# timer_counter

**timer_counter: logic cells by family**

Scale: 4 px per µm.
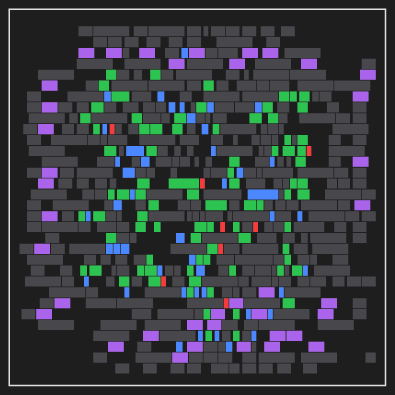
**timer_counter: layout detail**

Window x 27 to 67, y 46 to 86 µm. Cells in grey, sequential cells in the stronger grey; small squares are vias.
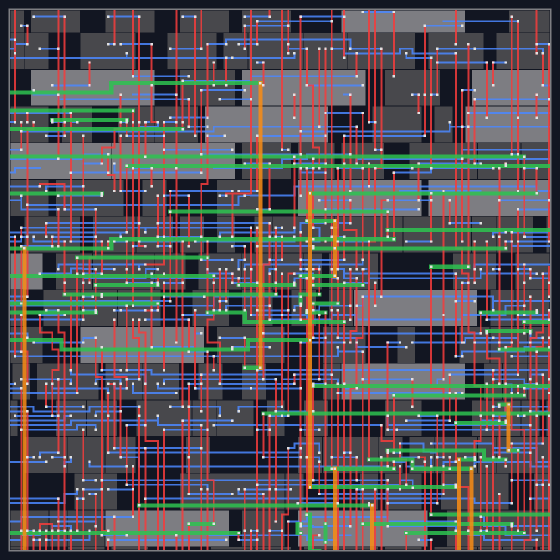
### src/rtl/timer_counter.sv
// Memory-mapped programmable down-counter with one-shot / auto-reload modes
// and a maskable interrupt; responder for bridge store transactions.
module timer_counter #(
  parameter int unsigned WIDTH = 32
) (
  input  logic             clk,
  input  logic             rstn,
  input  logic [1:0]       dev_addr,
  input  logic             dev_we,
  input  logic [3:0]       dev_be,
  input  logic [WIDTH-1:0] dev_wd,
  output logic [WIDTH-1:0] dev_rd,
  output logic             irq
);

  typedef enum logic [1:0] {IDLE, LOAD, CNT, INT} state_e;

  state_e           state_q, state_d;
  logic [3:0]       ctrl_q, ctrl_d;
  logic [WIDTH-1:0] preset_q, preset_d;
  logic [WIDTH-1:0] count_q, count_d;
  logic             flag_q, flag_d;

  logic             wr_ctrl, wr_preset;
  logic [31:0]      be_bytes;
  logic [WIDTH-1:0] be_mask;

  assign wr_ctrl   = dev_we && (dev_addr == 2'd0);
  assign wr_preset = dev_we && (dev_addr == 2'd1);
  assign be_bytes  = {{8{dev_be[3]}}, {8{dev_be[2]}}, {8{dev_be[1]}}, {8{dev_be[0]}}};
  assign be_mask   = WIDTH'(be_bytes);

  always_comb begin
    state_d  = state_q;
    ctrl_d   = ctrl_q;
    preset_d = preset_q;
    count_d  = count_q;
    flag_d   = flag_q;

    case (state_q)
      IDLE: if (ctrl_q[0]) state_d = LOAD;
      LOAD: begin
        count_d = preset_q;
        state_d = CNT;
      end
      CNT: begin
        if (!ctrl_q[0]) begin
          state_d = IDLE;
        end else if (count_q > WIDTH'(1)) begin
          count_d = count_q - WIDTH'(1);
        end else begin
          count_d = '0;
          flag_d  = 1'b1;
          state_d = INT;
        end
      end
      INT: begin
        if (ctrl_q[2:1] == 2'b01) begin
          flag_d  = 1'b0;
          state_d = LOAD;
        end else begin
          ctrl_d[0] = 1'b0;
          state_d   = IDLE;
        end
      end
      default: state_d = IDLE;
    endcase

    // CPU writes are applied last so they override the FSM's own EN clear.
    if (wr_ctrl) begin
      if (dev_be[0]) ctrl_d = dev_wd[3:0];
      flag_d = 1'b0;
    end
    if (wr_preset) begin
      preset_d = (preset_q & ~be_mask) | (dev_wd & be_mask);
      flag_d   = 1'b0;
    end
  end

  always_ff @(posedge clk or negedge rstn) begin
    if (!rstn) begin
      state_q  <= IDLE;
      ctrl_q   <= '0;
      preset_q <= '0;
      count_q  <= '0;
      flag_q   <= 1'b0;
    end else begin
      state_q  <= state_d;
      ctrl_q   <= ctrl_d;
      preset_q <= preset_d;
      count_q  <= count_d;
      flag_q   <= flag_d;
    end
  end

  always_comb begin
    dev_rd = '0;
    case (dev_addr)
      2'd0:    dev_rd = WIDTH'(ctrl_q);
      2'd1:    dev_rd = preset_q;
      2'd2:    dev_rd = count_q;
      default: dev_rd = '0;
    endcase
  end

  assign irq = ctrl_q[3] & flag_q;

endmodule

### config.mk
export PLATFORM = sky130hd
export DESIGN_NAME = timer_counter
export DESIGN_NICKNAME = d
export VERILOG_FILES = /design/src/rtl/timer_counter.sv
export SDC_FILE = /design/constraint.sdc
export NUM_CORES = 1
export LEC_CHECK = 0
export ABC_CLOCK_PERIOD_IN_PS = 2400
export CAP_MARGIN = 20
export CORE_MARGIN = 2
export CORE_UTILIZATION = 50
export DETAILED_ROUTE_END_ITERATION = 6
export GPL_TIMING_DRIVEN = 0
export PLACE_DENSITY = 0.79
export SYNTH_ARGS = -nofsm -noshare
export SYNTH_HDL_FRONTEND = slang
export SYNTH_SLANG_ARGS = --single-unit
### constraint.sdc
create_clock -name clk -period 2.4 [get_ports clk]
set_input_delay 0.24 -clock clk [delete_from_list [all_inputs] [get_ports clk]]
set_output_delay 0.24 -clock clk [all_outputs]
set_load 0.005 [all_outputs]
==> impl_metrics.env <==
# physical design summary
export IMPL_status="finished, violations left"
export IMPL_violations="negative hold slack"
export IMPL_end_kind="flop"
export IMPL_cpPeakStageDelay_ns=0.39
export IMPL_critPathMaxFanout=10
export IMPL_nNetsFinal=520
export IMPL_hold_viol=6
export IMPL_compound_area_share_pct=24.1
export IMPL_postCtsSetupRepairBufs=2
export IMPL_holdWs_ns=-0.0159
export IMPL_p_int_mw=3.20
export IMPL_simple_gate_share_pct=16.2
export IMPL_max_freq_mhz=420
export IMPL_path_cells="buf_4 -> inv_1 -> ha_1 -> o2111ai_2 -> o31a_1 -> buf_2 -> nand2_1 -> o311ai_1"
export IMPL_num_nonclk_buffers=109
About 'logic cells by family' of timer_counter:
legend:
  green:
    family: inverting AOI/OAI gates
    cells: 83
  purple:
    family: multiplexers
    cells: 39
    most_used: mux2_2
    where: widely spread
  blue:
    family: NAND gates
    cells: 45
    most_used: nand2_1
  red:
    family: inverters
    cells: 8
    most_used: inv_1
non-filler cells, final: 583
logic share of the area: 41.0%

About 'layout detail' of timer_counter:
legend:
  blue:
    layer: metal 1
  red:
    layer: metal 2
  orange:
    layer: metal 4
  green:
    layer: metal 3
sequential cells in the window: 15
cells with their middle in the window: 127
netlist names of flops here include: `count_q` (10)
most frequent: dfrtp_1 (14), a22o_1 (8), clkdlybuf4s50_1 (8)

-- routing by layer --
metal / global-route usage, % / wire length (µm) / up-vias
li1: - / - / 1684
met1: 37.2 / 4790 / 1820
met2: 45.8 / 5640 / 241
met3: 6.10 / 1210 / 31
met4: 8.82 / 330 / 0
met5: 0 / 0 / -
-- worst paths after layout --
path | from | endpoint | cells after the start
worst max-delay path | count_q[1] | count_q[30] | 8
max in group asynchronous | rstn | count_q[0] | 1
worst min-delay path | rstn | asynchronous set/reset pin | 1
worst max register to register | count_q[1] | count_q[30] | 8
min in group clk | dev_we | flag_q | 2
worst min register to register | flop | count_q[22] | 1

# mux4_rr_sched

<file path="config.mk">
export PLATFORM = sky130hd
export DESIGN_NAME = mux4_rr_sched
export DESIGN_NICKNAME = d
export VERILOG_FILES = /design/src/rtl/mux_sched_pkg.sv /design/src/rtl/mux4_rr_sched_rr_pick.sv /design/src/rtl/mux4_rr_sched.sv
export SDC_FILE = /design/constraint.sdc
export NUM_CORES = 1
export LEC_CHECK = 0
export ABC_AREA = 1
export CORE_MARGIN = 3
export CORE_UTILIZATION = 38
export DETAILED_ROUTE_END_ITERATION = 6
export HOLD_SLACK_MARGIN = 0.06
export PLACE_DENSITY_LB_ADDON = 0.12
export SYNTH_ARGS = -nofsm -noshare
export SYNTH_HDL_FRONTEND = slang
export SYNTH_SLANG_ARGS = --single-unit
</file>
<file path="constraint.sdc">
create_clock -name clk -period 4.7 [get_ports clk]
set_input_delay 0.94 -clock clk [delete_from_list [all_inputs] [get_ports clk]]
set_output_delay 0.94 -clock clk [all_outputs]
set_load 0.02 [all_outputs]
</file>
<file path="src/rtl/mux_sched_pkg.sv">
// Shared types and constants for the 4:1 round-robin burst scheduler.
package mux_sched_pkg;

   localparam int N_REQ = 4;  // number of requesters / mux inputs
   localparam int SEL_W = 2;  // width of a requester index
   localparam int CNT_W = 4;  // width of the per-grant beat counter

   // The scheduler is either waiting for requests or streaming one source.
   typedef enum logic {
      IDLE  = 1'b0,
      GRANT = 1'b1
   } state_e;

   // One-hot grant vector for a requester index.
   function automatic logic [N_REQ-1:0] onehot(input logic [SEL_W-1:0] idx);
      logic [N_REQ-1:0] v;
      v      = '0;
      v[idx] = 1'b1;
      return v;
   endfunction

endpackage

</file>
<file path="src/rtl/mux4_rr_sched_rr_pick.sv">
// Round-robin winner search: starts one past the last served index and
// ascends with wrap, so the last served requester has the lowest priority.
module rr_pick
   import mux_sched_pkg::*;
(
   input  logic [N_REQ-1:0] req_i,
   input  logic [SEL_W-1:0] ptr_i,
   output logic [SEL_W-1:0] winner_o,
   output logic             found_o
);

   logic [SEL_W-1:0] idx;

   // Scan ptr+1, ptr+2, ... ptr+N_REQ; the first asserted request wins.
   // Wrap-around comes for free from the SEL_W-bit add since N_REQ == 2**SEL_W.
   always_comb begin
      // NOTE: every output of a combinational block gets a default first so
      // no path leaves it unassigned, which would infer a latch.
      winner_o = ptr_i;
      found_o  = 1'b0;
      idx      = ptr_i;
      for (int k = 1; k <= N_REQ; k++) begin
         idx = ptr_i + SEL_W'(k);
         if (!found_o && req_i[idx]) begin
            winner_o = idx;
            found_o  = 1'b1;
         end
      end
   end

endmodule

</file>
<file path="src/rtl/mux4_rr_sched.sv">
// 4:1 mux scheduler: round-robin grant of up to MAX_BURST beats per
// requester, with zero-bubble hand-over when other requests are pending.
module mux4_rr_sched
   import mux_sched_pkg::*;
#(
   parameter int unsigned MAX_BURST = 4  // legal range 1..15
) (
   input  logic             clk,
   input  logic             rst_n,
   input  logic [N_REQ-1:0] req,
   input  logic [N_REQ-1:0] last,
   input  logic             out_ready,
   output logic [SEL_W-1:0] sel,
   output logic [N_REQ-1:0] gnt,
   output logic             out_valid,
   output logic             busy
);

   state_e           state_q;
   logic [SEL_W-1:0] sel_q;
   logic [N_REQ-1:0] gnt_q;
   logic [SEL_W-1:0] ptr_q;
   logic [CNT_W-1:0] cnt_q;
   logic [CNT_W-1:0] cnt_d;

   logic             cur_req;
   logic             cur_last;
   logic             valid_int;
   logic             beat;
   logic             burst_done;
   logic             rel_grant;
   logic [SEL_W-1:0] arb_ptr;
   logic [SEL_W-1:0] winner;
   logic             found;

   // Beat detection and release decision for the currently granted source.
   always_comb begin
      cur_req    = req[sel_q];
      cur_last   = last[sel_q];
      valid_int  = (state_q == GRANT) && cur_req;
      beat       = valid_int && out_ready;
      cnt_d      = cnt_q + CNT_W'(beat);
      // A last beat that also fills the burst is still a single release.
      burst_done = beat && (cur_last || (cnt_d == CNT_W'(MAX_BURST)));
      rel_grant  = (state_q == GRANT) && (!cur_req || burst_done);
      // On release the pointer is about to load sel, so arbitrate from sel now
      // to hand over in the same cycle.
      arb_ptr    = (state_q == GRANT) ? sel_q : ptr_q;
   end

   rr_pick u_rr_pick (
      .req_i    (req),
      .ptr_i    (arb_ptr),
      .winner_o (winner),
      .found_o  (found)
   );

   // Scheduler FSM: grant, count beats, release and re-arbitrate.
   always_ff @(posedge clk or negedge rst_n) begin
      if (!rst_n) begin
         state_q <= IDLE;
         sel_q   <= '0;
         gnt_q   <= '0;
         ptr_q   <= SEL_W'(N_REQ - 1);  // requester 0 wins the first arbitration
         cnt_q   <= '0;
      end else begin
         // NOTE: state registers use non-blocking assignments so every flop
         // samples the pre-edge values, independent of statement order.
         case (state_q)
            IDLE: begin
               if (found) begin
                  state_q <= GRANT;
                  sel_q   <= winner;
                  gnt_q   <= onehot(winner);
                  cnt_q   <= '0;
               end
            end
            GRANT: begin
               if (rel_grant) begin
                  ptr_q <= sel_q;
                  cnt_q <= '0;
                  if (found) begin
                     sel_q <= winner;
                     gnt_q <= onehot(winner);
                  end else begin
                     state_q <= IDLE;
                     gnt_q   <= '0;
                  end
               end else begin
                  cnt_q <= cnt_d;
               end
            end
            default: begin
               state_q <= IDLE;
               gnt_q   <= '0;
            end
         endcase
      end
   end

   assign sel       = sel_q;
   assign gnt       = gnt_q;
   assign out_valid = valid_int;
   assign busy      = (state_q == GRANT);

endmodule

</file>
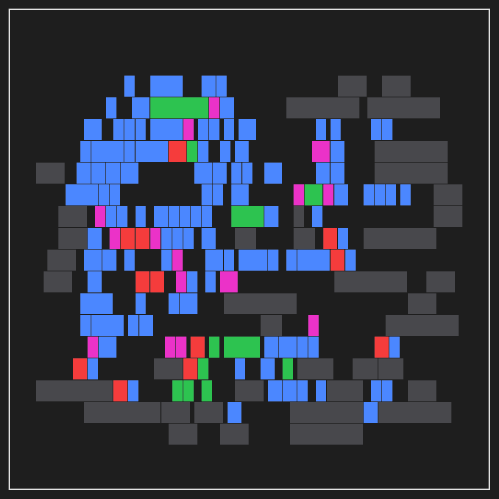
**Above:** mux4_rr_sched (logic cells by family).
Scale: 8 px per µm.
legend:
  green:
    family: NOR gates
    cells: 11
    most_used: nor2_1
  blue:
    family: NAND gates
    cells: 106
    most_used: nand2_1
  red:
    family: inverting AOI/OAI gates
    cells: 12
    most_used: o21ai_0
  magenta:
    family: inverters
    cells: 15
    most_used: inv_1
Commonest Layout Cell: nand2_1
non-filler cells, final: 213
logic share of the area: 52.7%

==> impl_metrics.env <==
# physical design summary
export IMPL_status="finished, final reports clean"
export IMPL_viasPerCell=4.88
export IMPL_cts_hold_buf=0
export IMPL_ios=19
export IMPL_start_kind="input port"
export IMPL_regArea_um2=328
export IMPL_place_area_um2=1310
export IMPL_ctsResizeCount=0
export IMPL_drtPass1Iterations=4
export IMPL_lay_top_cells="61 x nand2_1, 24 x nand3_1, 18 x clkdlybuf4s50_1, 12 x nand2_2"
export IMPL_postCtsSetupRepairBufs=0
export IMPL_r2r_end="sel[0]"
export IMPL_fill_cells=269
export IMPL_synth_cell_types=23
export IMPL_syn_to_final_growth_pct=21.5
==> routing by layer <==
metal	up-vias	track usage [%]	routed length (µm)
li1	561	-	-
met1	463	20.1	1160
met2	14	23.0	1050
met3	2	2.59	57
met4	0	5.70	27
met5	-	0	0
==> cells by family (layout without fill, tap and decap cells) <==
logic type | count (synthesis) | count (layout)
XOR/XNOR | 2 | 2
buffers and inverters | 16 | 37
flip-flops | 13 | 13
adder cells (fa/ha/maj) | 2 | 2
AND-OR/OR-AND | 12 | 12
AND/OR/NAND/NOR | 117 | 117

# mac_job_ctrl

**mac_job_ctrl: logic cells by family**

Scale: 8 px per µm.
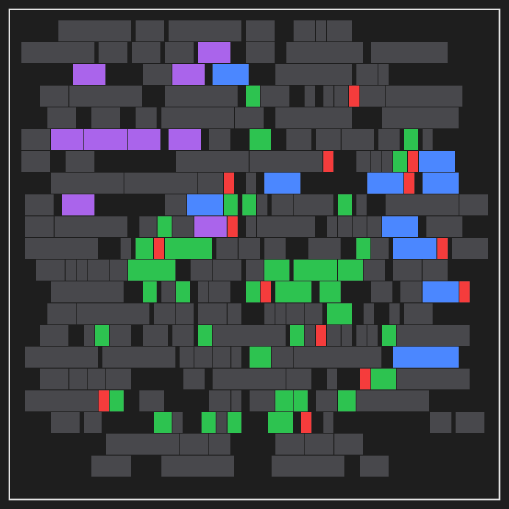
**mac_job_ctrl: layout detail**

Window x 11 to 51, y 21 to 61 µm. Cells in grey, sequential cells in the stronger grey; small squares are vias.
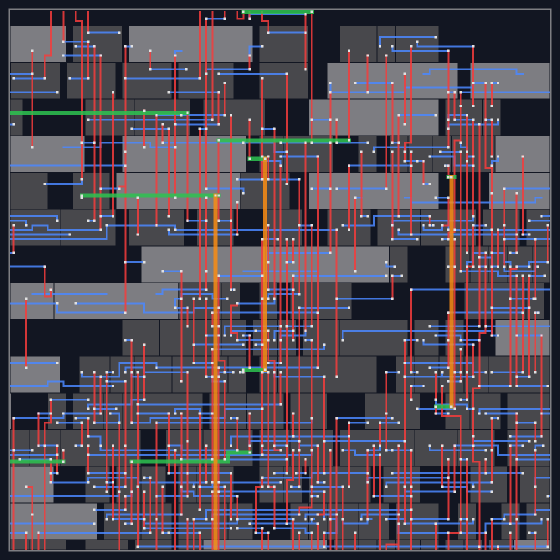
**mac_job_ctrl: congestion heat map**

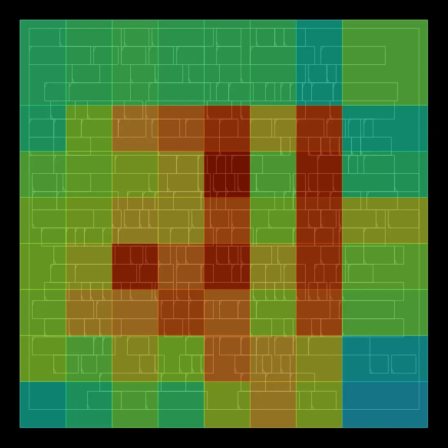
--- config.mk ---
export PLATFORM = sky130hd
export DESIGN_NAME = mac_job_ctrl
export DESIGN_NICKNAME = d
export VERILOG_FILES = /design/src/rtl/mac_job_ctrl_pkg.sv /design/src/rtl/mac_wdog.sv /design/src/rtl/mac_job_ctrl.sv
export SDC_FILE = /design/constraint.sdc
export NUM_CORES = 1
export LEC_CHECK = 0
export ABC_AREA = 0
export CAP_MARGIN = 20
export CORE_UTILIZATION = 52
export DETAILED_ROUTE_END_ITERATION = 6
export PLACE_DENSITY_LB_ADDON = 0.25
export SETUP_SLACK_MARGIN = 0.3
export SLEW_MARGIN = 10
export SYNTH_ARGS = -nofsm -noshare
export SYNTH_HDL_FRONTEND = slang
export SYNTH_SLANG_ARGS = --single-unit
export TNS_END_PERCENT = 100
--- constraint.sdc ---
create_clock -name clk -period 3.35 [get_ports clk]
set_clock_uncertainty 0.05 [all_clocks]
set_input_delay 0.5025 -clock clk [delete_from_list [all_inputs] [get_ports clk]]
set_output_delay 0.5025 -clock clk [all_outputs]
set_load 0.02 [all_outputs]
--- src/rtl/mac_job_ctrl_pkg.sv ---
// Shared command modes and state encodings for the MAC job sequencer and mac_fsm.
// No logic; the saturating add keeps counter arithmetic identical across users.
package mac_job_ctrl_pkg;

    localparam logic MODE_DATA   = 1'b0;
    localparam logic MODE_WEIGHT = 1'b1;

    typedef enum logic [2:0] {
        IDLE   = 3'd0,
        RST_W  = 3'd1,
        LOAD_W = 3'd2,
        RST_D  = 3'd3,
        LOAD_D = 3'd4,
        DRAIN  = 3'd5,
        DONE   = 3'd6,
        ABORT  = 3'd7
    } state_t;

    function automatic int unsigned sat_add(input int unsigned a, input int unsigned b,
                                            input int unsigned max);
        return (a + b > max) ? max : a + b;
    endfunction

endpackage

--- src/rtl/mac_wdog.sv ---
// Down-counting watchdog: reloads to all-ones, fires on the last enabled count.
// Expiry is a same-cycle strobe; a load in that cycle suppresses it.
module mac_wdog #(
    parameter int TO_W = 6
) (
    input  logic clk,
    input  logic rst_n,
    input  logic load,
    input  logic en,
    output logic expired
);

    logic [TO_W-1:0] cnt;

    always_ff @(posedge clk or negedge rst_n) begin
        if (!rst_n) begin
            cnt <= '1;
        end else if (load) begin
            cnt <= '1;
        end else if (en && cnt != '0) begin
            cnt <= cnt - 1'b1;
        end
    end

    assign expired = en && !load && (cnt == TO_W'(1));

endmodule

--- src/rtl/mac_job_ctrl.sv ---
// Job sequencer for the MAC array: weight load, data stream, result drain; commands lag acceptance by one cycle.
// Source is throttled by a state-decoded ready; ena low freezes everything and masks ready/valid/done.
module mac_job_ctrl
    import mac_job_ctrl_pkg::*;
#(
    parameter int N    = 2,
    parameter int NN   = N * N,
    parameter int W    = 8,
    parameter int TO_W = 6
) (
    input  logic         clk,
    input  logic         rst_n,
    input  logic         ena,
    input  logic         start_i,
    input  logic         reload_w_i,
    input  logic         abort_i,
    input  logic         in_v_i,
    input  logic [W-1:0] in_data_i,
    output logic         in_rdy_o,
    output logic         data_v_o,
    output logic         data_mode_o,
    output logic         data_rst_addr_o,
    output logic [W-1:0] data_o,
    input  logic [N-1:0] res_wr_i,
    output logic         busy_o,
    output logic         done_o,
    output logic         err_o
);

    localparam int CW = $clog2(NN + 1);
    localparam int PW = $clog2(N + 1);

    state_t        state, nxt;
    logic          w_loaded, rst_pend;
    logic          rdy_q, data_v_q, done_q;
    logic [CW-1:0] wcnt, rcnt, rcnt_nxt;
    logic [PW-1:0] pc;
    logic          accept, last_word, drained;
    logic          wd_load, wd_en, wd_exp;

    // Flopped flags masked by ena so a frozen cycle never hands over a word or a pulse.
    assign in_rdy_o = rdy_q & ena;
    assign data_v_o = data_v_q & ena;
    assign done_o   = done_q & ena;

    assign accept    = in_v_i & in_rdy_o;
    assign last_word = accept && (wcnt == CW'(NN - 1));

    always_comb begin
        pc = '0;
        for (int i = 0; i < N; i++) begin
            pc = pc + PW'(res_wr_i[i]);
        end
    end

    assign rcnt_nxt = CW'(sat_add(32'(rcnt), 32'(pc), NN));
    assign drained  = (state == DRAIN) && (rcnt_nxt == CW'(NN));
    assign wd_load  = ena && (state != DRAIN || pc != '0);
    assign wd_en    = ena && (state == DRAIN);

    mac_wdog #(.TO_W(TO_W)) u_wdog (
        .clk     (clk),
        .rst_n   (rst_n),
        .load    (wd_load),
        .en      (wd_en),
        .expired (wd_exp)
    );

    always_comb begin
        nxt = state;
        case (state)
            IDLE:    if (start_i) nxt = (reload_w_i || !w_loaded) ? RST_W : RST_D;
            RST_W:   nxt = LOAD_W;
            LOAD_W:  if (last_word) nxt = RST_D;
            RST_D:   nxt = LOAD_D;
            LOAD_D:  if (last_word) nxt = DRAIN;
            DRAIN:   if (drained) nxt = DONE; else if (wd_exp) nxt = IDLE;
            default: nxt = IDLE;
        endcase
        if (abort_i && state != IDLE) nxt = ABORT;
    end

    always_ff @(posedge clk or negedge rst_n) begin
        if (!rst_n) begin
            state           <= IDLE;
            w_loaded        <= 1'b0;
            rst_pend        <= 1'b0;
            rdy_q           <= 1'b0;
            data_v_q        <= 1'b0;
            data_rst_addr_o <= 1'b0;
            data_mode_o     <= MODE_DATA;
            data_o          <= '0;
            busy_o          <= 1'b0;
            done_q          <= 1'b0;
            err_o           <= 1'b0;
            wcnt            <= '0;
            rcnt            <= '0;
        end else if (ena) begin
            state    <= nxt;
            rdy_q    <= (nxt == LOAD_W) || (nxt == LOAD_D);
            busy_o   <= (nxt != IDLE);
            done_q   <= (nxt == DONE);
            rst_pend <= 1'b0;

            data_v_q        <= 1'b0;
            data_rst_addr_o <= 1'b0;
            data_mode_o     <= MODE_DATA;
            // The last weight word owns the RST_D command slot, so that address reset is sent one cycle later.
            if (nxt == ABORT || nxt == RST_W || (nxt == RST_D && !last_word)) begin
                data_v_q        <= 1'b1;
                data_rst_addr_o <= 1'b1;
                data_mode_o     <= (nxt == RST_W) ? MODE_WEIGHT : MODE_DATA;
            end else if (accept) begin
                data_v_q    <= 1'b1;
                data_o      <= in_data_i;
                data_mode_o <= (state == LOAD_W) ? MODE_WEIGHT : MODE_DATA;
                rst_pend    <= (nxt == RST_D);
            end else if (rst_pend) begin
                data_v_q        <= 1'b1;
                data_rst_addr_o <= 1'b1;
            end

            if (state == IDLE || state == RST_W || state == RST_D) begin
                wcnt <= '0;
            end else if (accept && wcnt != CW'(NN)) begin
                wcnt <= wcnt + 1'b1;
            end

            if (state == RST_D) begin
                rcnt <= '0;
            end else if (state == LOAD_D || state == DRAIN) begin
                rcnt <= rcnt_nxt;
            end

            if (nxt == ABORT && (state == RST_W || state == LOAD_W)) begin
                w_loaded <= 1'b0;
            end else if (state == LOAD_W && nxt == RST_D) begin
                w_loaded <= 1'b1;
            end

            if (state == IDLE && start_i) begin
                err_o <= 1'b0;
            end else if (state == DRAIN && nxt == IDLE) begin
                err_o <= 1'b1;
            end
        end
    end

endmodule
==> impl_metrics.env <==
# physical design summary
export IMPL_yosys_area_um2=1820
export IMPL_clkCellAreaFrac_pct=3.98
export IMPL_num_antenna_cells=0
export IMPL_clk_latency_ns=0.33
export IMPL_final_setup_worst_slack_ns=0.445
export IMPL_h_tree_depth=2
export IMPL_synthArstFlopShare_pct=100
export IMPL_viasPerCell=5.54
export IMPL_critPathMaxFanout=25
export IMPL_top_area_share_pct=35.8
export IMPL_slew_headroom_pct=49.9
export IMPL_syn_inst=184
export IMPL_die_area_um2=3730
export IMPL_worstHoldPathCells=1
export IMPL_vdd_drop_max_mv=0.367
export IMPL_status="finished, final reports clean"
export IMPL_dp_cells=261
export IMPL_yosysWarnings=0
export IMPL_worst_path_max_delay_cell="clkdlybuf4s50_1"
export IMPL_dp_slack_ns=-0.168
export IMPL_clockBufferDepth=2
export IMPL_min_path_type="reg -> reg"
export IMPL_seq_share_pct=33.8
export IMPL_r2r_start="rcnt[0]"
export IMPL_end_kind="output pin"
export IMPL_max_cap_violations=0
## Picture notes: 'logic cells by family' of mac_job_ctrl
legend:
  purple:
    family: multiplexers
    cells: 9
    most_used: mux2_2
  blue:
    family: adder and majority cells
    cells: 10
    most_used: ha_1
  red:
    family: inverters
    cells: 14
    most_used: inv_1
  green:
    family: inverting AOI/OAI gates
    cells: 35
    most_used: a21oi_1
non-filler cells, final: 276
Commonest Layout Cell: clkdlybuf4s50_1

## Picture notes: 'layout detail' of mac_job_ctrl
legend:
  orange:
    layer: metal 4
  red:
    layer: metal 2
  green:
    layer: metal 3
  blue:
    layer: metal 1
sequential cells in the window: 12
cells with their middle in the window: 124
netlist names of flops here include: `data_o` (4), `u_wdog.cnt` (4), `wcnt` (3)
most frequent: nand2_1 (11), clkdlybuf4s50_1 (10), buf_4 (10)

## Picture notes: 'congestion heat map' of mac_job_ctrl
post-DR wirelength/cell: 14.6 µm
met1 Track Usage GR: 29.6%
GRT Util Overall: 24.1%
final core occ: 71.7%

==> routing by layer <==
layer	GRT usage (%)	share of wire, %	vias to the layer above
met2	39.9	51	37
met1	29.6	44	749
met5	0	0	-
li1	-	-	736
met4	10.1	1.5	0
met3	6.51	3.5	6
==> power groups by stage <==
stage	logic (mW)	clock network, mW	registers [mW]
after floorplan	0.301	0	0.613
after global placement	0.537	0	0.572
after detailed placement	0.560	0	0.577
after CTS	0.595	0.338	0.570
after global routing	0.660	0.357	0.587
final	0.608	0.329	0.571
==> timing repair <==
action                     CTS  global route
pin swaps                    5             6
setup endpoints to repair   11            12
gates resized                8             5
setup buffers                5             2

# i2c_pcf8574_target

**i2c_pcf8574_target: congestion heat map**

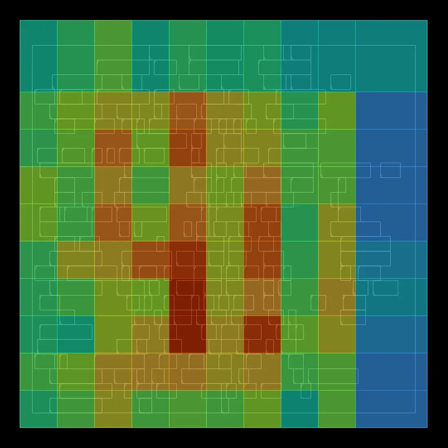
### src/rtl/i2c_pkg.sv
// Shared I2C definitions: target FSM encoding, ACK/NACK levels and the
// PCF8574 LCD-backpack bit map used by both the master and target sides.
package i2c_pkg;

  // Target FSM state encoding (also exported on the debug port).
  typedef enum logic [2:0] {
    ST_IDLE      = 3'd0,
    ST_ADDR      = 3'd1,
    ST_ADDR_ACK  = 3'd2,
    ST_WRITE     = 3'd3,
    ST_WRITE_ACK = 3'd4,
    ST_READ      = 3'd5,
    ST_READ_ACK  = 3'd6,
    ST_IGNORE    = 3'd7
  } i2c_state_t;

  // SDA level in the ninth (acknowledge) bit slot.
  localparam logic I2C_ACK  = 1'b0;
  localparam logic I2C_NACK = 1'b1;

  // PCF8574 LCD backpack pin map (P7..P4 carry D7..D4).
  localparam int LCD_BL = 3;
  localparam int LCD_EN = 2;
  localparam int LCD_RW = 1;
  localparam int LCD_RS = 0;

  // True when the first byte after START carries our 7-bit address.
  function automatic logic addr_match(input logic [7:0] first_byte,
                                      input logic [6:0] own_addr);
    return first_byte[7:1] == own_addr;
  endfunction

endpackage

### src/rtl/i2c_bus_cond.sv
// Synchronizes the SCL/SDA pads into the clk domain and derives single-cycle
// SCL edge and START/STOP condition pulses against the previous sample.
module i2c_bus_cond #(
  parameter int SYNC_STAGES = 2
) (
  input  logic clk,
  input  logic rst,
  input  logic i_scl,
  input  logic i_sda,
  output logic o_scl,
  output logic o_sda,
  output logic o_scl_rise,
  output logic o_scl_fall,
  output logic o_start,
  output logic o_stop
);

  logic [SYNC_STAGES-1:0] r_scl_sync;
  logic [SYNC_STAGES-1:0] r_sda_sync;
  logic                   r_scl_prev;
  logic                   r_sda_prev;
  logic                   w_scl_s;
  logic                   w_sda_s;

  assign w_scl_s = r_scl_sync[SYNC_STAGES-1];
  assign w_sda_s = r_sda_sync[SYNC_STAGES-1];

  // Synchronizer chains plus one sample of history; reset to the idle-high bus.
  always_ff @(posedge clk or posedge rst) begin
    if (rst) begin
      r_scl_sync <= '1;
      r_sda_sync <= '1;
      r_scl_prev <= 1'b1;
      r_sda_prev <= 1'b1;
    end else begin
      r_scl_sync <= {r_scl_sync[SYNC_STAGES-2:0], i_scl};
      r_sda_sync <= {r_sda_sync[SYNC_STAGES-2:0], i_sda};
      r_scl_prev <= w_scl_s;
      r_sda_prev <= w_sda_s;
    end
  end

  assign o_scl      = w_scl_s;
  assign o_sda      = w_sda_s;
  assign o_scl_rise = w_scl_s & ~r_scl_prev;
  assign o_scl_fall = ~w_scl_s & r_scl_prev;
  // SDA may only move while SCL is high for a bus condition, so SCL must be
  // high on both samples.
  assign o_start    = w_scl_s & r_scl_prev & r_sda_prev & ~w_sda_s;
  assign o_stop     = w_scl_s & r_scl_prev & ~r_sda_prev & w_sda_s;

endmodule

### src/rtl/i2c_pcf8574_target.sv
// I2C target emulating a PCF8574 8-bit quasi-bidirectional expander.
// Written bytes appear on port_out; reads return a byte-load snapshot of port_in.
// Bus handshake: there is no valid/ready pair; port_strobe is a one-clk
// qualifier meaning port_out has just taken a new byte, and it is never stalled.
module i2c_pcf8574_target
  import i2c_pkg::*;
#(
  parameter logic [6:0] I2C_ADDR    = 7'h27,
  parameter int         SYNC_STAGES = 2,
  parameter logic [7:0] PORT_RESET  = 8'hFF
) (
  input  logic       clk,
  input  logic       rst,
  input  logic       scl_in,
  input  logic       sda_in,
  output logic       sda_oe,
  output logic [7:0] port_out,
  input  logic [7:0] port_in,
  output logic       port_strobe,
  output logic       busy,
  output i2c_state_t o_dbg_state
);

  logic       w_scl_s;
  logic       w_sda_s;
  logic       w_scl_rise;
  logic       w_scl_fall;
  logic       w_start;
  logic       w_stop;

  i2c_state_t r_state;
  logic [2:0] r_bit_cnt;
  logic [7:0] r_shreg;
  logic       r_byte_done;
  logic       r_rw;
  logic       r_sda_oe;
  logic [7:0] r_port_out;
  logic       r_strobe;
  logic       r_busy;

  i2c_state_t w_state_nx;
  logic [2:0] w_bit_cnt_nx;
  logic [7:0] w_shreg_nx;
  logic       w_byte_done_nx;
  logic       w_rw_nx;
  logic       w_sda_oe_nx;
  logic [7:0] w_port_out_nx;
  logic       w_strobe_nx;
  logic       w_busy_nx;

  i2c_bus_cond #(
    .SYNC_STAGES (SYNC_STAGES)
  ) u_bus_cond (
    .clk        (clk),
    .rst        (rst),
    .i_scl      (scl_in),
    .i_sda      (sda_in),
    .o_scl      (w_scl_s),
    .o_sda      (w_sda_s),
    .o_scl_rise (w_scl_rise),
    .o_scl_fall (w_scl_fall),
    .o_start    (w_start),
    .o_stop     (w_stop)
  );

  // State and datapath registers; async reset releases SDA immediately.
  always_ff @(posedge clk or posedge rst) begin
    if (rst) begin
      r_state     <= ST_IDLE;
      r_bit_cnt   <= 3'd0;
      r_shreg     <= 8'h00;
      r_byte_done <= 1'b0;
      r_rw        <= 1'b0;
      r_sda_oe    <= 1'b0;
      r_port_out  <= PORT_RESET;
      r_strobe    <= 1'b0;
      r_busy      <= 1'b0;
    end else begin
      r_state     <= w_state_nx;
      r_bit_cnt   <= w_bit_cnt_nx;
      r_shreg     <= w_shreg_nx;
      r_byte_done <= w_byte_done_nx;
      r_rw        <= w_rw_nx;
      r_sda_oe    <= w_sda_oe_nx;
      r_port_out  <= w_port_out_nx;
      r_strobe    <= w_strobe_nx;
      r_busy      <= w_busy_nx;
    end
  end

  // Next-state logic: bus conditions first, then per-state bit handling.
  // Data is sampled on SCL rise; SDA drive only changes on SCL fall.
  always_comb begin
    w_state_nx     = r_state;
    w_bit_cnt_nx   = r_bit_cnt;
    w_shreg_nx     = r_shreg;
    w_byte_done_nx = r_byte_done;
    w_rw_nx        = r_rw;
    w_sda_oe_nx    = r_sda_oe;
    w_port_out_nx  = r_port_out;
    w_strobe_nx    = 1'b0;
    w_busy_nx      = r_busy;

    if (w_start) begin
      // Also covers repeated START: any partial byte is dropped.
      w_state_nx     = ST_ADDR;
      w_bit_cnt_nx   = 3'd0;
      w_byte_done_nx = 1'b0;
      w_sda_oe_nx    = 1'b0;
      w_busy_nx      = 1'b0;
    end else if (w_stop) begin
      w_state_nx     = ST_IDLE;
      w_bit_cnt_nx   = 3'd0;
      w_byte_done_nx = 1'b0;
      w_sda_oe_nx    = 1'b0;
      w_busy_nx      = 1'b0;
    end else begin
      case (r_state)
        ST_IDLE: begin
        end

        ST_ADDR, ST_WRITE: begin
          if (w_scl_rise) begin
            w_shreg_nx   = {r_shreg[6:0], w_sda_s};
            w_bit_cnt_nx = r_bit_cnt + 3'd1;
            if (r_bit_cnt == 3'd7) w_byte_done_nx = 1'b1;
          end else if (w_scl_fall && r_byte_done) begin
            w_byte_done_nx = 1'b0;
            if (r_state == ST_ADDR) begin
              if (addr_match(r_shreg, I2C_ADDR)) begin
                w_sda_oe_nx = 1'b1;
                w_busy_nx   = 1'b1;
                w_rw_nx     = r_shreg[0];
                w_state_nx  = ST_ADDR_ACK;
              end else begin
                w_state_nx = ST_IGNORE;
              end
            end else begin
              w_port_out_nx = r_shreg;
              w_strobe_nx   = 1'b1;
              w_sda_oe_nx   = 1'b1;
              w_state_nx    = ST_WRITE_ACK;
            end
          end
        end

        ST_ADDR_ACK: begin
          if (w_scl_fall) begin
            w_bit_cnt_nx = 3'd0;
            if (r_rw) begin
              w_shreg_nx  = port_in;
              w_sda_oe_nx = ~port_in[7];
              w_state_nx  = ST_READ;
            end else begin
              w_sda_oe_nx = 1'b0;
              w_state_nx  = ST_WRITE;
            end
          end
        end

        ST_WRITE_ACK: begin
          if (w_scl_fall) begin
            w_sda_oe_nx  = 1'b0;
            w_bit_cnt_nx = 3'd0;
            w_state_nx   = ST_WRITE;
          end
        end

        ST_READ: begin
          // Bit 7 is already on the bus at entry; each fall moves to the next.
          if (w_scl_fall) begin
            if (r_bit_cnt == 3'd7) begin
              w_sda_oe_nx  = 1'b0;
              w_bit_cnt_nx = 3'd0;
              w_state_nx   = ST_READ_ACK;
            end else begin
              w_shreg_nx   = {r_shreg[6:0], 1'b0};
              w_sda_oe_nx  = ~r_shreg[6];
              w_bit_cnt_nx = r_bit_cnt + 3'd1;
            end
          end
        end

        ST_READ_ACK: begin
          if (w_scl_rise && (w_sda_s == I2C_NACK)) begin
            w_state_nx = ST_IGNORE;
          end else if (w_scl_fall) begin
            w_shreg_nx   = port_in;
            w_sda_oe_nx  = ~port_in[7];
            w_bit_cnt_nx = 3'd0;
            w_state_nx   = ST_READ;
          end
        end

        ST_IGNORE: begin
          w_sda_oe_nx = 1'b0;
        end

        default: begin
          w_state_nx  = ST_IDLE;
          w_sda_oe_nx = 1'b0;
        end
      endcase
    end
  end

  assign sda_oe      = r_sda_oe;
  assign port_out    = r_port_out;
  assign port_strobe = r_strobe;
  assign busy        = r_busy;
  assign o_dbg_state = r_state;

endmodule

### config.mk
export PLATFORM = sky130hd
export DESIGN_NAME = i2c_pcf8574_target
export DESIGN_NICKNAME = d
export VERILOG_FILES = /design/src/rtl/i2c_pkg.sv /design/src/rtl/i2c_bus_cond.sv /design/src/rtl/i2c_pcf8574_target.sv
export SDC_FILE = /design/constraint.sdc
export NUM_CORES = 1
export LEC_CHECK = 0
export CELL_PAD_IN_SITES_DETAIL_PLACEMENT = 1
export CELL_PAD_IN_SITES_GLOBAL_PLACEMENT = 2
export CORE_MARGIN = 2
export CORE_UTILIZATION = 34
export DETAILED_ROUTE_END_ITERATION = 10
export PLACE_DENSITY = 0.8
export SLEW_MARGIN = 10
export SYNTH_ARGS = -nofsm -noshare
export SYNTH_HDL_FRONTEND = slang
export SYNTH_SLANG_ARGS = --single-unit
export TNS_END_PERCENT = 30
### constraint.sdc
create_clock -name clk -period 2.21 [get_ports clk]
set_input_delay 0.3315 -clock clk [delete_from_list [all_inputs] [get_ports clk]]
set_output_delay 0.3315 -clock clk [all_outputs]
set_load 0.01 [all_outputs]
==> impl_metrics.env <==
# physical design summary
export IMPL_place_area_um2=2060
export IMPL_seq_cells=33
export IMPL_pwr_share_clk_pct=18.4
export IMPL_path_cells="ha_1 -> ha_1 -> or4b_1 -> a21boi_2 -> o22ai_4 -> nand2_1 -> o21ai_1"
export IMPL_worst_path_max_delay_cell="or4b_1"
export IMPL_routabilityCongestion=0.812
export IMPL_yosys_area_um2=1730
export IMPL_clkTransAtPathRegs_ns=0.08
export IMPL_lay_top_cells="25 x clkdlybuf4s50_1, 19 x dfrtp_1, 15 x nand2_1, 14 x dfstp_2, 12 x mux2_2"
export IMPL_top_area_share_pct=27.5
export IMPL_max_cap_violations=0
export IMPL_synth_cell_types=43
export IMPL_comb_power_mw=1.19
export IMPL_clk_latency_ns=0.29
export IMPL_cpPeakStageDelay_ns=0.50
export IMPL_comb_cell_share_pct=38.7
export IMPL_busiest_layer="met2"
export IMPL_worstPathArrival_ns=2.18
export IMPL_power_leakage_nw=0.896
export IMPL_fin_cells=261
export IMPL_dieHeight_um=75.3
export IMPL_grt_overflow=0
export IMPL_core_area_um2=4820
export IMPL_pwr_share_seq_pct=36.5
export IMPL_r2r_end="r_shreg[4]"
export IMPL_status="finished, final reports clean"
export IMPL_drc_errors=0
export IMPL_antenna_found_initial=0
export IMPL_crit_family="simple AND/OR/NAND/NOR gates"
export IMPL_final_cell_area_um2=2160
export IMPL_hold_viol=0
export IMPL_syn_nets=178
export IMPL_p_switching_mw=1.03
export IMPL_grt_pass1_wl_um=7220
export IMPL_ios=26
export IMPL_viasPerCell=5.28
export IMPL_drtPass1Iterations=4
export IMPL_synth_edff_count=0
export IMPL_portBuffers=25
export IMPL_rr_worst_depth=7
export IMPL_rsz0062_at_grt="false"
export IMPL_dp_cells=253
export IMPL_required_ns=2.37
export IMPL_cp_depth=7
## Picture notes: 'congestion heat map' of i2c_pcf8574_target
final core occ: 44.9%
grt met2 use: 26.6%
post-DR wirelength/cell: 16.6 µm
met3 Use GR: 4.10%

==> what timing repair did <==
item	4_1_cts	5_1_grt
setup endpoints to repair	0	8
gates resized	0	2
buffers inserted	0	0
endpoints found under the hold margin	0	0
==> cells by family (layout without fill, tap and decap cells) <==
logic type	count (synthesis)	count (layout)	synth area share (%)
compound gates	41	41	16.3
flops	33	33	48.7
fa+ha+maj	2	2	1.45
xor+xnor	2	2	1.01
mux	19	19	11.9
buf+inv	12	42	3.54
simple gates	55	55	17.1

# nrisc_run_controller

`config.mk`:
```
export PLATFORM = sky130hd
export DESIGN_NAME = nrisc_run_controller
export DESIGN_NICKNAME = d
export VERILOG_FILES = /design/src/rtl/nrisc_pkg.sv /design/src/rtl/cycle_watchdog.sv /design/src/rtl/nrisc_run_controller.sv
export SDC_FILE = /design/constraint.sdc
export NUM_CORES = 1
export LEC_CHECK = 0
export CAP_MARGIN = 0
export CELL_PAD_IN_SITES_DETAIL_PLACEMENT = 1
export CELL_PAD_IN_SITES_GLOBAL_PLACEMENT = 1
export CORE_MARGIN = 2
export CORE_UTILIZATION = 39
export DETAILED_ROUTE_END_ITERATION = 6
export PLACE_DENSITY = 0.82
export SETUP_SLACK_MARGIN = 0.4
export SYNTH_ARGS = -nofsm -noshare
export SYNTH_HDL_FRONTEND = slang
export SYNTH_SLANG_ARGS = --single-unit
```
`constraint.sdc`:
```
create_clock -name Clock -period 6.5 [get_ports Clock]
set_clock_uncertainty 0.15 [all_clocks]
set_input_delay 1.95 -clock Clock [delete_from_list [all_inputs] [get_ports Clock]]
set_output_delay 1.95 -clock Clock [all_outputs]
set_load 0.05 [all_outputs]
```
`src/rtl/nrisc_pkg.sv`:
```
// Shared definitions for the nRisc run controller: state encoding, halt opcode
// and default bus widths.
package nrisc_pkg;

    localparam int ADDR_W_DEF = 8;
    localparam int DATA_W_DEF = 8;

    localparam logic [7:0] HALT_OPCODE = 8'h00;

    // Plain vector encoding keeps the state register easy to probe from legacy benches.
    typedef logic [2:0] run_state_t;

    localparam run_state_t ST_IDLE = 3'd0;
    localparam run_state_t ST_LOAD = 3'd1;
    localparam run_state_t ST_ARM  = 3'd2;
    localparam run_state_t ST_RUN  = 3'd3;
    localparam run_state_t ST_HALT = 3'd4;

    function automatic logic can_start(input run_state_t state);
        return (state == ST_IDLE) || (state == ST_HALT);
    endfunction

endpackage

```
`src/rtl/cycle_watchdog.sv`:
```
// Saturating RUN-cycle counter; with RUN_CTRL_TIMEOUT_EN defined it also flags
// the cycle in which the count reaches MAX_CYCLES.
module cycle_watchdog #(
    parameter int               CYC_W      = 16,
    parameter logic [CYC_W-1:0] MAX_CYCLES = 16'd4096
) (
    input  logic             clk,
    input  logic             rst,
    input  logic             clear,
    input  logic             enable,
    output logic [CYC_W-1:0] count
`ifdef RUN_CTRL_TIMEOUT_EN
    ,
    output logic             limit_hit
`endif
);

    always_ff @(posedge clk or posedge rst) begin
        if (rst) begin
            count <= '0;
        end else if (clear) begin
            count <= '0;
        end else if (enable && (count != '1)) begin
            count <= count + CYC_W'(1);
        end
    end

`ifdef RUN_CTRL_TIMEOUT_EN
    // Fires during the cycle that brings the count to MAX_CYCLES, so the halt
    // lands exactly when the counter shows the limit.
    assign limit_hit = enable && (count >= (MAX_CYCLES - CYC_W'(1)));
`else
    logic unused_limit;
    assign unused_limit = ^MAX_CYCLES;
`endif

endmodule

```
`src/rtl/nrisc_run_controller.sv`:
```
// Run lifecycle sequencer for the nRisc core: program load, reset settle, run and
// halt detection. Optional watchdog halt enabled by defining RUN_CTRL_TIMEOUT_EN.
module nrisc_run_controller
    import nrisc_pkg::*;
#(
    parameter int               ADDR_W     = ADDR_W_DEF,
    parameter int               DATA_W     = DATA_W_DEF,
    parameter int               CYC_W      = 16,
    parameter logic [CYC_W-1:0] MAX_CYCLES = 16'd4096
) (
    input  logic              Clock,
    input  logic              Reset,
    input  logic              Start,
    input  logic              Abort,
    input  logic              LoadValid,
    output logic              LoadReady,
    input  logic [DATA_W-1:0] LoadData,
    input  logic              LoadLast,
    output logic              ImemWrite,
    output logic [ADDR_W-1:0] ImemAddr,
    output logic [DATA_W-1:0] ImemData,
    output logic              CoreReset,
    input  logic [ADDR_W-1:0] CorePC,
    input  logic [DATA_W-1:0] CoreInstr,
    output logic              Busy,
    output logic              Halted,
    output logic              Timeout,
    output logic [ADDR_W-1:0] HaltPC,
    output logic [ADDR_W:0]   ProgLen,
    output logic [CYC_W-1:0]  CycleCount
);

    run_state_t        state;
    logic [ADDR_W-1:0] load_addr;
    logic [ADDR_W:0]   prog_len;
    logic              transfer;
    logic              last_byte;
    logic              start_req;
    logic              halt_seen;
    logic              limit_hit;
    logic              halt_now;

    assign transfer  = LoadValid && LoadReady;
    assign last_byte = LoadLast || (load_addr == '1);
    assign start_req = Start && !Abort && can_start(state);
    assign halt_seen = (state == ST_RUN) && (CoreInstr == DATA_W'(HALT_OPCODE));
    assign halt_now  = (state == ST_RUN) && !Abort && (halt_seen || limit_hit);

    assign LoadReady = (state == ST_LOAD);
    assign CoreReset = (state != ST_RUN);
    assign Busy      = (state == ST_LOAD) || (state == ST_ARM) || (state == ST_RUN);
    assign Halted    = (state == ST_HALT);
    assign ProgLen   = prog_len;

`ifdef RUN_CTRL_TIMEOUT_EN
    cycle_watchdog #(
        .CYC_W      (CYC_W),
        .MAX_CYCLES (MAX_CYCLES)
    ) u_watchdog (
        .clk       (Clock),
        .rst       (Reset),
        .clear     (start_req),
        .enable    (state == ST_RUN),
        .count     (CycleCount),
        .limit_hit (limit_hit)
    );
`else
    cycle_watchdog #(
        .CYC_W      (CYC_W),
        .MAX_CYCLES (MAX_CYCLES)
    ) u_watchdog (
        .clk    (Clock),
        .rst    (Reset),
        .clear  (start_req),
        .enable (state == ST_RUN),
        .count  (CycleCount)
    );

    assign limit_hit = 1'b0;
`endif

    // Abort outranks everything, including a simultaneous Start in IDLE/HALT.
    always_ff @(posedge Clock or posedge Reset) begin
        if (Reset) begin
            state <= ST_IDLE;
        end else if (Abort) begin
            state <= ST_IDLE;
        end else begin
            case (state)
                ST_IDLE, ST_HALT: if (Start) state <= ST_LOAD;
                ST_LOAD:          if (transfer && last_byte) state <= ST_ARM;
                ST_ARM:           state <= ST_RUN;
                ST_RUN:           if (halt_now) state <= ST_HALT;
                default:          state <= ST_IDLE;
            endcase
        end
    end

    // A byte accepted on the Abort edge is still written; the address stops at the
    // top entry instead of wrapping so entry 0 is never overwritten.
    always_ff @(posedge Clock or posedge Reset) begin
        if (Reset) begin
            ImemWrite <= 1'b0;
            ImemAddr  <= '0;
            ImemData  <= '0;
            load_addr <= '0;
            prog_len  <= '0;
        end else begin
            ImemWrite <= transfer;
            if (transfer) begin
                ImemAddr <= load_addr;
                ImemData <= LoadData;
                prog_len <= prog_len + (ADDR_W+1)'(1);
                if (!last_byte) begin
                    load_addr <= load_addr + ADDR_W'(1);
                end
            end
            if (start_req) begin
                load_addr <= '0;
                prog_len  <= '0;
            end
        end
    end

    always_ff @(posedge Clock or posedge Reset) begin
        if (Reset) begin
            HaltPC <= '0;
        end else if (start_req) begin
            HaltPC <= '0;
        end else if (halt_now) begin
            HaltPC <= CorePC;
        end
    end

`ifdef RUN_CTRL_TIMEOUT_EN
    // The opcode wins a tie with the watchdog, so Timeout only marks a pure limit halt.
    always_ff @(posedge Clock or posedge Reset) begin
        if (Reset) begin
            Timeout <= 1'b0;
        end else if (start_req) begin
            Timeout <= 1'b0;
        end else if (halt_now) begin
            Timeout <= !halt_seen;
        end
    end
`else
    assign Timeout = 1'b0;
`endif

endmodule

```
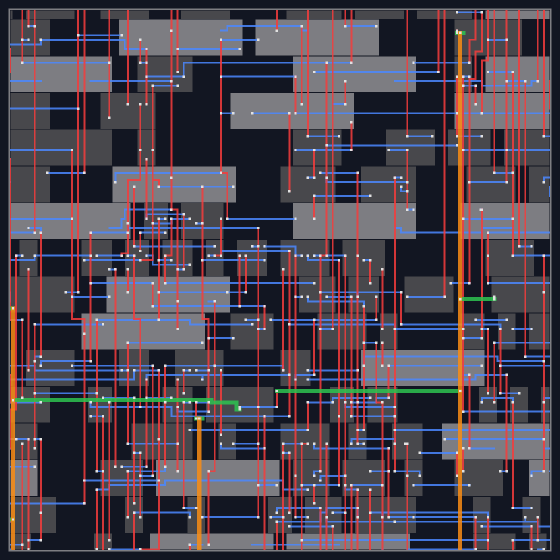
**Above:** nrisc_run_controller (layout detail).
Window x 26 to 66, y 45 to 85 µm. Cells in grey, sequential cells in the stronger grey; small squares are vias.
legend:
  blue:
    layer: metal 1
  green:
    layer: metal 3
  red:
    layer: metal 2
  orange:
    layer: metal 4
netlist names of flops here include: `load_addr` (7), `ImemData` (4), `ImemAddr` (3)
most frequent: dfrtp_1 (16), nand2_1 (9), clkdlybuf4s50_1 (8)
sequential cells in the window: 16
cells with their middle in the window: 84

==> impl_metrics.env <==
# physical design summary
export IMPL_worstHoldPathCells=1
export IMPL_routabilityCongestion=0.799
export IMPL_fin_tns_setup_ns=0
export IMPL_regArea_um2=1530
export IMPL_top_logic_kind="simple AND/OR/NAND/NOR gates"
export IMPL_status="finished, final reports clean"
export IMPL_top_area_share_pct=49.9
export IMPL_dp_hpwl_um=5510
export IMPL_yosys_top_cells_count="61 x dfrtp_1, 34 x nand2_1, 20 x mux2i_1, 16 x mux2_2, 14 x inv_1"
export IMPL_tool_warnings=26
export IMPL_r2r_end="load_addr[5]"
export IMPL_wl_met2_um=4430
export IMPL_drc_errors=0
export IMPL_clockRootBuffer="clkbuf_8"
export IMPL_crit_buf_inv=2
export IMPL_max_freq_mhz=230
export IMPL_hold_viol=0
export IMPL_holdPathEnd="ImemData[7]"
export IMPL_drt_iter0_drc=113
export IMPL_cts_tree="done"
export IMPL_fill_cells=836
export IMPL_power_leakage_nw=1.94
export IMPL_syn_area_um2=3060
export IMPL_dieHeight_um=92.6
export IMPL_rsz0062_at_grt="false"
export IMPL_pg_clk_uw=463
export IMPL_fin_cells=480
export IMPL_met3_length_um=303
export IMPL_viasPerCell=5.28
export IMPL_worstPathArrival_ns=2.26
export IMPL_max_cap_violations=0
export IMPL_cpPeakStageDelay_ns=0.73
export IMPL_cp_depth=3
export IMPL_largest_register_ffs=16
export IMPL_endpoint="CoreReset"
export IMPL_grt_use_total_pct=20.6
export IMPL_yosys_stat_cells=293
export IMPL_final_setup_worst_slack_ns=2.14
export IMPL_grt_pass1_wl_um=13700
export IMPL_grt_overflow=0
export IMPL_syn_inst=293
export IMPL_clkTransAtPathRegs_ns=0.07
export IMPL_dp_slack_ns=2.23
export IMPL_synthAdderAreaFrac_pct=1.23
export IMPL_critPathMaxFanout=11
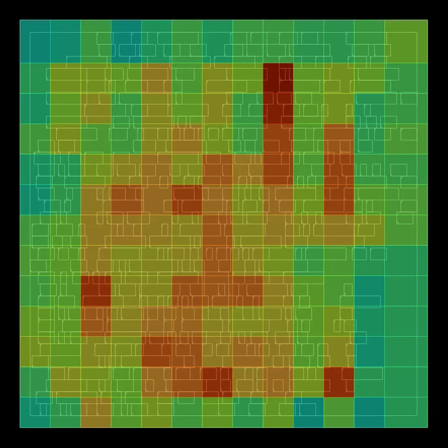
**Above:** nrisc_run_controller (congestion heat map).
final core occ: 55.1%
grt met2 use: 35.5%
post-DR wirelength/cell: 17.3 µm

-- cell type report --
| type | instances | share of cell area [%] |
|---|---|---|
| clock inverter | 6 | 3.18 |
| timing repair buffer | 85 | 20.1 |
| clock buffer | 10 | 3.27 |
| inverter | 15 | 1.34 |
| tap | 102 | 3.03 |
| multi-input combinational | 201 | 32.9 |
| sequential | 61 | 36.2 |
-- per-layer routing --
metal  vias to the layer above  GRT usage [%]
met1                      1282           25.6
met5                         -              0
met2                        51           35.5
met3                        10           4.31
li1                       1190              -
met4                         0           7.59

# csr_file_flat

**csr_file_flat: congestion heat map**

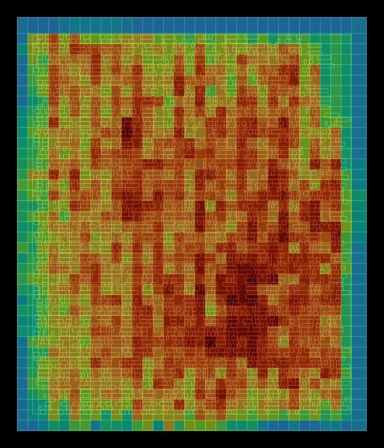
**csr_file_flat: register map, names as in the netlist**

Scale: 1.5 px per µm. Other sequential cells in the stronger grey, the rest of the logic in the fainter grey.
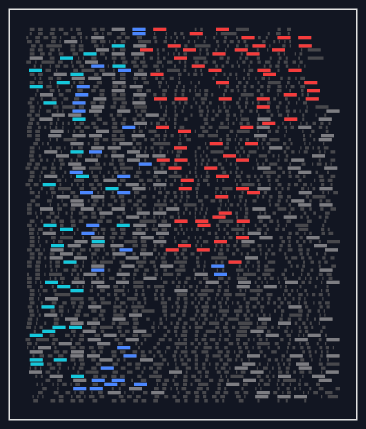
**csr_file_flat: M2 wires**

Scale: 1 px per µm. Cells faint in the background.
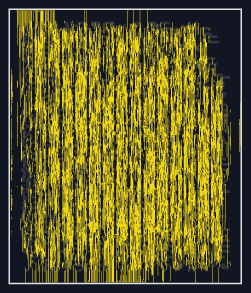
<file path="src/rtl/csr_pkg.sv">
// Shared CSR definitions: address map, mstatus bit positions, CSR funct3
// encodings (also used by the write-data generator) and address decode helpers.
package csr_pkg;

  localparam int unsigned XLEN = 32;

  localparam logic [11:0] CSR_MSTATUS   = 12'h300;
  localparam logic [11:0] CSR_MISA      = 12'h301;
  localparam logic [11:0] CSR_MIE       = 12'h304;
  localparam logic [11:0] CSR_MTVEC     = 12'h305;
  localparam logic [11:0] CSR_MSCRATCH  = 12'h340;
  localparam logic [11:0] CSR_MEPC      = 12'h341;
  localparam logic [11:0] CSR_MCAUSE    = 12'h342;
  localparam logic [11:0] CSR_MTVAL     = 12'h343;
  localparam logic [11:0] CSR_MCYCLE    = 12'hB00;
  localparam logic [11:0] CSR_MINSTRET  = 12'hB02;
  localparam logic [11:0] CSR_MCYCLEH   = 12'hB80;
  localparam logic [11:0] CSR_MINSTRETH = 12'hB82;
  localparam logic [11:0] CSR_CYCLE     = 12'hC00;
  localparam logic [11:0] CSR_INSTRET   = 12'hC02;
  localparam logic [11:0] CSR_CYCLEH    = 12'hC80;
  localparam logic [11:0] CSR_INSTRETH  = 12'hC82;
  localparam logic [11:0] CSR_MHARTID   = 12'hF14;

  localparam int unsigned MSTATUS_MIE  = 3;
  localparam int unsigned MSTATUS_MPIE = 7;

  // mtvec and mepc are word aligned; the low two bits always read zero.
  localparam logic [XLEN-1:0] ALIGN_MASK = 32'hFFFF_FFFC;

  typedef enum logic [2:0] {
    Funct3Csrrw  = 3'b001,
    Funct3Csrrs  = 3'b010,
    Funct3Csrrc  = 3'b011,
    Funct3Csrrwi = 3'b101,
    Funct3Csrrsi = 3'b110,
    Funct3Csrrci = 3'b111
  } csr_funct3_e;

  function automatic logic csr_is_known(logic [11:0] addr);
    case (addr)
      CSR_MSTATUS, CSR_MISA, CSR_MIE, CSR_MTVEC, CSR_MSCRATCH, CSR_MEPC, CSR_MCAUSE,
      CSR_MTVAL, CSR_MCYCLE, CSR_MINSTRET, CSR_MCYCLEH, CSR_MINSTRETH, CSR_CYCLE,
      CSR_INSTRET, CSR_CYCLEH, CSR_INSTRETH, CSR_MHARTID: return 1'b1;
      default: return 1'b0;
    endcase
  endfunction

  // Address bits [11:10] == 2'b11 mark the read-only CSR space.
  function automatic logic csr_is_read_only(logic [11:0] addr);
    return addr[11:10] == 2'b11;
  endfunction

endpackage

</file>
<file path="src/rtl/csr_file_if.sv">
// CSR access port between the execute stage (master) and csr_file (slave).
//   csr_addr    : CSR address of the current instruction
//   csr_we      : commit csr_w_data at the next rising edge
//   csr_w_data  : value from the CSR write-data generator
//   csr_r_data  : combinational read of csr_addr
//   illegal_csr : unknown address, or write to read-only space
interface csr_file_if;
  import csr_pkg::*;

  logic [11:0]     csr_addr;
  logic            csr_we;
  logic [XLEN-1:0] csr_w_data;
  logic [XLEN-1:0] csr_r_data;
  logic            illegal_csr;

  modport master (
    output csr_addr, csr_we, csr_w_data,
    input  csr_r_data, illegal_csr
  );

  modport slave (
    input  csr_addr, csr_we, csr_w_data,
    output csr_r_data, illegal_csr
  );
endinterface

</file>
<file path="src/rtl/csr_counter64.sv">
// 64-bit free-running counter with independently writable 32-bit halves.
//   clk, rst_n : clock, asynchronous active-low reset
//   inc        : increment by one this cycle
//   we_lo/hi   : load the low/high half from wdata (suppresses increment)
//   wdata      : load value
//   count      : current 64-bit value
module csr_counter64
  import csr_pkg::*;
(
  input  logic            clk,
  input  logic            rst_n,
  input  logic            inc,
  input  logic            we_lo,
  input  logic            we_hi,
  input  logic [XLEN-1:0] wdata,
  output logic [63:0]     count
);

  logic [63:0] count_q, count_d;

  always_comb begin
    count_d = count_q;
    // A half write holds the other half untouched: no increment, no carry.
    if (we_lo) begin
      count_d[31:0] = wdata;
    end else if (we_hi) begin
      count_d[63:32] = wdata;
    end else if (inc) begin
      count_d = count_q + 64'd1;
    end
  end

  always_ff @(posedge clk or negedge rst_n) begin
    if (!rst_n) begin
      count_q <= '0;
    end else begin
      count_q <= count_d;
    end
  end

  assign count = count_q;

endmodule

</file>
<file path="src/rtl/csr_file.sv">
// Machine-mode CSR file for the single-hart RV32 core.
//   clk, rst_n            : clock, asynchronous active-low reset
//   bus                   : CSR access port (address, write, read data, illegal flag)
//   instret_inc           : one instruction retired this cycle
//   trap_en/cause/pc/val  : trap entry and the values it records
//   mret_en               : execute MRET this cycle
//   trap_vector, epc      : mtvec base and mepc for the fetch unit
//   irq_enable            : mstatus.MIE
module csr_file
  import csr_pkg::*;
#(
  parameter logic [XLEN-1:0] HART_ID  = '0,
  parameter logic [XLEN-1:0] MISA_VAL = 32'h4000_0100
) (
  input  logic            clk,
  input  logic            rst_n,
  csr_file_if.slave       bus,
  input  logic            instret_inc,
  input  logic            trap_en,
  input  logic [XLEN-1:0] trap_cause,
  input  logic [XLEN-1:0] trap_pc,
  input  logic [XLEN-1:0] trap_val,
  input  logic            mret_en,
  output logic [XLEN-1:0] trap_vector,
  output logic [XLEN-1:0] epc,
  output logic            irq_enable
);

  logic            mstatus_mie_q, mstatus_mie_d;
  logic            mstatus_mpie_q, mstatus_mpie_d;
  logic [XLEN-1:0] mie_q, mie_d;
  logic [XLEN-1:0] mtvec_q, mtvec_d;
  logic [XLEN-1:0] mscratch_q, mscratch_d;
  logic [XLEN-1:0] mepc_q, mepc_d;
  logic [XLEN-1:0] mcause_q, mcause_d;
  logic [XLEN-1:0] mtval_q, mtval_d;
  logic [63:0]     mcycle, minstret;
  logic [XLEN-1:0] mstatus_rd;
  logic            csr_wr;

  assign bus.illegal_csr = !csr_is_known(bus.csr_addr) ||
                           (bus.csr_we && csr_is_read_only(bus.csr_addr));
  assign csr_wr = bus.csr_we && !bus.illegal_csr;

  always_comb begin
    mstatus_rd               = '0;
    mstatus_rd[MSTATUS_MIE]  = mstatus_mie_q;
    mstatus_rd[MSTATUS_MPIE] = mstatus_mpie_q;
    mstatus_rd[12:11]        = 2'b11;  // MPP: machine mode only
  end

  always_comb begin
    bus.csr_r_data = '0;
    case (bus.csr_addr)
      CSR_MSTATUS:               bus.csr_r_data = mstatus_rd;
      CSR_MISA:                  bus.csr_r_data = MISA_VAL;
      CSR_MIE:                   bus.csr_r_data = mie_q;
      CSR_MTVEC:                 bus.csr_r_data = mtvec_q;
      CSR_MSCRATCH:              bus.csr_r_data = mscratch_q;
      CSR_MEPC:                  bus.csr_r_data = mepc_q;
      CSR_MCAUSE:                bus.csr_r_data = mcause_q;
      CSR_MTVAL:                 bus.csr_r_data = mtval_q;
      CSR_MCYCLE, CSR_CYCLE:     bus.csr_r_data = mcycle[31:0];
      CSR_MCYCLEH, CSR_CYCLEH:   bus.csr_r_data = mcycle[63:32];
      CSR_MINSTRET, CSR_INSTRET: bus.csr_r_data = minstret[31:0];
      CSR_MINSTRETH, CSR_INSTRETH: bus.csr_r_data = minstret[63:32];
      CSR_MHARTID:               bus.csr_r_data = HART_ID;
      default:                   bus.csr_r_data = '0;
    endcase
  end

  // Software write first; trap, then MRET, override whatever bits they own so a
  // colliding write is dropped while writes to unrelated CSRs still land.
  always_comb begin
    mstatus_mie_d  = mstatus_mie_q;
    mstatus_mpie_d = mstatus_mpie_q;
    mie_d          = mie_q;
    mtvec_d        = mtvec_q;
    mscratch_d     = mscratch_q;
    mepc_d         = mepc_q;
    mcause_d       = mcause_q;
    mtval_d        = mtval_q;

    if (csr_wr) begin
      case (bus.csr_addr)
        CSR_MSTATUS: begin
          mstatus_mie_d  = bus.csr_w_data[MSTATUS_MIE];
          mstatus_mpie_d = bus.csr_w_data[MSTATUS_MPIE];
        end
        CSR_MIE:      mie_d      = bus.csr_w_data;
        CSR_MTVEC:    mtvec_d    = bus.csr_w_data & ALIGN_MASK;
        CSR_MSCRATCH: mscratch_d = bus.csr_w_data;
        CSR_MEPC:     mepc_d     = bus.csr_w_data & ALIGN_MASK;
        CSR_MCAUSE:   mcause_d   = bus.csr_w_data;
        CSR_MTVAL:    mtval_d    = bus.csr_w_data;
        default: ;
      endcase
    end

    if (trap_en) begin
      mepc_d         = trap_pc & ALIGN_MASK;
      mcause_d       = trap_cause;
      mtval_d        = trap_val;
      mstatus_mpie_d = mstatus_mie_q;
      mstatus_mie_d  = 1'b0;
    end else if (mret_en) begin
      mstatus_mie_d  = mstatus_mpie_q;
      mstatus_mpie_d = 1'b1;
    end
  end

  always_ff @(posedge clk or negedge rst_n) begin
    if (!rst_n) begin
      mstatus_mie_q  <= 1'b0;
      mstatus_mpie_q <= 1'b0;
      mie_q          <= '0;
      mtvec_q        <= '0;
      mscratch_q     <= '0;
      mepc_q         <= '0;
      mcause_q       <= '0;
      mtval_q        <= '0;
    end else begin
      mstatus_mie_q  <= mstatus_mie_d;
      mstatus_mpie_q <= mstatus_mpie_d;
      mie_q          <= mie_d;
      mtvec_q        <= mtvec_d;
      mscratch_q     <= mscratch_d;
      mepc_q         <= mepc_d;
      mcause_q       <= mcause_d;
      mtval_q        <= mtval_d;
    end
  end

  csr_counter64 u_mcycle (
    .clk   (clk),
    .rst_n (rst_n),
    .inc   (1'b1),
    .we_lo (csr_wr && (bus.csr_addr == CSR_MCYCLE)),
    .we_hi (csr_wr && (bus.csr_addr == CSR_MCYCLEH)),
    .wdata (bus.csr_w_data),
    .count (mcycle)
  );

  csr_counter64 u_minstret (
    .clk   (clk),
    .rst_n (rst_n),
    .inc   (instret_inc),
    .we_lo (csr_wr && (bus.csr_addr == CSR_MINSTRET)),
    .we_hi (csr_wr && (bus.csr_addr == CSR_MINSTRETH)),
    .wdata (bus.csr_w_data),
    .count (minstret)
  );

  assign trap_vector = mtvec_q;
  assign epc         = mepc_q;
  assign irq_enable  = mstatus_mie_q;

endmodule

</file>
<file path="src/flat_wrapper.sv">
// flat-port wrapper written by rule: the top's interface ports become plain ports
module csr_file_flat import csr_pkg::*;
#(
  parameter logic [XLEN-1:0] HART_ID  = '0,
  parameter logic [XLEN-1:0] MISA_VAL = 32'h4000_0100
)
  (clk, rst_n, instret_inc, trap_en, trap_cause, trap_pc, trap_val, mret_en, trap_vector, epc, irq_enable, bus_csr_addr, bus_csr_we, bus_csr_w_data, bus_csr_r_data, bus_illegal_csr);
  csr_file_if bus_i ();
  input  logic clk;
  input  logic rst_n;
  input  logic instret_inc;
  input  logic trap_en;
  input  logic [XLEN-1:0] trap_cause;
  input  logic [XLEN-1:0] trap_pc;
  input  logic [XLEN-1:0] trap_val;
  input  logic mret_en;
  output logic [XLEN-1:0] trap_vector;
  output logic [XLEN-1:0] epc;
  output logic irq_enable;
  input wire logic [$bits(bus_i.csr_addr)-1:0] bus_csr_addr;
  input wire logic [$bits(bus_i.csr_we)-1:0] bus_csr_we;
  input wire logic [$bits(bus_i.csr_w_data)-1:0] bus_csr_w_data;
  output wire logic [$bits(bus_i.csr_r_data)-1:0] bus_csr_r_data;
  output wire logic [$bits(bus_i.illegal_csr)-1:0] bus_illegal_csr;
  assign bus_i.csr_addr = bus_csr_addr;
  assign bus_i.csr_we = bus_csr_we;
  assign bus_i.csr_w_data = bus_csr_w_data;
  assign bus_csr_r_data = bus_i.csr_r_data;
  assign bus_illegal_csr = bus_i.illegal_csr;
  csr_file #(.HART_ID(HART_ID), .MISA_VAL(MISA_VAL)) u_core (.clk(clk), .rst_n(rst_n), .bus(bus_i), .instret_inc(instret_inc), .trap_en(trap_en), .trap_cause(trap_cause), .trap_pc(trap_pc), .trap_val(trap_val), .mret_en(mret_en), .trap_vector(trap_vector), .epc(epc), .irq_enable(irq_enable));
endmodule
</file>
<file path="config.mk">
export PLATFORM = sky130hd
export DESIGN_NAME = csr_file_flat
export DESIGN_NICKNAME = d
export VERILOG_FILES = /design/src/rtl/csr_pkg.sv /design/src/rtl/csr_file_if.sv /design/src/rtl/csr_counter64.sv /design/src/rtl/csr_file.sv /design/src/flat_wrapper.sv
export SDC_FILE = /design/constraint.sdc
export NUM_CORES = 1
export LEC_CHECK = 0
export CAP_MARGIN = 10
export CELL_PAD_IN_SITES_DETAIL_PLACEMENT = 2
export CELL_PAD_IN_SITES_GLOBAL_PLACEMENT = 2
export CORE_ASPECT_RATIO = 1.2
export CORE_MARGIN = 10
export CORE_UTILIZATION = 35
export CTS_BUF_LIST = sky130_fd_sc_hd__clkbuf_16
export CTS_CLUSTER_DIAMETER = 50
export DETAILED_ROUTE_END_ITERATION = 6
export PLACE_DENSITY_LB_ADDON = 0.1
export SYNTH_ARGS = -nofsm -noshare
export SYNTH_HDL_FRONTEND = slang
export SYNTH_SLANG_ARGS = --single-unit
</file>
<file path="constraint.sdc">
create_clock -name clk -period 3.05 [get_ports clk]
set_input_delay 0.4575 -clock clk [delete_from_list [all_inputs] [get_ports clk]]
set_output_delay 0.4575 -clock clk [all_outputs]
set_load 0.005 [all_outputs]
</file>
==> impl_metrics.env <==
# physical design summary
export IMPL_simple_gate_share_pct=19.3
export IMPL_rr_worst_depth=7
export IMPL_violations="negative setup slack"
export IMPL_start_kind="input port"
export IMPL_tool_warnings=30
export IMPL_maxSlewViolCount=0
export IMPL_num_nonclk_buffers=503
export IMPL_rows=92
export IMPL_worstHoldPathCells=2
export IMPL_h_tree_depth=2
export IMPL_crit_buf_inv=4
export IMPL_clkTransAtPathRegs_ns=0.06
export IMPL_drt_iter0_drc=2142
export IMPL_fin_skew_ns=0.0293
export IMPL_comb_cell_share_pct=39.8
export IMPL_place_area_um2=23300
export IMPL_status="finished, violations left"
export IMPL_seq_cells=318
export IMPL_clkCellAreaFrac_pct=6.45
export IMPL_nWellTaps=705
export IMPL_syn_area_um2=18600
export IMPL_ios=244
export IMPL_drc_errors=0
export IMPL_ys_flops=318
export IMPL_r2r_start="u_core.u_mcycle.count[19]"
export IMPL_path_class="in -> out"
export IMPL_ctsResizeCount=111
export IMPL_max_cap_violations=0
export IMPL_end_kind="output pin"
export IMPL_busiest_layer="met2"
export IMPL_final_setup_worst_slack_ns=-0.0826
export IMPL_setup_viol=2
export IMPL_top_area_cell="dfrtp_1"
About 'congestion heat map' of csr_file_flat:
post-DR wirelength/cell: 34.9 µm
met3 Use GR: 6.23%
GRT Util Overall: 33.6%
met1 Track Usage GR: 41.2%

About 'register map, names as in the netlist' of csr_file_flat:
legend:
  red:
    name_in_the_netlist: `u_core.u_mcycle.count`
    flops: 64
  blue:
    name_in_the_netlist: `u_core.trap_vector`
    flops: 30
  cyan:
    name_in_the_netlist: `u_core.mcause_q`
    flops: 32
    where: a vertical strip on the left
sequential power: 4.81 mW
Seq area share: 31.4%
final core occ: 48.2%

About 'M2 wires' of csr_file_flat:
wire length on this layer: 52.2 mm
nets with wire on the layer: 2342
share of all routed wire: 48%
main direction: vertical
WL final: 108000 µm
grt met2 use: 56.2%
Vias: 19800

stage by stage:
| stage | utilization [%] | instances | TNS (ns) | power (mW) | setup slack, ns |
|---|---|---|---|---|---|
| 5_1_grt | 48.2 | 3102 | -0.383 | 12.2 | -0.0841 |
| 3_3_place_gp | 44.4 | 2976 | -15.02 | 6.06 | -0.518 |
| 4_1_cts | 48.2 | 3096 | -0.00187 | 11.9 | -0.00109 |
| 6_report | 48.2 | 3105 | -0.117 | 11.9 | -0.0826 |
| 3_5_place_dp | 44.4 | 2976 | -21.33 | 6.12 | -0.622 |
| 2_1_floorplan | - | 1977 | 0 | 5.19 | 0.369 |

# uart_host_bridge

File: config.mk
export PLATFORM = sky130hd
export DESIGN_NAME = uart_host_bridge
export DESIGN_NICKNAME = d
export VERILOG_FILES = /design/src/rtl/uart_pkg.sv /design/src/rtl/uart_sync_fifo.sv /design/src/rtl/uart_host_bridge.sv
export SDC_FILE = /design/constraint.sdc
export NUM_CORES = 1
export LEC_CHECK = 0
export CAP_MARGIN = 20
export CORE_MARGIN = 1
export CORE_UTILIZATION = 50
export DETAILED_ROUTE_END_ITERATION = 16
export PLACE_DENSITY = 0.65
export SYNTH_ARGS = -nofsm -noshare
export SYNTH_HDL_FRONTEND = slang
export SYNTH_SLANG_ARGS = --single-unit
File: constraint.sdc
create_clock -name clk_CPU -period 6.2 [get_ports clk_CPU]
set_input_delay 0.62 -clock clk_CPU [delete_from_list [all_inputs] [get_ports clk_CPU]]
set_output_delay 0.62 -clock clk_CPU [all_outputs]
set_load 0.03 [all_outputs]
File: src/rtl/uart_pkg.sv
// rtl/uart_pkg.sv - shared widths and TX handshake state encoding for the uart host bridge
package uart_pkg;

    localparam int UART_FRAME_W = 10;
    localparam int UART_DATA_W  = 8;

    typedef enum logic [1:0] {
        TX_IDLE = 2'd0,
        TX_REQ  = 2'd1,
        TX_BUSY = 2'd2,
        TX_DONE = 2'd3
    } tx_state_e;

endpackage

File: src/rtl/uart_sync_fifo.sv
// rtl/uart_sync_fifo.sv - first-word-fall-through synchronous FIFO, pop frees a slot for a same-cycle push
module uart_sync_fifo #(
    parameter int WIDTH = 8,
    parameter int DEPTH = 8
) (
    input  logic                     clk,
    input  logic                     resetn,
    input  logic                     push,
    input  logic [WIDTH-1:0]         push_data,
    input  logic                     pop,
    output logic [WIDTH-1:0]         head,
    output logic                     full,
    output logic                     empty,
    output logic [$clog2(DEPTH):0]   level
);

    localparam int AW = $clog2(DEPTH);

    logic [WIDTH-1:0] mem_q [DEPTH];
    logic [WIDTH-1:0] mem_d [DEPTH];
    logic [AW-1:0]    wr_ptr_q, wr_ptr_d;
    logic [AW-1:0]    rd_ptr_q, rd_ptr_d;
    logic [AW:0]      level_q, level_d;
    logic             do_push, do_pop;

    assign empty   = (level_q == '0);
    assign full    = (level_q == (AW+1)'(DEPTH));
    assign do_pop  = pop && !empty;
    assign do_push = push && (!full || do_pop);
    assign head    = mem_q[rd_ptr_q];
    assign level   = level_q;

    always_comb begin
        mem_d    = mem_q;
        wr_ptr_d = wr_ptr_q;
        rd_ptr_d = rd_ptr_q;
        if (do_push) begin
            mem_d[wr_ptr_q] = push_data;
            wr_ptr_d        = wr_ptr_q + AW'(1);
        end
        if (do_pop) begin
            rd_ptr_d = rd_ptr_q + AW'(1);
        end
        level_d = level_q + (AW+1)'(do_push) - (AW+1)'(do_pop);
    end

    always_ff @(posedge clk) begin
        if (!resetn) begin
            wr_ptr_q <= '0;
            rd_ptr_q <= '0;
            level_q  <= '0;
        end else begin
            wr_ptr_q <= wr_ptr_d;
            rd_ptr_q <= rd_ptr_d;
            level_q  <= level_d;
        end
    end

    // Storage needs no reset: the level counter alone decides what is valid.
    always_ff @(posedge clk) begin
        mem_q <= mem_d;
    end

endmodule

File: src/rtl/uart_host_bridge.sv
// rtl/uart_host_bridge.sv - CPU-side TX/RX buffering and handshake bridge to the uart top
module uart_host_bridge
    import uart_pkg::*;
#(
    parameter int FIFO_DEPTH  = 8,
    parameter int TIMEOUT_CYC = 65535
) (
    input  logic                          clk_CPU,
    input  logic                          RST,
    input  logic [7:0]                    tx_data,
    input  logic                          tx_valid,
    output logic                          tx_ready,
    output logic [9:0]                    rx_data,
    output logic                          rx_valid,
    input  logic                          rx_ready,
    input  logic                          err_clr,
    output logic                          UART_WRITE,
    output logic [7:0]                    DATA_IN_Tx,
    input  logic                          IRQ_Tx,
    input  logic                          UART_AVAIL,
    input  logic [9:0]                    DATA_OUT_Rx,
    output logic [$clog2(FIFO_DEPTH):0]   tx_level,
    output logic [$clog2(FIFO_DEPTH):0]   rx_level,
    output logic                          rx_overflow,
    output logic                          tx_timeout
);

    localparam int TW = $clog2(TIMEOUT_CYC + 1);

    logic irq_meta_q, irq_s_q, avail_meta_q, avail_s_q, avail_prev_q;

    tx_state_e              state_q, state_d;
    logic                   uart_write_q, uart_write_d;
    logic [UART_DATA_W-1:0] data_in_q, data_in_d;
    logic [TW-1:0]          tmo_q, tmo_d;
    logic                   rx_overflow_q, rx_overflow_d;
    logic                   tx_timeout_q, tx_timeout_d;

    logic                   tx_push, tx_pop, tx_full, tx_empty;
    logic [UART_DATA_W-1:0] tx_head;
    logic                   rx_pop, rx_full, rx_empty, avail_rise;
    logic                   tmo_hit, rx_ovf_set;

    assign tx_push    = tx_valid && !tx_full;
    assign tx_ready   = !tx_full;
    assign rx_valid   = !rx_empty;
    assign rx_pop     = rx_ready && !rx_empty;
    assign avail_rise = avail_s_q && !avail_prev_q;
    assign rx_ovf_set = avail_rise && rx_full && !rx_pop;

    uart_sync_fifo #(.WIDTH(UART_DATA_W), .DEPTH(FIFO_DEPTH)) u_tx_fifo (
        .clk       (clk_CPU),
        .resetn    (RST),
        .push      (tx_push),
        .push_data (tx_data),
        .pop       (tx_pop),
        .head      (tx_head),
        .full      (tx_full),
        .empty     (tx_empty),
        .level     (tx_level)
    );

    uart_sync_fifo #(.WIDTH(UART_FRAME_W), .DEPTH(FIFO_DEPTH)) u_rx_fifo (
        .clk       (clk_CPU),
        .resetn    (RST),
        .push      (avail_rise),
        .push_data (DATA_OUT_Rx),
        .pop       (rx_pop),
        .head      (rx_data),
        .full      (rx_full),
        .empty     (rx_empty),
        .level     (rx_level)
    );

    always_comb begin
        state_d      = state_q;
        uart_write_d = uart_write_q;
        data_in_d    = data_in_q;
        tmo_d        = tmo_q;
        tx_pop       = 1'b0;
        tmo_hit      = 1'b0;
        case (state_q)
            TX_IDLE: begin
                if (!tx_empty && irq_s_q) begin
                    tx_pop       = 1'b1;
                    data_in_d    = tx_head;
                    uart_write_d = 1'b1;
                    tmo_d        = '0;
                    state_d      = TX_REQ;
                end
            end
            TX_REQ, TX_BUSY: begin
                // Timeout takes priority so a stuck uart always releases the bridge.
                if (tmo_q == TW'(TIMEOUT_CYC - 1)) begin
                    uart_write_d = 1'b0;
                    tmo_hit      = 1'b1;
                    state_d      = TX_IDLE;
                end else begin
                    tmo_d = tmo_q + TW'(1);
                    if (state_q == TX_REQ && !irq_s_q) begin
                        uart_write_d = 1'b0;
                        state_d      = TX_BUSY;
                    end else if (state_q == TX_BUSY && irq_s_q) begin
                        state_d = TX_DONE;
                    end
                end
            end
            TX_DONE: state_d = TX_IDLE;
            default: state_d = TX_IDLE;
        endcase
        rx_overflow_d = rx_ovf_set || (rx_overflow_q && !err_clr);
        tx_timeout_d  = tmo_hit || (tx_timeout_q && !err_clr);
    end

    always_ff @(posedge clk_CPU) begin
        if (!RST) begin
            irq_meta_q    <= 1'b0;
            irq_s_q       <= 1'b0;
            avail_meta_q  <= 1'b0;
            avail_s_q     <= 1'b0;
            avail_prev_q  <= 1'b0;
            state_q       <= TX_IDLE;
            uart_write_q  <= 1'b0;
            data_in_q     <= '0;
            tmo_q         <= '0;
            rx_overflow_q <= 1'b0;
            tx_timeout_q  <= 1'b0;
        end else begin
            irq_meta_q    <= IRQ_Tx;
            irq_s_q       <= irq_meta_q;
            avail_meta_q  <= UART_AVAIL;
            avail_s_q     <= avail_meta_q;
            avail_prev_q  <= avail_s_q;
            state_q       <= state_d;
            uart_write_q  <= uart_write_d;
            data_in_q     <= data_in_d;
            tmo_q         <= tmo_d;
            rx_overflow_q <= rx_overflow_d;
            tx_timeout_q  <= tx_timeout_d;
        end
    end

    assign UART_WRITE  = uart_write_q;
    assign DATA_IN_Tx  = data_in_q;
    assign rx_overflow = rx_overflow_q;
    assign tx_timeout  = tx_timeout_q;

endmodule

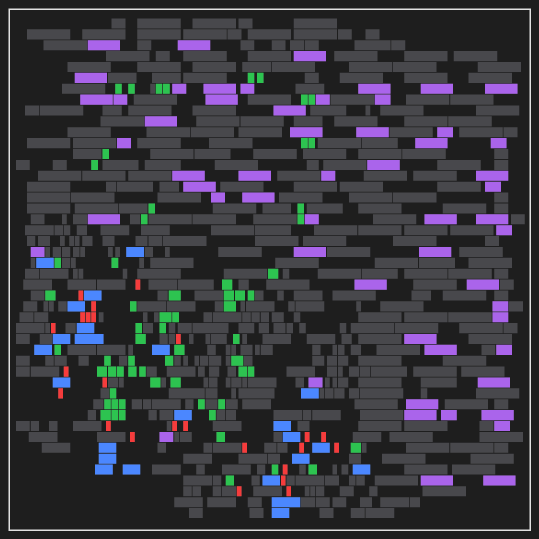
**Above:** uart_host_bridge (logic cells by family).
Scale: 4 px per µm.
legend:
  green:
    family: inverting AOI/OAI gates
    cells: 63
    most_used: o21ai_0
  red:
    family: inverters
    cells: 24
    most_used: inv_1
  purple:
    family: multiplexers
    cells: 57
    most_used: mux4_2
    where: widely spread
  blue:
    family: adder and majority cells
    cells: 24
    most_used: ha_1
Commonest Layout Cell: edfxtp_1
logic share of the area: 27.0%

==> impl_metrics.env <==
# physical design summary
export IMPL_wl_met2_um=7670
export IMPL_switching_share_pct=28.2
export IMPL_busiest_layer="met2"
export IMPL_hold_viol=0
export IMPL_grt_use_met2_pct=33.2
export IMPL_yosysWarnings=0
export IMPL_cts_hold_buf=0
export IMPL_finalClockPeriodUsage_pct=54.6
export IMPL_crit_buf_inv=1
export IMPL_path_class="reg -> out"
export IMPL_worst_path_max_delay_cell="dfxtp_1"
export IMPL_power_leakage_nw=3.18
export IMPL_fp_dieW_um=130
export IMPL_die_area_um2=16900
export IMPL_core_area_um2=15900
export IMPL_antenna_found_initial=0
export IMPL_hold_start="irq_meta_q"
export IMPL_gr_usage_met3_pct=3.65
export IMPL_pwr_share_clk_pct=31.1
export IMPL_cts_tree="done"
export IMPL_status="finished, final reports clean"
export IMPL_ys_flops=198
export IMPL_worst_slew_pin_slew_ns=1.07
export IMPL_synthAdderAreaFrac_pct=3.86
export IMPL_num_nonclk_buffers=67
export IMPL_drc_errors=0
export IMPL_cp_depth=3
export IMPL_top_layer_used="met4"
export IMPL_path_cells="mux4_2 -> mux2_2 -> clkdlybuf4s50_1"
export IMPL_top_power_group="sequential cells"
export IMPL_synthArstFlopShare_pct=0
export IMPL_ios=56
export IMPL_endpoint="rx_data[0]"
==> stage by stage <==
stage                     total power, mW  cells  hold WS (ns)  cell area [µm²]  setup WS, ns
after floorplan                      2.18    539         0.412             8170          3.11
after global placement               2.43    798         0.418             8990          3.20
after detailed placement             2.46    798         0.427             8990          3.05
after CTS                            3.56    830         0.445             9580          2.78
after global routing                 3.70    830         0.453             9580          2.68
final                                3.52    830         0.438             9580          2.82

# byte_serial_sub

<file path="src/rtl/byte_serial_sub.sv">
// Byte-serial multi-precision subtractor: one byte per clock, LSB first, with a registered borrow.
// Optional add mode (op_add port) is enabled by defining BYTE_SUB_ADD_MODE_EN.
module byte_serial_sub #(
  parameter int NBYTES = 4
) (
  input  logic                  clk,
  input  logic                  rst_n,
  input  logic                  in_valid,
  output logic                  in_ready,
  input  logic [8*NBYTES-1:0]   a,
  input  logic [8*NBYTES-1:0]   b,
  input  logic                  borrow_in,
`ifdef BYTE_SUB_ADD_MODE_EN
  input  logic                  op_add,
`endif
  output logic                  out_valid,
  input  logic                  out_ready,
  output logic [8*NBYTES-1:0]   diff,
  output logic                  borrow_out,
  output logic                  overflow,
  output logic                  zero
);

  // state | meaning
  // IDLE  | waiting for operands, in_ready=1
  // RUN   | processing byte idx_q, one byte per cycle
  // DONE  | result held, out_valid=1 until out_ready

  localparam int W  = 8 * NBYTES;
  localparam int IW = (NBYTES > 1) ? $clog2(NBYTES) : 1;
  localparam logic [IW-1:0] LAST = IW'(NBYTES - 1);

  typedef enum logic [1:0] {IDLE, RUN, DONE} state_t;

  state_t        state_q, state_d;
  logic [W-1:0]  a_q, b_q, diff_q, diff_nxt;
  logic [IW-1:0] idx_q;
  logic          br_q, bo_q, ov_q, z_q;
  logic          add_q;
  logic [7:0]    a_byte, b_byte;
  logic [8:0]    sum;
  logic          last, ov_nxt;

`ifndef BYTE_SUB_ADD_MODE_EN
  assign add_q = 1'b0;
`endif

  always_ff @(posedge clk) begin
    if (!rst_n) state_q <= IDLE;
    else        state_q <= state_d;
  end

  always_comb begin
    state_d = state_q;
    case (state_q)
      IDLE:    if (in_valid)  state_d = RUN;
      RUN:     if (last)      state_d = DONE;
      DONE:    if (out_ready) state_d = IDLE;
      default: state_d = IDLE;
    endcase
  end

  always_comb begin
    a_byte = a_q[{idx_q, 3'b000} +: 8];
    b_byte = b_q[{idx_q, 3'b000} +: 8];
    if (add_q) sum = {1'b0, a_byte} + {1'b0, b_byte} + {8'b0, br_q};
    else       sum = {1'b0, a_byte} - {1'b0, b_byte} - {8'b0, br_q};
    diff_nxt = diff_q;
    diff_nxt[{idx_q, 3'b000} +: 8] = sum[7:0];
    last = (idx_q == LAST);
    // on the last byte, sum[7] is the result MSB
    if (add_q) ov_nxt = (a_q[W-1] == b_q[W-1]) && (sum[7] != a_q[W-1]);
    else       ov_nxt = (a_q[W-1] != b_q[W-1]) && (sum[7] != a_q[W-1]);
  end

  always_ff @(posedge clk) begin
    if (!rst_n) begin
      a_q    <= '0;
      b_q    <= '0;
      diff_q <= '0;
      idx_q  <= '0;
      br_q   <= 1'b0;
      bo_q   <= 1'b0;
      ov_q   <= 1'b0;
      z_q    <= 1'b0;
`ifdef BYTE_SUB_ADD_MODE_EN
      add_q  <= 1'b0;
`endif
    end else begin
      case (state_q)
        IDLE: begin
          if (in_valid) begin
            a_q   <= a;
            b_q   <= b;
            br_q  <= borrow_in;
            idx_q <= '0;
`ifdef BYTE_SUB_ADD_MODE_EN
            add_q <= op_add;
`endif
          end
        end
        RUN: begin
          diff_q <= diff_nxt;
          br_q   <= sum[8];
          idx_q  <= idx_q + 1'b1;
          if (last) begin
            bo_q <= sum[8];
            ov_q <= ov_nxt;
            z_q  <= ~|diff_nxt;
          end
        end
        default: ;
      endcase
    end
  end

  assign in_ready   = (state_q == IDLE);
  assign out_valid  = (state_q == DONE);
  assign diff       = diff_q;
  assign borrow_out = bo_q;
  assign overflow   = ov_q;
  assign zero       = z_q;

endmodule

</file>
<file path="config.mk">
export PLATFORM = sky130hd
export DESIGN_NAME = byte_serial_sub
export DESIGN_NICKNAME = d
export VERILOG_FILES = /design/src/rtl/byte_serial_sub.sv
export SDC_FILE = /design/constraint.sdc
export NUM_CORES = 1
export LEC_CHECK = 0
export CAP_MARGIN = 20
export CORE_UTILIZATION = 46
export CTS_CLUSTER_DIAMETER = 120
export DETAILED_ROUTE_END_ITERATION = 10
export PLACE_DENSITY = 0.76
export SLEW_MARGIN = 20
export SYNTH_ARGS = -nofsm -noshare
export SYNTH_HDL_FRONTEND = slang
export SYNTH_SLANG_ARGS = --single-unit
</file>
<file path="constraint.sdc">
create_clock -name clk -period 3.5 [get_ports clk]
set_input_delay 0.7 -clock clk [delete_from_list [all_inputs] [get_ports clk]]
set_output_delay 0.7 -clock clk [all_outputs]
set_load 0.02 [all_outputs]
</file>
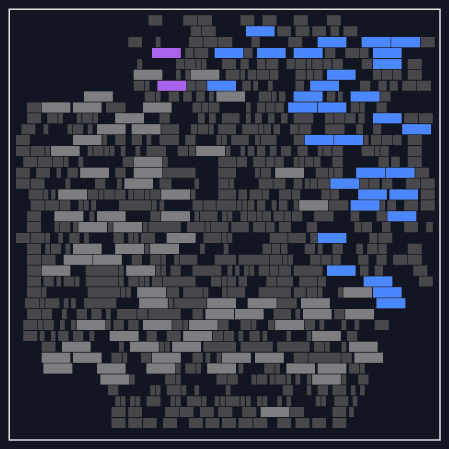
**Above:** byte_serial_sub (register map, names as in the netlist).
Scale: 4 px per µm. Other sequential cells in the stronger grey, the rest of the logic in the fainter grey.
legend:
  blue:
    name_in_the_netlist: `diff`
    flops: 32
  purple:
    name_in_the_netlist: `state_q`
    flops: 2
register area: 2080 µm²
final core occ: 59.8%
Seq area share: 32.1%

==> impl_metrics.env <==
# physical design summary
export IMPL_status="finished, final reports clean"
export IMPL_drc_errors=0
export IMPL_wl_met2_um=6300
export IMPL_cts_hold_buf=0
export IMPL_viasPerCell=5.40
export IMPL_top_layer_used="met4"
export IMPL_clkCellAreaFrac_pct=2.94
export IMPL_max_freq_mhz=309
export IMPL_die_area_um2=11500
export IMPL_worst_path_max_delay_cell="mux4_2"
export IMPL_ios=106
export IMPL_holdPathEnd="a_q[16]"
export IMPL_nNetsFinal=767
export IMPL_r2r_start="idx_q[0]"
export IMPL_max_cap_violations=0
export IMPL_hold_viol=0
export IMPL_dieHeight_um=107
export IMPL_gr_usage_met3_pct=5.21
export IMPL_yosys_top_cells_count="148 x nand2_1, 104 x dfxtp_1, 67 x a21boi_0, 38 x nor2b_1, 28 x inv_1"
export IMPL_crit_buf_inv=3
export IMPL_comb_cell_share_pct=42.7
export IMPL_antenna_found_initial=0
export IMPL_numCtsBuffers=9
export IMPL_hold_start="a_q[16]"
export IMPL_path_cells="buf_4 -> mux4_2 -> inv_1 -> ha_1 -> inv_1 -> ha_1 -> o21ai_0 -> nand2b_1 -> o31ai_4 -> xnor2_1 -> a22oi_1 -> nor2b_1"
export IMPL_nWellTaps=140
export IMPL_period_needed_ns=3.23
export IMPL_crit_family="adder cells"
export IMPL_synthArstFlopShare_pct=0
export IMPL_r2r_setup_slack_ns=0.27
export IMPL_yosys_area_um2=5100
export IMPL_area_leaders="dfxtp_1 41%, nand2_1 11%, a21boi_0 9.9%"
export IMPL_pg_seq_mw=1.28
export IMPL_rsz0062_at_grt="false"
export IMPL_drtPass1Iterations=5
export IMPL_buf_share_pct=17.9
export IMPL_synthAdderAreaFrac_pct=5.20
export IMPL_cts_tree="done"
export IMPL_required_ns=3.82
export IMPL_ff_type="dfxtp_1"
==> layout by cell type (no fill, tap or decap), types with 15 or more instances in the layout <==
cell             Yosys  routed
ha_1                18      18
a22oi_1             26      26
mux4_2              15      15
inv_1               28      28
a21boi_0            67      67
clkdlybuf4s50_1      0     104
nor2b_1             38      38
nand2_1            148     147
dfxtp_1            104     104
buf_4                0      15
==> state kept, by name, indices dropped and copies added, names as in the netlist <==
register,flops
a_q,32
b_q,32
borrow_out,1
br_q,1
diff,32
idx_q,2
overflow,1
state_q,2
zero,1

# fetch_queue

==> config.mk <==
export PLATFORM = sky130hd
export DESIGN_NAME = fetch_queue
export DESIGN_NICKNAME = d
export VERILOG_FILES = /design/src/rtl/fetch_queue.sv
export SDC_FILE = /design/constraint.sdc
export NUM_CORES = 1
export LEC_CHECK = 0
export CELL_PAD_IN_SITES_DETAIL_PLACEMENT = 0
export CELL_PAD_IN_SITES_GLOBAL_PLACEMENT = 1
export CORE_ASPECT_RATIO = 1.4
export CORE_MARGIN = 1
export CORE_UTILIZATION = 31
export CTS_BUF_LIST = sky130_fd_sc_hd__clkbuf_8
export CTS_CLUSTER_DIAMETER = 80
export CTS_CLUSTER_SIZE = 30
export DETAILED_ROUTE_END_ITERATION = 6
export GPL_TIMING_DRIVEN = 0
export PLACE_DENSITY_LB_ADDON = 0.25
export SETUP_SLACK_MARGIN = 0.02
export SYNTH_ARGS = -nofsm -noshare
export SYNTH_HDL_FRONTEND = slang
export SYNTH_SLANG_ARGS = --single-unit
==> constraint.sdc <==
create_clock -name clk -period 4.9 [get_ports clk]
set_clock_uncertainty 0.2 [all_clocks]
set_input_delay 0.735 -clock clk [delete_from_list [all_inputs] [get_ports clk]]
set_output_delay 0.735 -clock clk [all_outputs]
set_load 0.01 [all_outputs]
==> src/rtl/fetch_queue.sv <==
// Fetch stage with an instruction queue feeding decode.
// Owns the PC; a redirect from execute flushes all buffered entries.
module fetch_queue #(
  parameter int unsigned DATA_WIDTH = 32,
  parameter int unsigned ADDR_WIDTH = 32,
  parameter int unsigned DEPTH = 4,
  parameter logic [ADDR_WIDTH-1:0] RESET_PC = '0
) (
  input  logic                         clk,
  input  logic                         rst,
  input  logic                         trigger,
  input  logic                         PCSrcE,
  input  logic [ADDR_WIDTH-1:0]        PCTargetE,
  input  logic                         StallD,
  output logic [ADDR_WIDTH-1:0]        IAddr,
  input  logic [DATA_WIDTH-1:0]        IData,
  output logic [DATA_WIDTH-1:0]        InstrD,
  output logic [ADDR_WIDTH-1:0]        PCD,
  output logic [ADDR_WIDTH-1:0]        PCPlus4D,
  output logic                         ValidD,
  output logic [$clog2(DEPTH+1)-1:0]   Count
);

  localparam int unsigned PW = $clog2(DEPTH);
  localparam int unsigned CW = $clog2(DEPTH+1);
  localparam logic [CW-1:0] FULL = CW'(DEPTH);
  localparam logic [DATA_WIDTH-1:0] NOP = DATA_WIDTH'(32'h13);
  localparam logic [ADDR_WIDTH-1:0] FOUR = ADDR_WIDTH'(4);

  logic [ADDR_WIDTH-1:0] pc_q, pc_d;
  logic [PW-1:0]         rptr_q, rptr_d;
  logic [PW-1:0]         wptr_q, wptr_d;
  logic [CW-1:0]         cnt_q, cnt_d;

  logic [DATA_WIDTH-1:0] instr_q [DEPTH];
  logic [ADDR_WIDTH-1:0] pcs_q   [DEPTH];
  logic [ADDR_WIDTH-1:0] pc4_q   [DEPTH];

  logic                  head_valid;
  logic                  pop;
  logic                  push;
  logic [ADDR_WIDTH-1:0] pc_plus4;
  logic                  unused_tgt;

  assign unused_tgt = ^PCTargetE[1:0];
  assign head_valid = (cnt_q != '0);
  assign pc_plus4   = pc_q + FOUR;

  // A pop frees a slot in the same cycle, so a full queue can still push.
  assign pop  = head_valid & ~StallD;
  assign push = trigger & ~PCSrcE & ((cnt_q != FULL) | pop);

  always_comb begin
    pc_d   = pc_q;
    rptr_d = rptr_q;
    wptr_d = wptr_q;
    cnt_d  = cnt_q;
    if (PCSrcE) begin
      pc_d   = {PCTargetE[ADDR_WIDTH-1:2], 2'b00};
      rptr_d = '0;
      wptr_d = '0;
      cnt_d  = '0;
    end else begin
      if (push) begin
        pc_d   = pc_plus4;
        wptr_d = wptr_q + PW'(1);
      end
      if (pop) begin
        rptr_d = rptr_q + PW'(1);
      end
      unique case ({push, pop})
        2'b10:   cnt_d = cnt_q + CW'(1);
        2'b01:   cnt_d = cnt_q - CW'(1);
        default: cnt_d = cnt_q;
      endcase
    end
  end

  always_ff @(posedge clk or negedge rst) begin
    if (!rst) begin
      pc_q   <= RESET_PC;
      rptr_q <= '0;
      wptr_q <= '0;
      cnt_q  <= '0;
    end else begin
      pc_q   <= pc_d;
      rptr_q <= rptr_d;
      wptr_q <= wptr_d;
      cnt_q  <= cnt_d;
    end
  end

  always_ff @(posedge clk) begin
    if (push) begin
      instr_q[wptr_q] <= IData;
      pcs_q[wptr_q]   <= pc_q;
      pc4_q[wptr_q]   <= pc_plus4;
    end
  end

  assign IAddr    = pc_q;
  assign ValidD   = head_valid;
  assign Count    = cnt_q;
  assign InstrD   = head_valid ? instr_q[rptr_q] : NOP;
  assign PCD      = head_valid ? pcs_q[rptr_q]   : '0;
  assign PCPlus4D = head_valid ? pc4_q[rptr_q]   : '0;

endmodule
==> impl_metrics.env <==
# physical design summary
export IMPL_compound_area_share_pct=2.71
export IMPL_period_needed_ns=4.63
export IMPL_status="finished, final reports clean"
export IMPL_ios=201
export IMPL_max_cap_violations=0
export IMPL_p_int_mw=5.33
export IMPL_vias=8834
export IMPL_drive_above_1_share_pct=15.4
export IMPL_inverters_excl_clock=10
export IMPL_postCtsSetupRepairBufs=0
export IMPL_switching_share_pct=28.5
export IMPL_worst_path_max_delay_cell="buf_1"
export IMPL_pwr_share_clk_pct=20.2
export IMPL_slew_headroom_pct=37.2
export IMPL_grt_pass1_vias=9473
per-stage QoR:
step	cell area, µm²	setup WS, ns	instances
floorplan	16600	1.06	899
global placement	19400	-1.79	1798
detailed placement	19500	0.811	1803
CTS	19900	0.0656	1837
global route	19900	0.0973	1838
finish	19900	0.273	1838
per-layer routing:
metal  wire (µm)  track usage, %  up-vias
li1            -               -     3955
met1       17500            19.4     4646
met2       22700            29.1      198
met3        1660            1.75       35
met4         780            3.96        0
met5           0               0        -
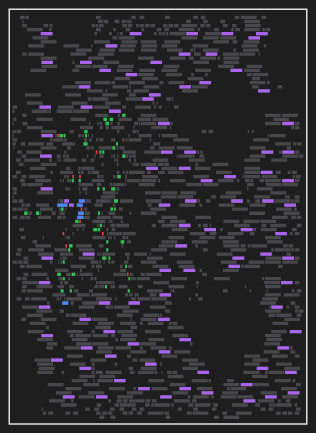
**Above:** fetch_queue (logic cells by family).
Scale: 1.5 px per µm.
legend:
  green:
    family: inverting AOI/OAI gates
    cells: 48
    most_used: o21ai_0
  red:
    family: inverters
    cells: 10
    most_used: inv_1
    where: west
  purple:
    family: multiplexers
    cells: 94
    most_used: mux4_2
    where: widely spread
  blue:
    family: adder and majority cells
    cells: 6
    most_used: ha_1
    where: west
logic share of the area: 21.9%
non-filler cells, final: 1838
Commonest Layout Cell: edfxtp_1


# spi_packet_tx

==> config.mk <==
export PLATFORM = sky130hd
export DESIGN_NAME = spi_packet_tx
export DESIGN_NICKNAME = d
export VERILOG_FILES = /design/src/rtl/ndn_pkg.sv /design/src/rtl/spi_shift_master.sv /design/src/rtl/spi_packet_tx.sv
export SDC_FILE = /design/constraint.sdc
export NUM_CORES = 1
export LEC_CHECK = 0
export CAP_MARGIN = 30
export CORE_MARGIN = 2
export CORE_UTILIZATION = 66
export DETAILED_ROUTE_END_ITERATION = 12
export PLACE_DENSITY_LB_ADDON = 0.1
export SLEW_MARGIN = 20
export SYNTH_ARGS = -nofsm -noshare
export SYNTH_HDL_FRONTEND = slang
export SYNTH_SLANG_ARGS = --single-unit
export TNS_END_PERCENT = 100
==> constraint.sdc <==
create_clock -name clk -period 6.6 [get_ports clk]
set_clock_uncertainty 0.15 [all_clocks]
set_input_delay 1.32 -clock clk [delete_from_list [all_inputs] [get_ports clk]]
set_output_delay 1.32 -clock clk [all_outputs]
set_load 0.05 [all_outputs]
==> src/rtl/ndn_pkg.sv <==
// Shared NDN egress definitions: packet geometry, FSM states and
// the metadata-driven length decode.
package ndn_pkg;

  localparam int META_INTEREST_BIT = 6;
  localparam int INTEREST_LEN      = 9;
  localparam int DATA_LEN          = 41;
  localparam int PREFIX_W          = 64;
  localparam int DATA_W            = 256;
  localparam int IDX_W             = 6;

  typedef enum logic [1:0] {
    IDLE,
    CAPTURE,
    SEND,
    GAP
  } tx_state_t;

  function automatic logic [IDX_W-1:0] pkt_len(
    input logic [7:0] meta
  );
    return meta[META_INTEREST_BIT] ? IDX_W'(INTEREST_LEN)
                                   : IDX_W'(DATA_LEN);
  endfunction

endpackage

==> src/rtl/spi_shift_master.sv <==
// Mode-0 byte shifter: MSB first, SCLK low then high per bit,
// MOSI advances on each falling edge.
module spi_shift_master #(
  parameter int CLK_DIV = 2
) (
  input  logic       clk,
  input  logic       rst,
  input  logic       load,
  input  logic [7:0] din,
  output logic       sclk,
  output logic       mosi,
  output logic       byte_done
);

  localparam int DW = (CLK_DIV > 1) ? $clog2(CLK_DIV) : 1;

  logic          active;
  logic [DW-1:0] div_cnt;
  logic [2:0]    bit_cnt;
  logic [7:0]    shreg;
  logic          div_end;

  assign div_end   = div_cnt == DW'(CLK_DIV - 1);
  assign byte_done = active && sclk && div_end && bit_cnt == 3'd7;
  assign mosi      = active & shreg[7];

  always_ff @(posedge clk or negedge rst) begin
    if (!rst) begin
      active  <= 1'b0;
      sclk    <= 1'b0;
      div_cnt <= '0;
      bit_cnt <= '0;
      shreg   <= '0;
    end else if (load) begin
      active  <= 1'b1;
      sclk    <= 1'b0;
      div_cnt <= '0;
      bit_cnt <= '0;
      shreg   <= din;
    end else if (active) begin
      if (div_end) begin
        div_cnt <= '0;
        sclk    <= ~sclk;
        if (sclk) begin
          shreg   <= {shreg[6:0], 1'b0};
          bit_cnt <= bit_cnt + 3'd1;
          if (bit_cnt == 3'd7)
            active <= 1'b0;
        end
      end else begin
        div_cnt <= div_cnt + DW'(1);
      end
    end
  end

endmodule

==> src/rtl/spi_packet_tx.sv <==
// Egress stage: buffers one FIB packet and frames it out over SPI,
// reporting packets offered while one is still in flight.
module spi_packet_tx
  import ndn_pkg::*;
#(
  parameter int CLK_DIV = 2,
  parameter int CS_GAP  = 4
) (
  input  logic       clk,
  input  logic       rst,
  input  logic       FIB_to_SPI_data_flag,
  input  logic [7:0] data_FIB_to_SPI,
  output logic       spi_sclk,
  output logic       spi_cs_n,
  output logic       spi_mosi,
  output logic       tx_busy,
  output logic       tx_done,
  output logic       tx_dropped
);

  localparam int GW = (CS_GAP > 1) ? $clog2(CS_GAP) : 1;

  tx_state_t        state, state_nx;
  logic [IDX_W-1:0] idx, len, last;
  logic [GW-1:0]    gap_cnt;
  logic [7:0]       pkt [DATA_LEN];
  logic [7:0]       load_byte;
  logic             byte_done, load, dropped;
  logic             cap_end, send_end, gap_end;

  assign last     = len - IDX_W'(1);
  assign cap_end  = state == CAPTURE && idx == last;
  assign send_end = state == SEND && byte_done && idx == last;
  assign gap_end  = state == GAP && gap_cnt == GW'(CS_GAP - 1);

  // Byte 0 goes out at SEND entry; later bytes chain on byte_done.
  assign load = cap_end ||
                (state == SEND && byte_done && idx != last);
  assign load_byte = cap_end ? pkt[0] : pkt[idx + IDX_W'(1)];

  always_ff @(posedge clk or negedge rst) begin
    if (!rst) state <= IDLE;
    else      state <= state_nx;
  end

  always_comb begin
    state_nx = state;
    unique case (state)
      IDLE:    if (FIB_to_SPI_data_flag) state_nx = CAPTURE;
      CAPTURE: if (cap_end)  state_nx = SEND;
      SEND:    if (send_end) state_nx = GAP;
      GAP:     if (gap_end)  state_nx = IDLE;
      default: state_nx = IDLE;
    endcase
  end

  always_comb begin
    spi_cs_n = 1'b1;
    tx_busy  = 1'b1;
    tx_done  = 1'b0;
    unique case (state)
      IDLE:    tx_busy  = 1'b0;
      CAPTURE: ;
      SEND:    spi_cs_n = 1'b0;
      GAP:     tx_done  = gap_cnt == '0;
      default: ;
    endcase
  end

  assign tx_dropped = dropped;

  always_ff @(posedge clk or negedge rst) begin
    if (!rst) begin
      idx     <= '0;
      len     <= IDX_W'(DATA_LEN);
      gap_cnt <= '0;
      dropped <= 1'b0;
    end else begin
      dropped <= FIB_to_SPI_data_flag && state != IDLE;
      unique case (state)
        IDLE: begin
          idx     <= '0;
          gap_cnt <= '0;
        end
        CAPTURE: begin
          if (idx == '0) len <= pkt_len(data_FIB_to_SPI);
          idx <= cap_end ? '0 : idx + IDX_W'(1);
        end
        SEND:    if (byte_done) idx <= idx + IDX_W'(1);
        GAP:     gap_cnt <= gap_cnt + GW'(1);
        default: ;
      endcase
    end
  end

  always_ff @(posedge clk) begin
    if (state == CAPTURE) pkt[idx] <= data_FIB_to_SPI;
  end

  spi_shift_master #(
    .CLK_DIV(CLK_DIV)
  ) u_shift (
    .clk       (clk),
    .rst       (rst),
    .load      (load),
    .din       (load_byte),
    .sclk      (spi_sclk),
    .mosi      (spi_mosi),
    .byte_done (byte_done)
  );

endmodule

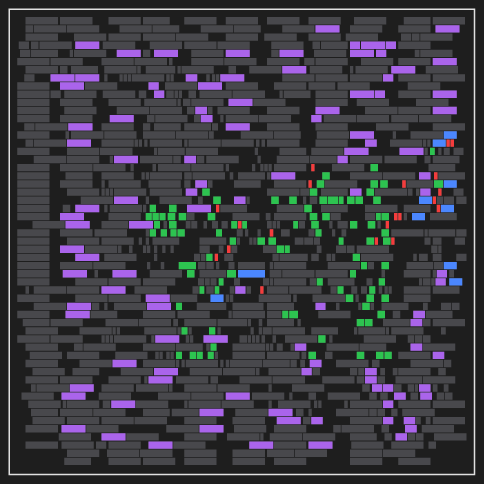
**Above:** spi_packet_tx (logic cells by family).
Scale: 3 px per µm.
legend:
  red:
    family: inverters
    cells: 20
    most_used: inv_1
  blue:
    family: adder and majority cells
    cells: 10
    most_used: ha_1
  purple:
    family: multiplexers
    cells: 108
    most_used: mux4_2
    where: widely spread
  green:
    family: inverting AOI/OAI gates
    cells: 92
    most_used: o211ai_1
non-filler cells, final: 1235
Commonest Layout Cell: edfxtp_1

==> impl_metrics.env <==
# physical design summary
export IMPL_status="finished, final reports clean"
export IMPL_seq_share_pct=63.6
export IMPL_muxShareOfSynthArea_pct=12.8
export IMPL_vias=8225
export IMPL_max_cap_violations=0
export IMPL_worst_slew_pin_slew_ns=0.944
export IMPL_rr_worst_depth=8
export IMPL_rows=55
export IMPL_top_area_share_pct=65.8
export IMPL_syn_area_um2=15000
export IMPL_r2r_end="u_shift.shreg[1]"
export IMPL_pwr_share_seq_pct=42.1
export IMPL_switching_share_pct=30.0
export IMPL_fin_util_pct=73.7
export IMPL_drive_above_1_share_pct=16.9
export IMPL_grt_use_total_pct=28.4
flip-flops by register name (all words and copies together) (netlist names):
| register | cells |
|---|---|
| pkt | 328 |
| u_shift.shreg | 8 |
| idx | 6 |
| u_shift.bit_cnt | 3 |
| gap_cnt | 2 |
| state | 2 |
| len | 1 |
| tx_dropped | 1 |
| u_shift.active | 1 |
| u_shift.div_cnt | 1 |
| u_shift.sclk | 1 |
per-layer routing:
metal | up-vias | track usage [%]
met5 | - | 0
met4 | 0 | 8.91
met3 | 74 | 5.49
met2 | 328 | 45.1
met1 | 4217 | 41.0
li1 | 3606 | -

# load_hazard_scoreboard

--- config.mk ---
export PLATFORM = sky130hd
export DESIGN_NAME = load_hazard_scoreboard
export DESIGN_NICKNAME = d
export VERILOG_FILES = /design/src/rtl/load_hazard_scoreboard.sv
export SDC_FILE = /design/constraint.sdc
export NUM_CORES = 1
export LEC_CHECK = 0
export ABC_AREA = 1
export CORE_MARGIN = 10
export CORE_UTILIZATION = 43
export DETAILED_ROUTE_END_ITERATION = 12
export PLACE_DENSITY = 0.73
export RECOVER_POWER = 25
export SKIP_CTS_REPAIR_TIMING = 1
export SYNTH_ARGS = -nofsm -noshare
export SYNTH_HDL_FRONTEND = slang
export SYNTH_SLANG_ARGS = --single-unit
export TNS_END_PERCENT = 1
--- constraint.sdc ---
create_clock -name clk -period 3.5 [get_ports clk]
set_input_delay 0.35 -clock clk [delete_from_list [all_inputs] [get_ports clk]]
set_output_delay 0.35 -clock clk [all_outputs]
set_load 0.02 [all_outputs]
--- src/rtl/load_hazard_scoreboard.sv ---
// ---------------------------------------------------------------------------
// load_hazard_scoreboard
//
// Load-use hazard controller for the 5-stage MIPS pipeline. It tracks loads
// that are in flight and whose data cannot be forwarded yet, using a shift
// register of LOAD_LATENCY slots (slot 0 is the instruction now in EX). From
// that scoreboard and the ID-stage operand fields it drives the PC, IF/ID and
// ID/EX write/clear controls. It also applies data-memory freezes and ID
// flushes, and it keeps a saturating count of hazard bubbles.
//
// Ports:
//   clk, rst                 clock; asynchronous active-high reset
//   id_rs, id_rt             source register fields of the ID instruction
//   id_jmp                   ID is a jump (rs is not a source)
//   id_dst, id_beq, id_bne,
//   id_memwrite              any set -> rt is a source
//   id_memread, id_load_dst  ID instruction is a load, and its destination
//   mem_busy                 data memory stall; freezes the whole pipeline
//   flush_id                 squash the instruction in ID
//   pc_write, ifid_write,
//   idex_write               pipeline register load enables
//   ctrl_bubble              zero the control fields entering ID/EX
//   ifid_flush               clear IF/ID
//   stall_cnt                saturating count of hazard bubble cycles
// ---------------------------------------------------------------------------
module load_hazard_scoreboard #(
    parameter int REG_ADDR_W   = 5,
    parameter int LOAD_LATENCY = 1,   // must be >= 1
    parameter int CNT_W        = 16
) (
    input  logic                  clk,
    input  logic                  rst,
    input  logic [REG_ADDR_W-1:0] id_rs,
    input  logic [REG_ADDR_W-1:0] id_rt,
    input  logic                  id_jmp,
    input  logic                  id_dst,
    input  logic                  id_beq,
    input  logic                  id_bne,
    input  logic                  id_memwrite,
    input  logic                  id_memread,
    input  logic [REG_ADDR_W-1:0] id_load_dst,
    input  logic                  mem_busy,
    input  logic                  flush_id,
    output logic                  pc_write,
    output logic                  ifid_write,
    output logic                  idex_write,
    output logic                  ctrl_bubble,
    output logic                  ifid_flush,
    output logic [CNT_W-1:0]      stall_cnt
);

    logic [LOAD_LATENCY-1:0]                 valid_q, valid_d;
    logic [LOAD_LATENCY-1:0][REG_ADDR_W-1:0] dst_q, dst_d;
    logic [CNT_W-1:0]                        stall_cnt_q;
    logic [LOAD_LATENCY-1:0]                 hit;
    logic                                    uses_rs, uses_rt, hazard;

    assign uses_rs = ~id_jmp;
    assign uses_rt = id_dst | id_beq | id_bne | id_memwrite;

    // A slot only matters while its value is not yet forwardable. A load to
    // $0 never creates a dependency.
    genvar gi;
    generate
        for (gi = 0; gi < LOAD_LATENCY; gi++) begin : g_hit
            assign hit[gi] = valid_q[gi] && (dst_q[gi] != '0) &&
                             (((dst_q[gi] == id_rs) && uses_rs) ||
                              ((dst_q[gi] == id_rt) && uses_rt));
        end
    endgenerate

    assign hazard = |hit;

    always_comb begin
        pc_write    = 1'b1;
        ifid_write  = 1'b1;
        idex_write  = 1'b1;
        ctrl_bubble = 1'b0;
        ifid_flush  = 1'b0;
        if (rst) begin
            pc_write    = 1'b0;
            ifid_write  = 1'b0;
            idex_write  = 1'b0;
            ctrl_bubble = 1'b1;
        end else if (mem_busy) begin
            pc_write    = 1'b0;
            ifid_write  = 1'b0;
            idex_write  = 1'b0;
        end else if (flush_id) begin
            // The ID instruction is dead, so any hazard it has is irrelevant.
            ctrl_bubble = 1'b1;
            ifid_flush  = 1'b1;
        end else if (hazard) begin
            pc_write    = 1'b0;
            ifid_write  = 1'b0;
            ctrl_bubble = 1'b1;
        end
    end

    // Shift the scoreboard one slot per advancing cycle. A bubbled or flushed
    // load never reaches EX, so it must not occupy a slot.
    assign valid_d[0] = id_memread & ~ctrl_bubble;
    assign dst_d[0]   = id_load_dst;
    generate
        for (gi = 1; gi < LOAD_LATENCY; gi++) begin : g_shift
            assign valid_d[gi] = valid_q[gi-1];
            assign dst_d[gi]   = dst_q[gi-1];
        end
    endgenerate

    always_ff @(posedge clk or posedge rst) begin
        if (rst) begin
            valid_q     <= '0;
            dst_q       <= '0;
            stall_cnt_q <= '0;
        end else if (!mem_busy) begin
            valid_q <= valid_d;
            dst_q   <= dst_d;
            if (hazard && !flush_id && (stall_cnt_q != '1))
                stall_cnt_q <= stall_cnt_q + CNT_W'(1);
        end
    end

    assign stall_cnt = stall_cnt_q;

endmodule

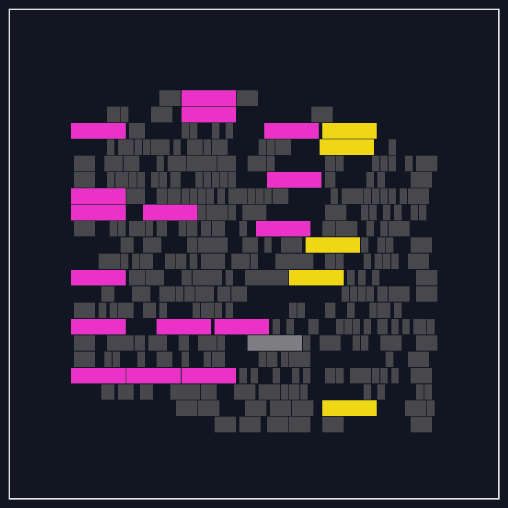
**Above:** load_hazard_scoreboard (register map, names as in the netlist).
Scale: 6 px per µm. Other sequential cells in the stronger grey, the rest of the logic in the fainter grey.
legend:
  yellow:
    name_in_the_netlist: `dst_q`
    flops: 5
  magenta:
    name_in_the_netlist: `stall_cnt`
    flops: 16
Seq area share: 25.7%
register area: 551 µm²

==> impl_metrics.env <==
# physical design summary
export IMPL_grt_max_degree=24
export IMPL_top_area_cell="dfrtp_1"
export IMPL_nWellTaps=48
export IMPL_drc_errors=0
export IMPL_vdd_drop_max_mv=0.173
export IMPL_viasPerCell=4.72
export IMPL_critPathMaxFanout=23
export IMPL_antenna_found_initial=0
export IMPL_routedLengthMet1_um=1780
export IMPL_drt_iter0_drc=67
export IMPL_drive_above_1_share_pct=10.5
export IMPL_worst_path_max_delay_cell="clkbuf_1"
export IMPL_period_needed_ns=2.80
export IMPL_dp_slack_ns=0.887
export IMPL_fill_cells=371
export IMPL_ios=46
export IMPL_drtPass1Iterations=4
export IMPL_place_area_um2=2090
export IMPL_yosys_stat_cells=231
export IMPL_synthArstFlopShare_pct=100
export IMPL_ff_type="dfrtp_1"
export IMPL_die_area_um2=6620
export IMPL_power_leakage_nw=1.22
export IMPL_status="finished, final reports clean"
export IMPL_pwr_share_clk_pct=34.9
export IMPL_p_switching_uw=134
export IMPL_final_setup_worst_slack_ns=0.699
export IMPL_postRouteAntennaNets=0
export IMPL_worst_slew_pin_slew_ns=1.24
export IMPL_wl_met2_um=1910
export IMPL_slew_headroom_pct=17.2
export IMPL_grt_use_met2_pct=21.9
export IMPL_met3_length_um=369
export IMPL_cts_tree="done"
export IMPL_end_kind="output pin"
export IMPL_maxSlewViolCount=0
export IMPL_area_leaders="dfrtp_1 34%, nand2_1 17%, inv_1 7.7%"
export IMPL_comb_cell_share_pct=40.9
export IMPL_synth_cell_types=22
export IMPL_holdWs_ns=0.496
export IMPL_pwr_share_seq_pct=49.4
export IMPL_dp_hpwl_um=3090
export IMPL_cpPeakStageDelay_ns=0.91
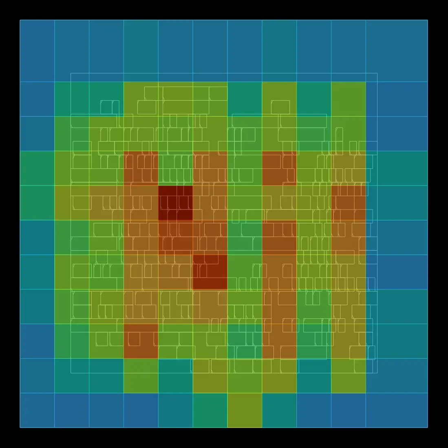
**Above:** load_hazard_scoreboard (congestion heat map).
post-DR wirelength/cell: 12.6 µm
final core occ: 58.5%
met1 Track Usage GR: 15.0%

## final timing paths
check                        startpoint       endpoint  slack [ns]  depth (start not counted)
hold reg to reg                 valid_q        valid_q        0.50                          2
setup / recovery                    rst    ctrl_bubble        0.70                          5
min in group asynchronous           rst       dst_q[4]        0.84                          3
max in group asynchronous           rst  stall_cnt[10]        1.93                          3
setup reg to reg           stall_cnt[0]  stall_cnt[11]        1.62                         10
hold / removal                  valid_q        valid_q        0.50                          2
## flip-flops by register name, indices dropped and copies added, names as in the netlist
register	cells
dst_q	5
stall_cnt	16
valid_q	1

# muldiv_sequencer

<file path="config.mk">
export PLATFORM = sky130hd
export DESIGN_NAME = muldiv_sequencer
export DESIGN_NICKNAME = d
export VERILOG_FILES = /design/src/rtl/muldiv_sequencer.sv
export SDC_FILE = /design/constraint.sdc
export NUM_CORES = 1
export LEC_CHECK = 0
export CAP_MARGIN = 20
export CORE_ASPECT_RATIO = 0.9
export CORE_MARGIN = 4
export CORE_UTILIZATION = 39
export DETAILED_ROUTE_END_ITERATION = 7
export GPL_TIMING_DRIVEN = 0
export PLACE_DENSITY = 0.57
export RECOVER_POWER = 50
export SYNTH_ARGS = -nofsm -noshare
export SYNTH_HDL_FRONTEND = slang
export SYNTH_SLANG_ARGS = --single-unit
export TNS_END_PERCENT = 1
</file>
<file path="constraint.sdc">
create_clock -name Clk -period 9.4 [get_ports Clk]
set_input_delay 2.82 -clock Clk [delete_from_list [all_inputs] [get_ports Clk]]
set_output_delay 2.82 -clock Clk [all_outputs]
set_load 0.05 [all_outputs]
</file>
<file path="src/rtl/muldiv_sequencer.sv">
// muldiv_sequencer: multi-cycle multiply/divide unit beside the EX-stage ALU.
// Sequences MULT/MULTU/DIV/DIVU, one iteration per clock for DATA_WIDTH iterations.
// It owns the architectural HI/LO registers and stalls IF/ID/EX while an operation
// is in flight.
//
// Ports:
//   Clk          rising-edge clock
//   Reset        asynchronous active-high reset; aborts any operation
//   start        EX holds a mul/div instruction; held high while stalled
//   op           00 MULT, 01 MULTU, 10 DIV, 11 DIVU
//   rs_val       multiplicand / dividend
//   rt_val       multiplier / divisor
//   flush        squashes the start in IDLE or the operation in BUSY
//   hi_we/lo_we  MTHI/MTLO write enables, with data on wdata
//   stall        holds the pipeline
//   busy         operation iterating
//   done         one-cycle result-valid pulse
//   div_by_zero  qualifies done for a divide with a zero divisor
//   hi/lo        HI/LO registers
module muldiv_sequencer #(
   parameter int unsigned DATA_WIDTH = 32
) (
   input  logic                  Clk,
   input  logic                  Reset,
   input  logic                  start,
   input  logic [1:0]            op,
   input  logic [DATA_WIDTH-1:0] rs_val,
   input  logic [DATA_WIDTH-1:0] rt_val,
   input  logic                  flush,
   input  logic                  hi_we,
   input  logic                  lo_we,
   input  logic [DATA_WIDTH-1:0] wdata,
   output logic                  stall,
   output logic                  busy,
   output logic                  done,
   output logic                  div_by_zero,
   output logic [DATA_WIDTH-1:0] hi,
   output logic [DATA_WIDTH-1:0] lo
);

   localparam int unsigned W    = DATA_WIDTH;
   localparam int unsigned CntW = $clog2(DATA_WIDTH) + 1;

   typedef enum logic [1:0] {StIdle, StBusy, StDone} state_e;

   state_e          state_q;
   logic [CntW-1:0] cnt_q;
   logic [2*W-1:0]  acc_q;      // product, or remainder:quotient
   logic [W-1:0]    opnd_q;     // multiplicand magnitude or divisor magnitude
   logic            is_div_q;
   logic            neg_q;      // product / quotient must be negated
   logic            rs_neg_q;   // remainder must be negated
   logic [W-1:0]    hi_q, lo_q;
   logic            done_q, dbz_q;

   // Operand decode
   logic         op_signed, rs_neg, rt_neg, accept, mt_ok;
   logic [W-1:0] rs_mag, rt_mag;

   always_comb begin
      op_signed = ~op[0];
      rs_neg    = op_signed & rs_val[W-1];
      rt_neg    = op_signed & rt_val[W-1];
      rs_mag    = rs_neg ? (~rs_val + 1'b1) : rs_val;
      rt_mag    = rt_neg ? (~rt_val + 1'b1) : rt_val;
      accept    = (state_q == StIdle) & start & ~flush;
      // MT writes lose to an accepted start and are blocked while iterating
      mt_ok     = ((state_q == StIdle) & ~accept) | (state_q == StDone);
   end

   // One iteration of each algorithm
   logic [W:0]     mul_sum, div_top, div_diff;
   logic           div_ok;
   logic [2*W-1:0] mul_next, div_next, acc_d;
   logic [2*W-1:0] prod;
   logic [W-1:0]   quo, rem, res_hi, res_lo;

   always_comb begin
      // Shift-add: add multiplicand into the upper half when the LSB is set, then shift right
      mul_sum  = {1'b0, acc_q[2*W-1:W]} + (acc_q[0] ? {1'b0, opnd_q} : {(W+1){1'b0}});
      mul_next = {mul_sum, acc_q[W-1:1]};

      // Restoring divide: shift left, subtract divisor from the W+1-bit partial remainder
      div_top  = acc_q[2*W-1:W-1];
      div_ok   = div_top >= {1'b0, opnd_q};
      div_diff = div_top - {1'b0, opnd_q};
      div_next = div_ok ? {div_diff[W-1:0], acc_q[W-2:0], 1'b1}
                        : {div_top[W-1:0], acc_q[W-2:0], 1'b0};

      acc_d = is_div_q ? div_next : mul_next;

      // Sign correction of the final iteration's value
      prod = neg_q ? (~acc_d + 1'b1) : acc_d;
      quo  = neg_q ? (~acc_d[W-1:0] + 1'b1) : acc_d[W-1:0];
      rem  = rs_neg_q ? (~acc_d[2*W-1:W] + 1'b1) : acc_d[2*W-1:W];

      res_hi = is_div_q ? rem : prod[2*W-1:W];
      res_lo = is_div_q ? quo : prod[W-1:0];
   end

   always_ff @(posedge Clk or posedge Reset) begin
      if (Reset) begin
         state_q  <= StIdle;
         cnt_q    <= '0;
         acc_q    <= '0;
         opnd_q   <= '0;
         is_div_q <= 1'b0;
         neg_q    <= 1'b0;
         rs_neg_q <= 1'b0;
         hi_q     <= '0;
         lo_q     <= '0;
         done_q   <= 1'b0;
         dbz_q    <= 1'b0;
      end else begin
         done_q <= 1'b0;
         dbz_q  <= 1'b0;
         unique case (state_q)
            StIdle: begin
               if (accept) begin
                  opnd_q   <= op[1] ? rt_mag : rs_mag;
                  acc_q    <= {{W{1'b0}}, (op[1] ? rs_mag : rt_mag)};
                  cnt_q    <= '0;
                  is_div_q <= op[1];
                  neg_q    <= rs_neg ^ rt_neg;
                  rs_neg_q <= rs_neg;
                  if (op[1] && (rt_val == '0)) begin
                     // Zero divisor: skip iteration, leave HI/LO untouched
                     state_q <= StDone;
                     done_q  <= 1'b1;
                     dbz_q   <= 1'b1;
                  end else begin
                     state_q <= StBusy;
                  end
               end
            end
            StBusy: begin
               if (flush) begin
                  state_q <= StIdle;
               end else begin
                  acc_q <= acc_d;
                  cnt_q <= cnt_q + 1'b1;
                  if (cnt_q == CntW'(W - 1)) begin
                     hi_q    <= res_hi;
                     lo_q    <= res_lo;
                     state_q <= StDone;
                     done_q  <= 1'b1;
                  end
               end
            end
            StDone: begin
               // start is ignored: the same instruction is leaving EX
               state_q <= StIdle;
            end
            default: begin
               state_q <= StIdle;
            end
         endcase
         // Later assignment overrides a result committed at the same edge
         if (mt_ok && hi_we) hi_q <= wdata;
         if (mt_ok && lo_we) lo_q <= wdata;
      end
   end

   always_comb begin
      stall       = ~Reset & ((state_q == StBusy) | accept);
      busy        = (state_q == StBusy);
      done        = done_q;
      div_by_zero = dbz_q;
      hi          = hi_q;
      lo          = lo_q;
   end

endmodule

</file>
==> impl_metrics.env <==
# physical design summary
export IMPL_drive_above_1_share_pct=6.48
export IMPL_met3_length_um=6100
export IMPL_cp_startpoint="flush"
export IMPL_lay_top_cells="237 x nand2_1, 209 x o21ai_0, 173 x dfrtp_1, 167 x nor2_1, 139 x a21oi_1"
export IMPL_clockBufferDepth=2
export IMPL_max_freq_mhz=118
export IMPL_nNetsFinal=2368
export IMPL_grtUsageMet1_pct=45.8
export IMPL_violations="max-capacitance violations, max-slew violations"
export IMPL_status="finished, violations left"
export IMPL_maxSlewViolCount=176
export IMPL_h_tree_depth=4
export IMPL_end_kind="output pin"
export IMPL_nWellTaps=532
export IMPL_grt_use_met2_pct=46.4
export IMPL_max_cap_violations=2
export IMPL_syn_area_um2=15800
==> synth_stat cells (32+ instances only) <==
| cell | count |
|---|---|
| o211ai_1 | 32 |
| a21oi_1 | 139 |
| nand3_1 | 32 |
| o21ai_0 | 209 |
| xnor2_1 | 100 |
| ha_1 | 69 |
| mux2i_1 | 42 |
| inv_1 | 61 |
| dfrtp_1 | 173 |
| xor2_1 | 57 |
| clkbuf_1 | 81 |
| nand2_1 | 237 |
| a22oi_1 | 61 |
| nor3_1 | 36 |
| nor2_1 | 167 |
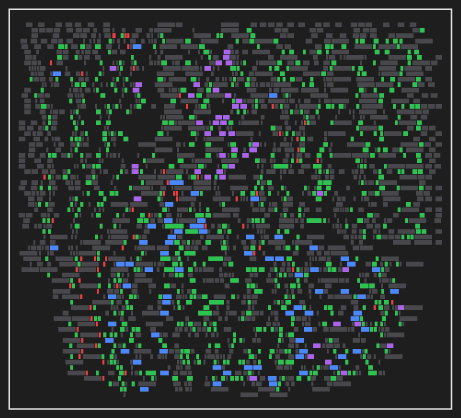
**Above:** muldiv_sequencer (logic cells by family).
Scale: 2 px per µm.
legend:
  green:
    family: inverting AOI/OAI gates
    cells: 622
    most_used: o21ai_0
    where: widely spread
  blue:
    family: adder and majority cells
    cells: 71
    most_used: ha_1
  red:
    family: inverters
    cells: 62
    most_used: inv_1
  purple:
    family: multiplexers
    cells: 47
    most_used: mux2i_1
non-filler cells, final: 2738
logic share of the area: 57.1%
Commonest Layout Cell: nand2_1



==> layout pictures side by side <==
Layout detail.
panel A
Window x 45 to 85, y 71 to 111 µm. Cells in grey, sequential cells in the stronger grey; small squares are vias.
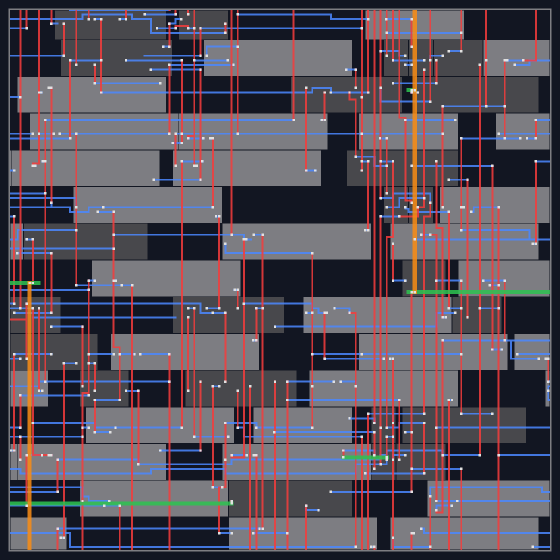
panel B
Window x 18 to 58, y 33 to 73 µm. Cells in grey, sequential cells in the stronger grey; small squares are vias.
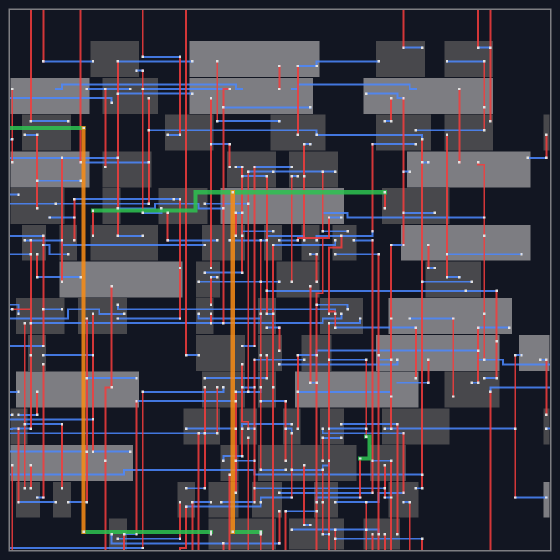
panel C
Window x 57 to 97, y 88 to 128 µm. Cells in grey, sequential cells in the stronger grey; small squares are vias.
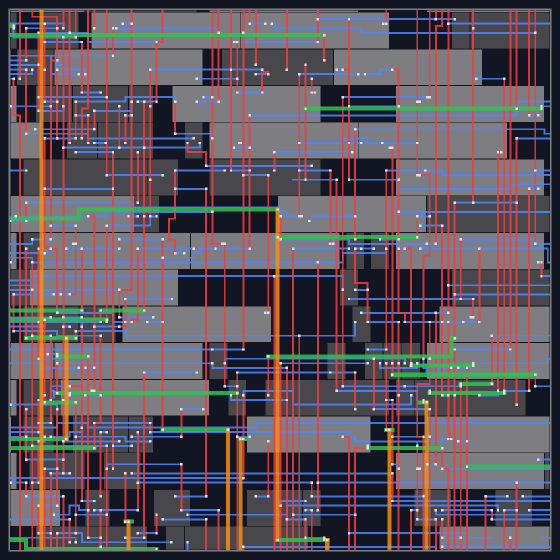
panel D
Window x 90 to 130, y 119 to 159 µm. Cells in grey, sequential cells in the stronger grey; small squares are vias.
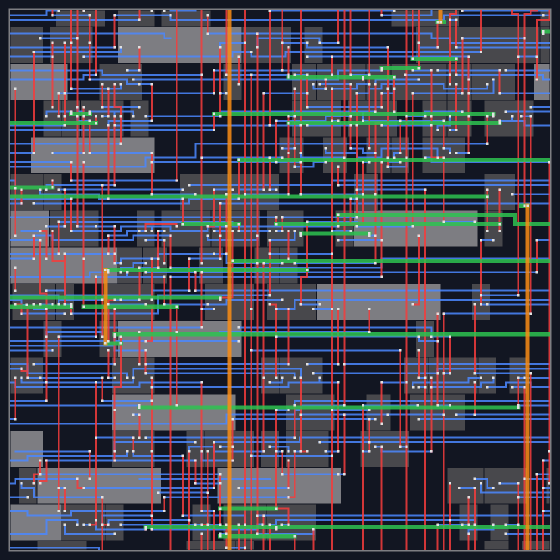
panel E
Window x 95 to 135, y 171 to 211 µm. Cells in grey, sequential cells in the stronger grey; small squares are vias.
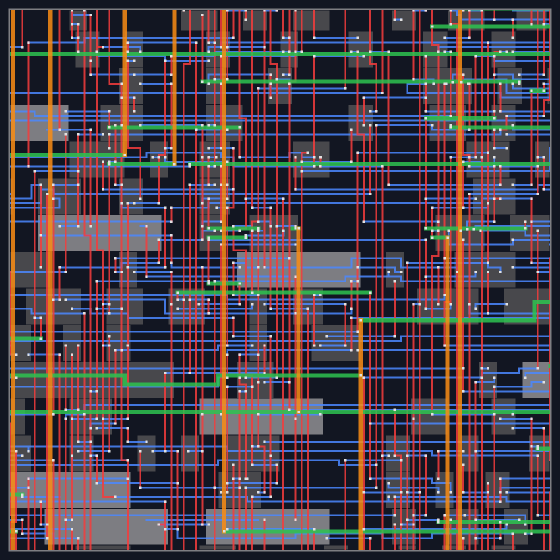
panel F
Window x 79 to 119, y 173 to 213 µm. Cells in grey, sequential cells in the stronger grey; small squares are vias.
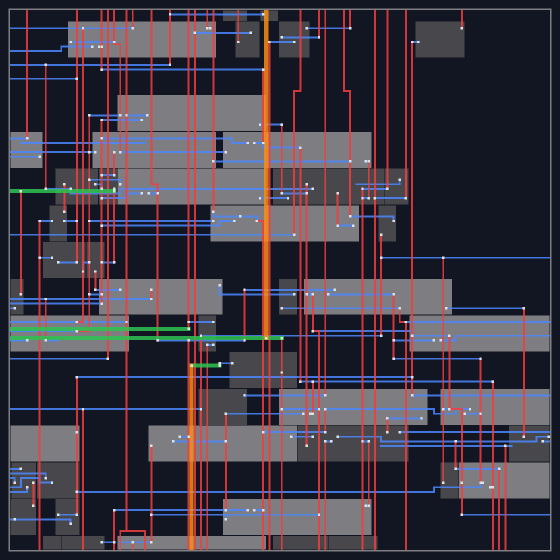
spi_packet_tx is panel C.
fetch_queue is panel F.
csr_file_flat is panel E.
uart_host_bridge is panel A.
i2c_pcf8574_target is panel B.
muldiv_sequencer is panel D.


==> notes/layouts.md <==
Pictures saved along the way, in no particular order.

Register map, names as in the netlist.
image #1
Scale: 6 px per µm. Other sequential cells in the stronger grey, the rest of the logic in the fainter grey.
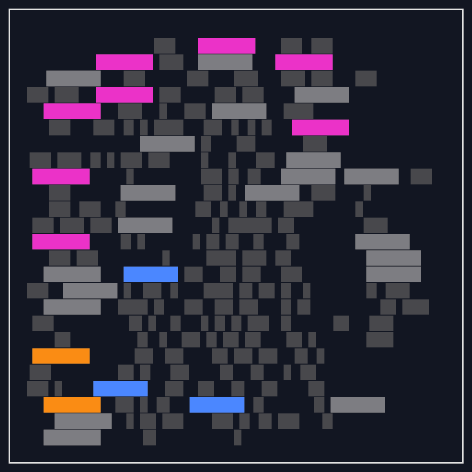
image #2
Scale: 8 px per µm. Other sequential cells in the stronger grey, the rest of the logic in the fainter grey.
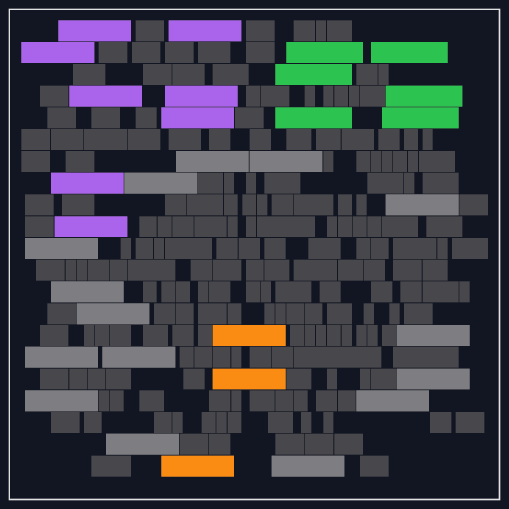
image #3
Scale: 8 px per µm. Other sequential cells in the stronger grey, the rest of the logic in the fainter grey.
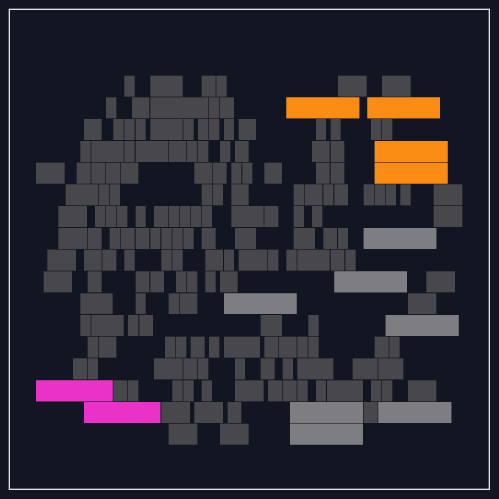
image #4
Scale: 4 px per µm. Other sequential cells in the stronger grey, the rest of the logic in the fainter grey.
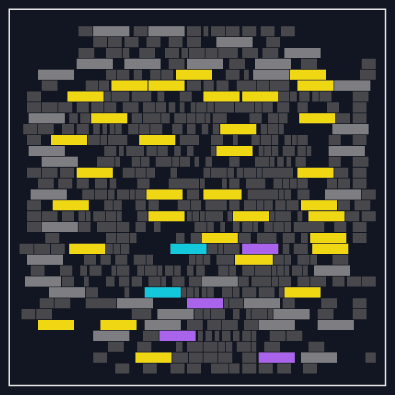
image #5
Scale: 1.5 px per µm. Other sequential cells in the stronger grey, the rest of the logic in the fainter grey.
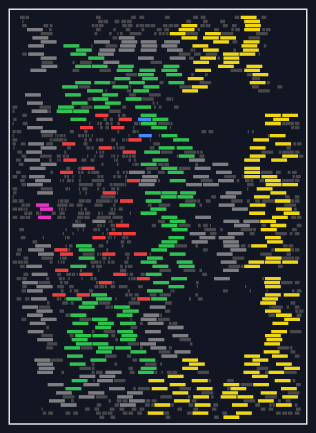
image #6
Scale: 3 px per µm. Other sequential cells in the stronger grey, the rest of the logic in the fainter grey.
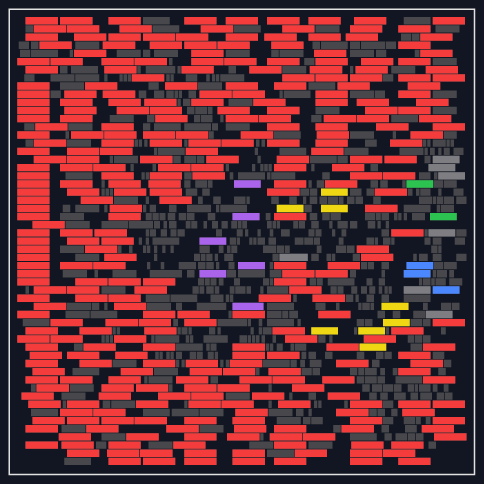
- spi_packet_tx = image #6
- fetch_queue = image #5
- timer_counter = image #4
- mac_job_ctrl = image #2
- mux4_rr_sched = image #3
- i2c_pcf8574_target = image #1

Key to image #3:
legend:
  magenta:
    name_in_the_netlist: `ptr_q`
    flops: 2
  orange:
    name_in_the_netlist: `gnt`
    flops: 4
    where: north-east
not coloured: 7

Power figures rest on the tool's default switching activity, not on a simulated workload.
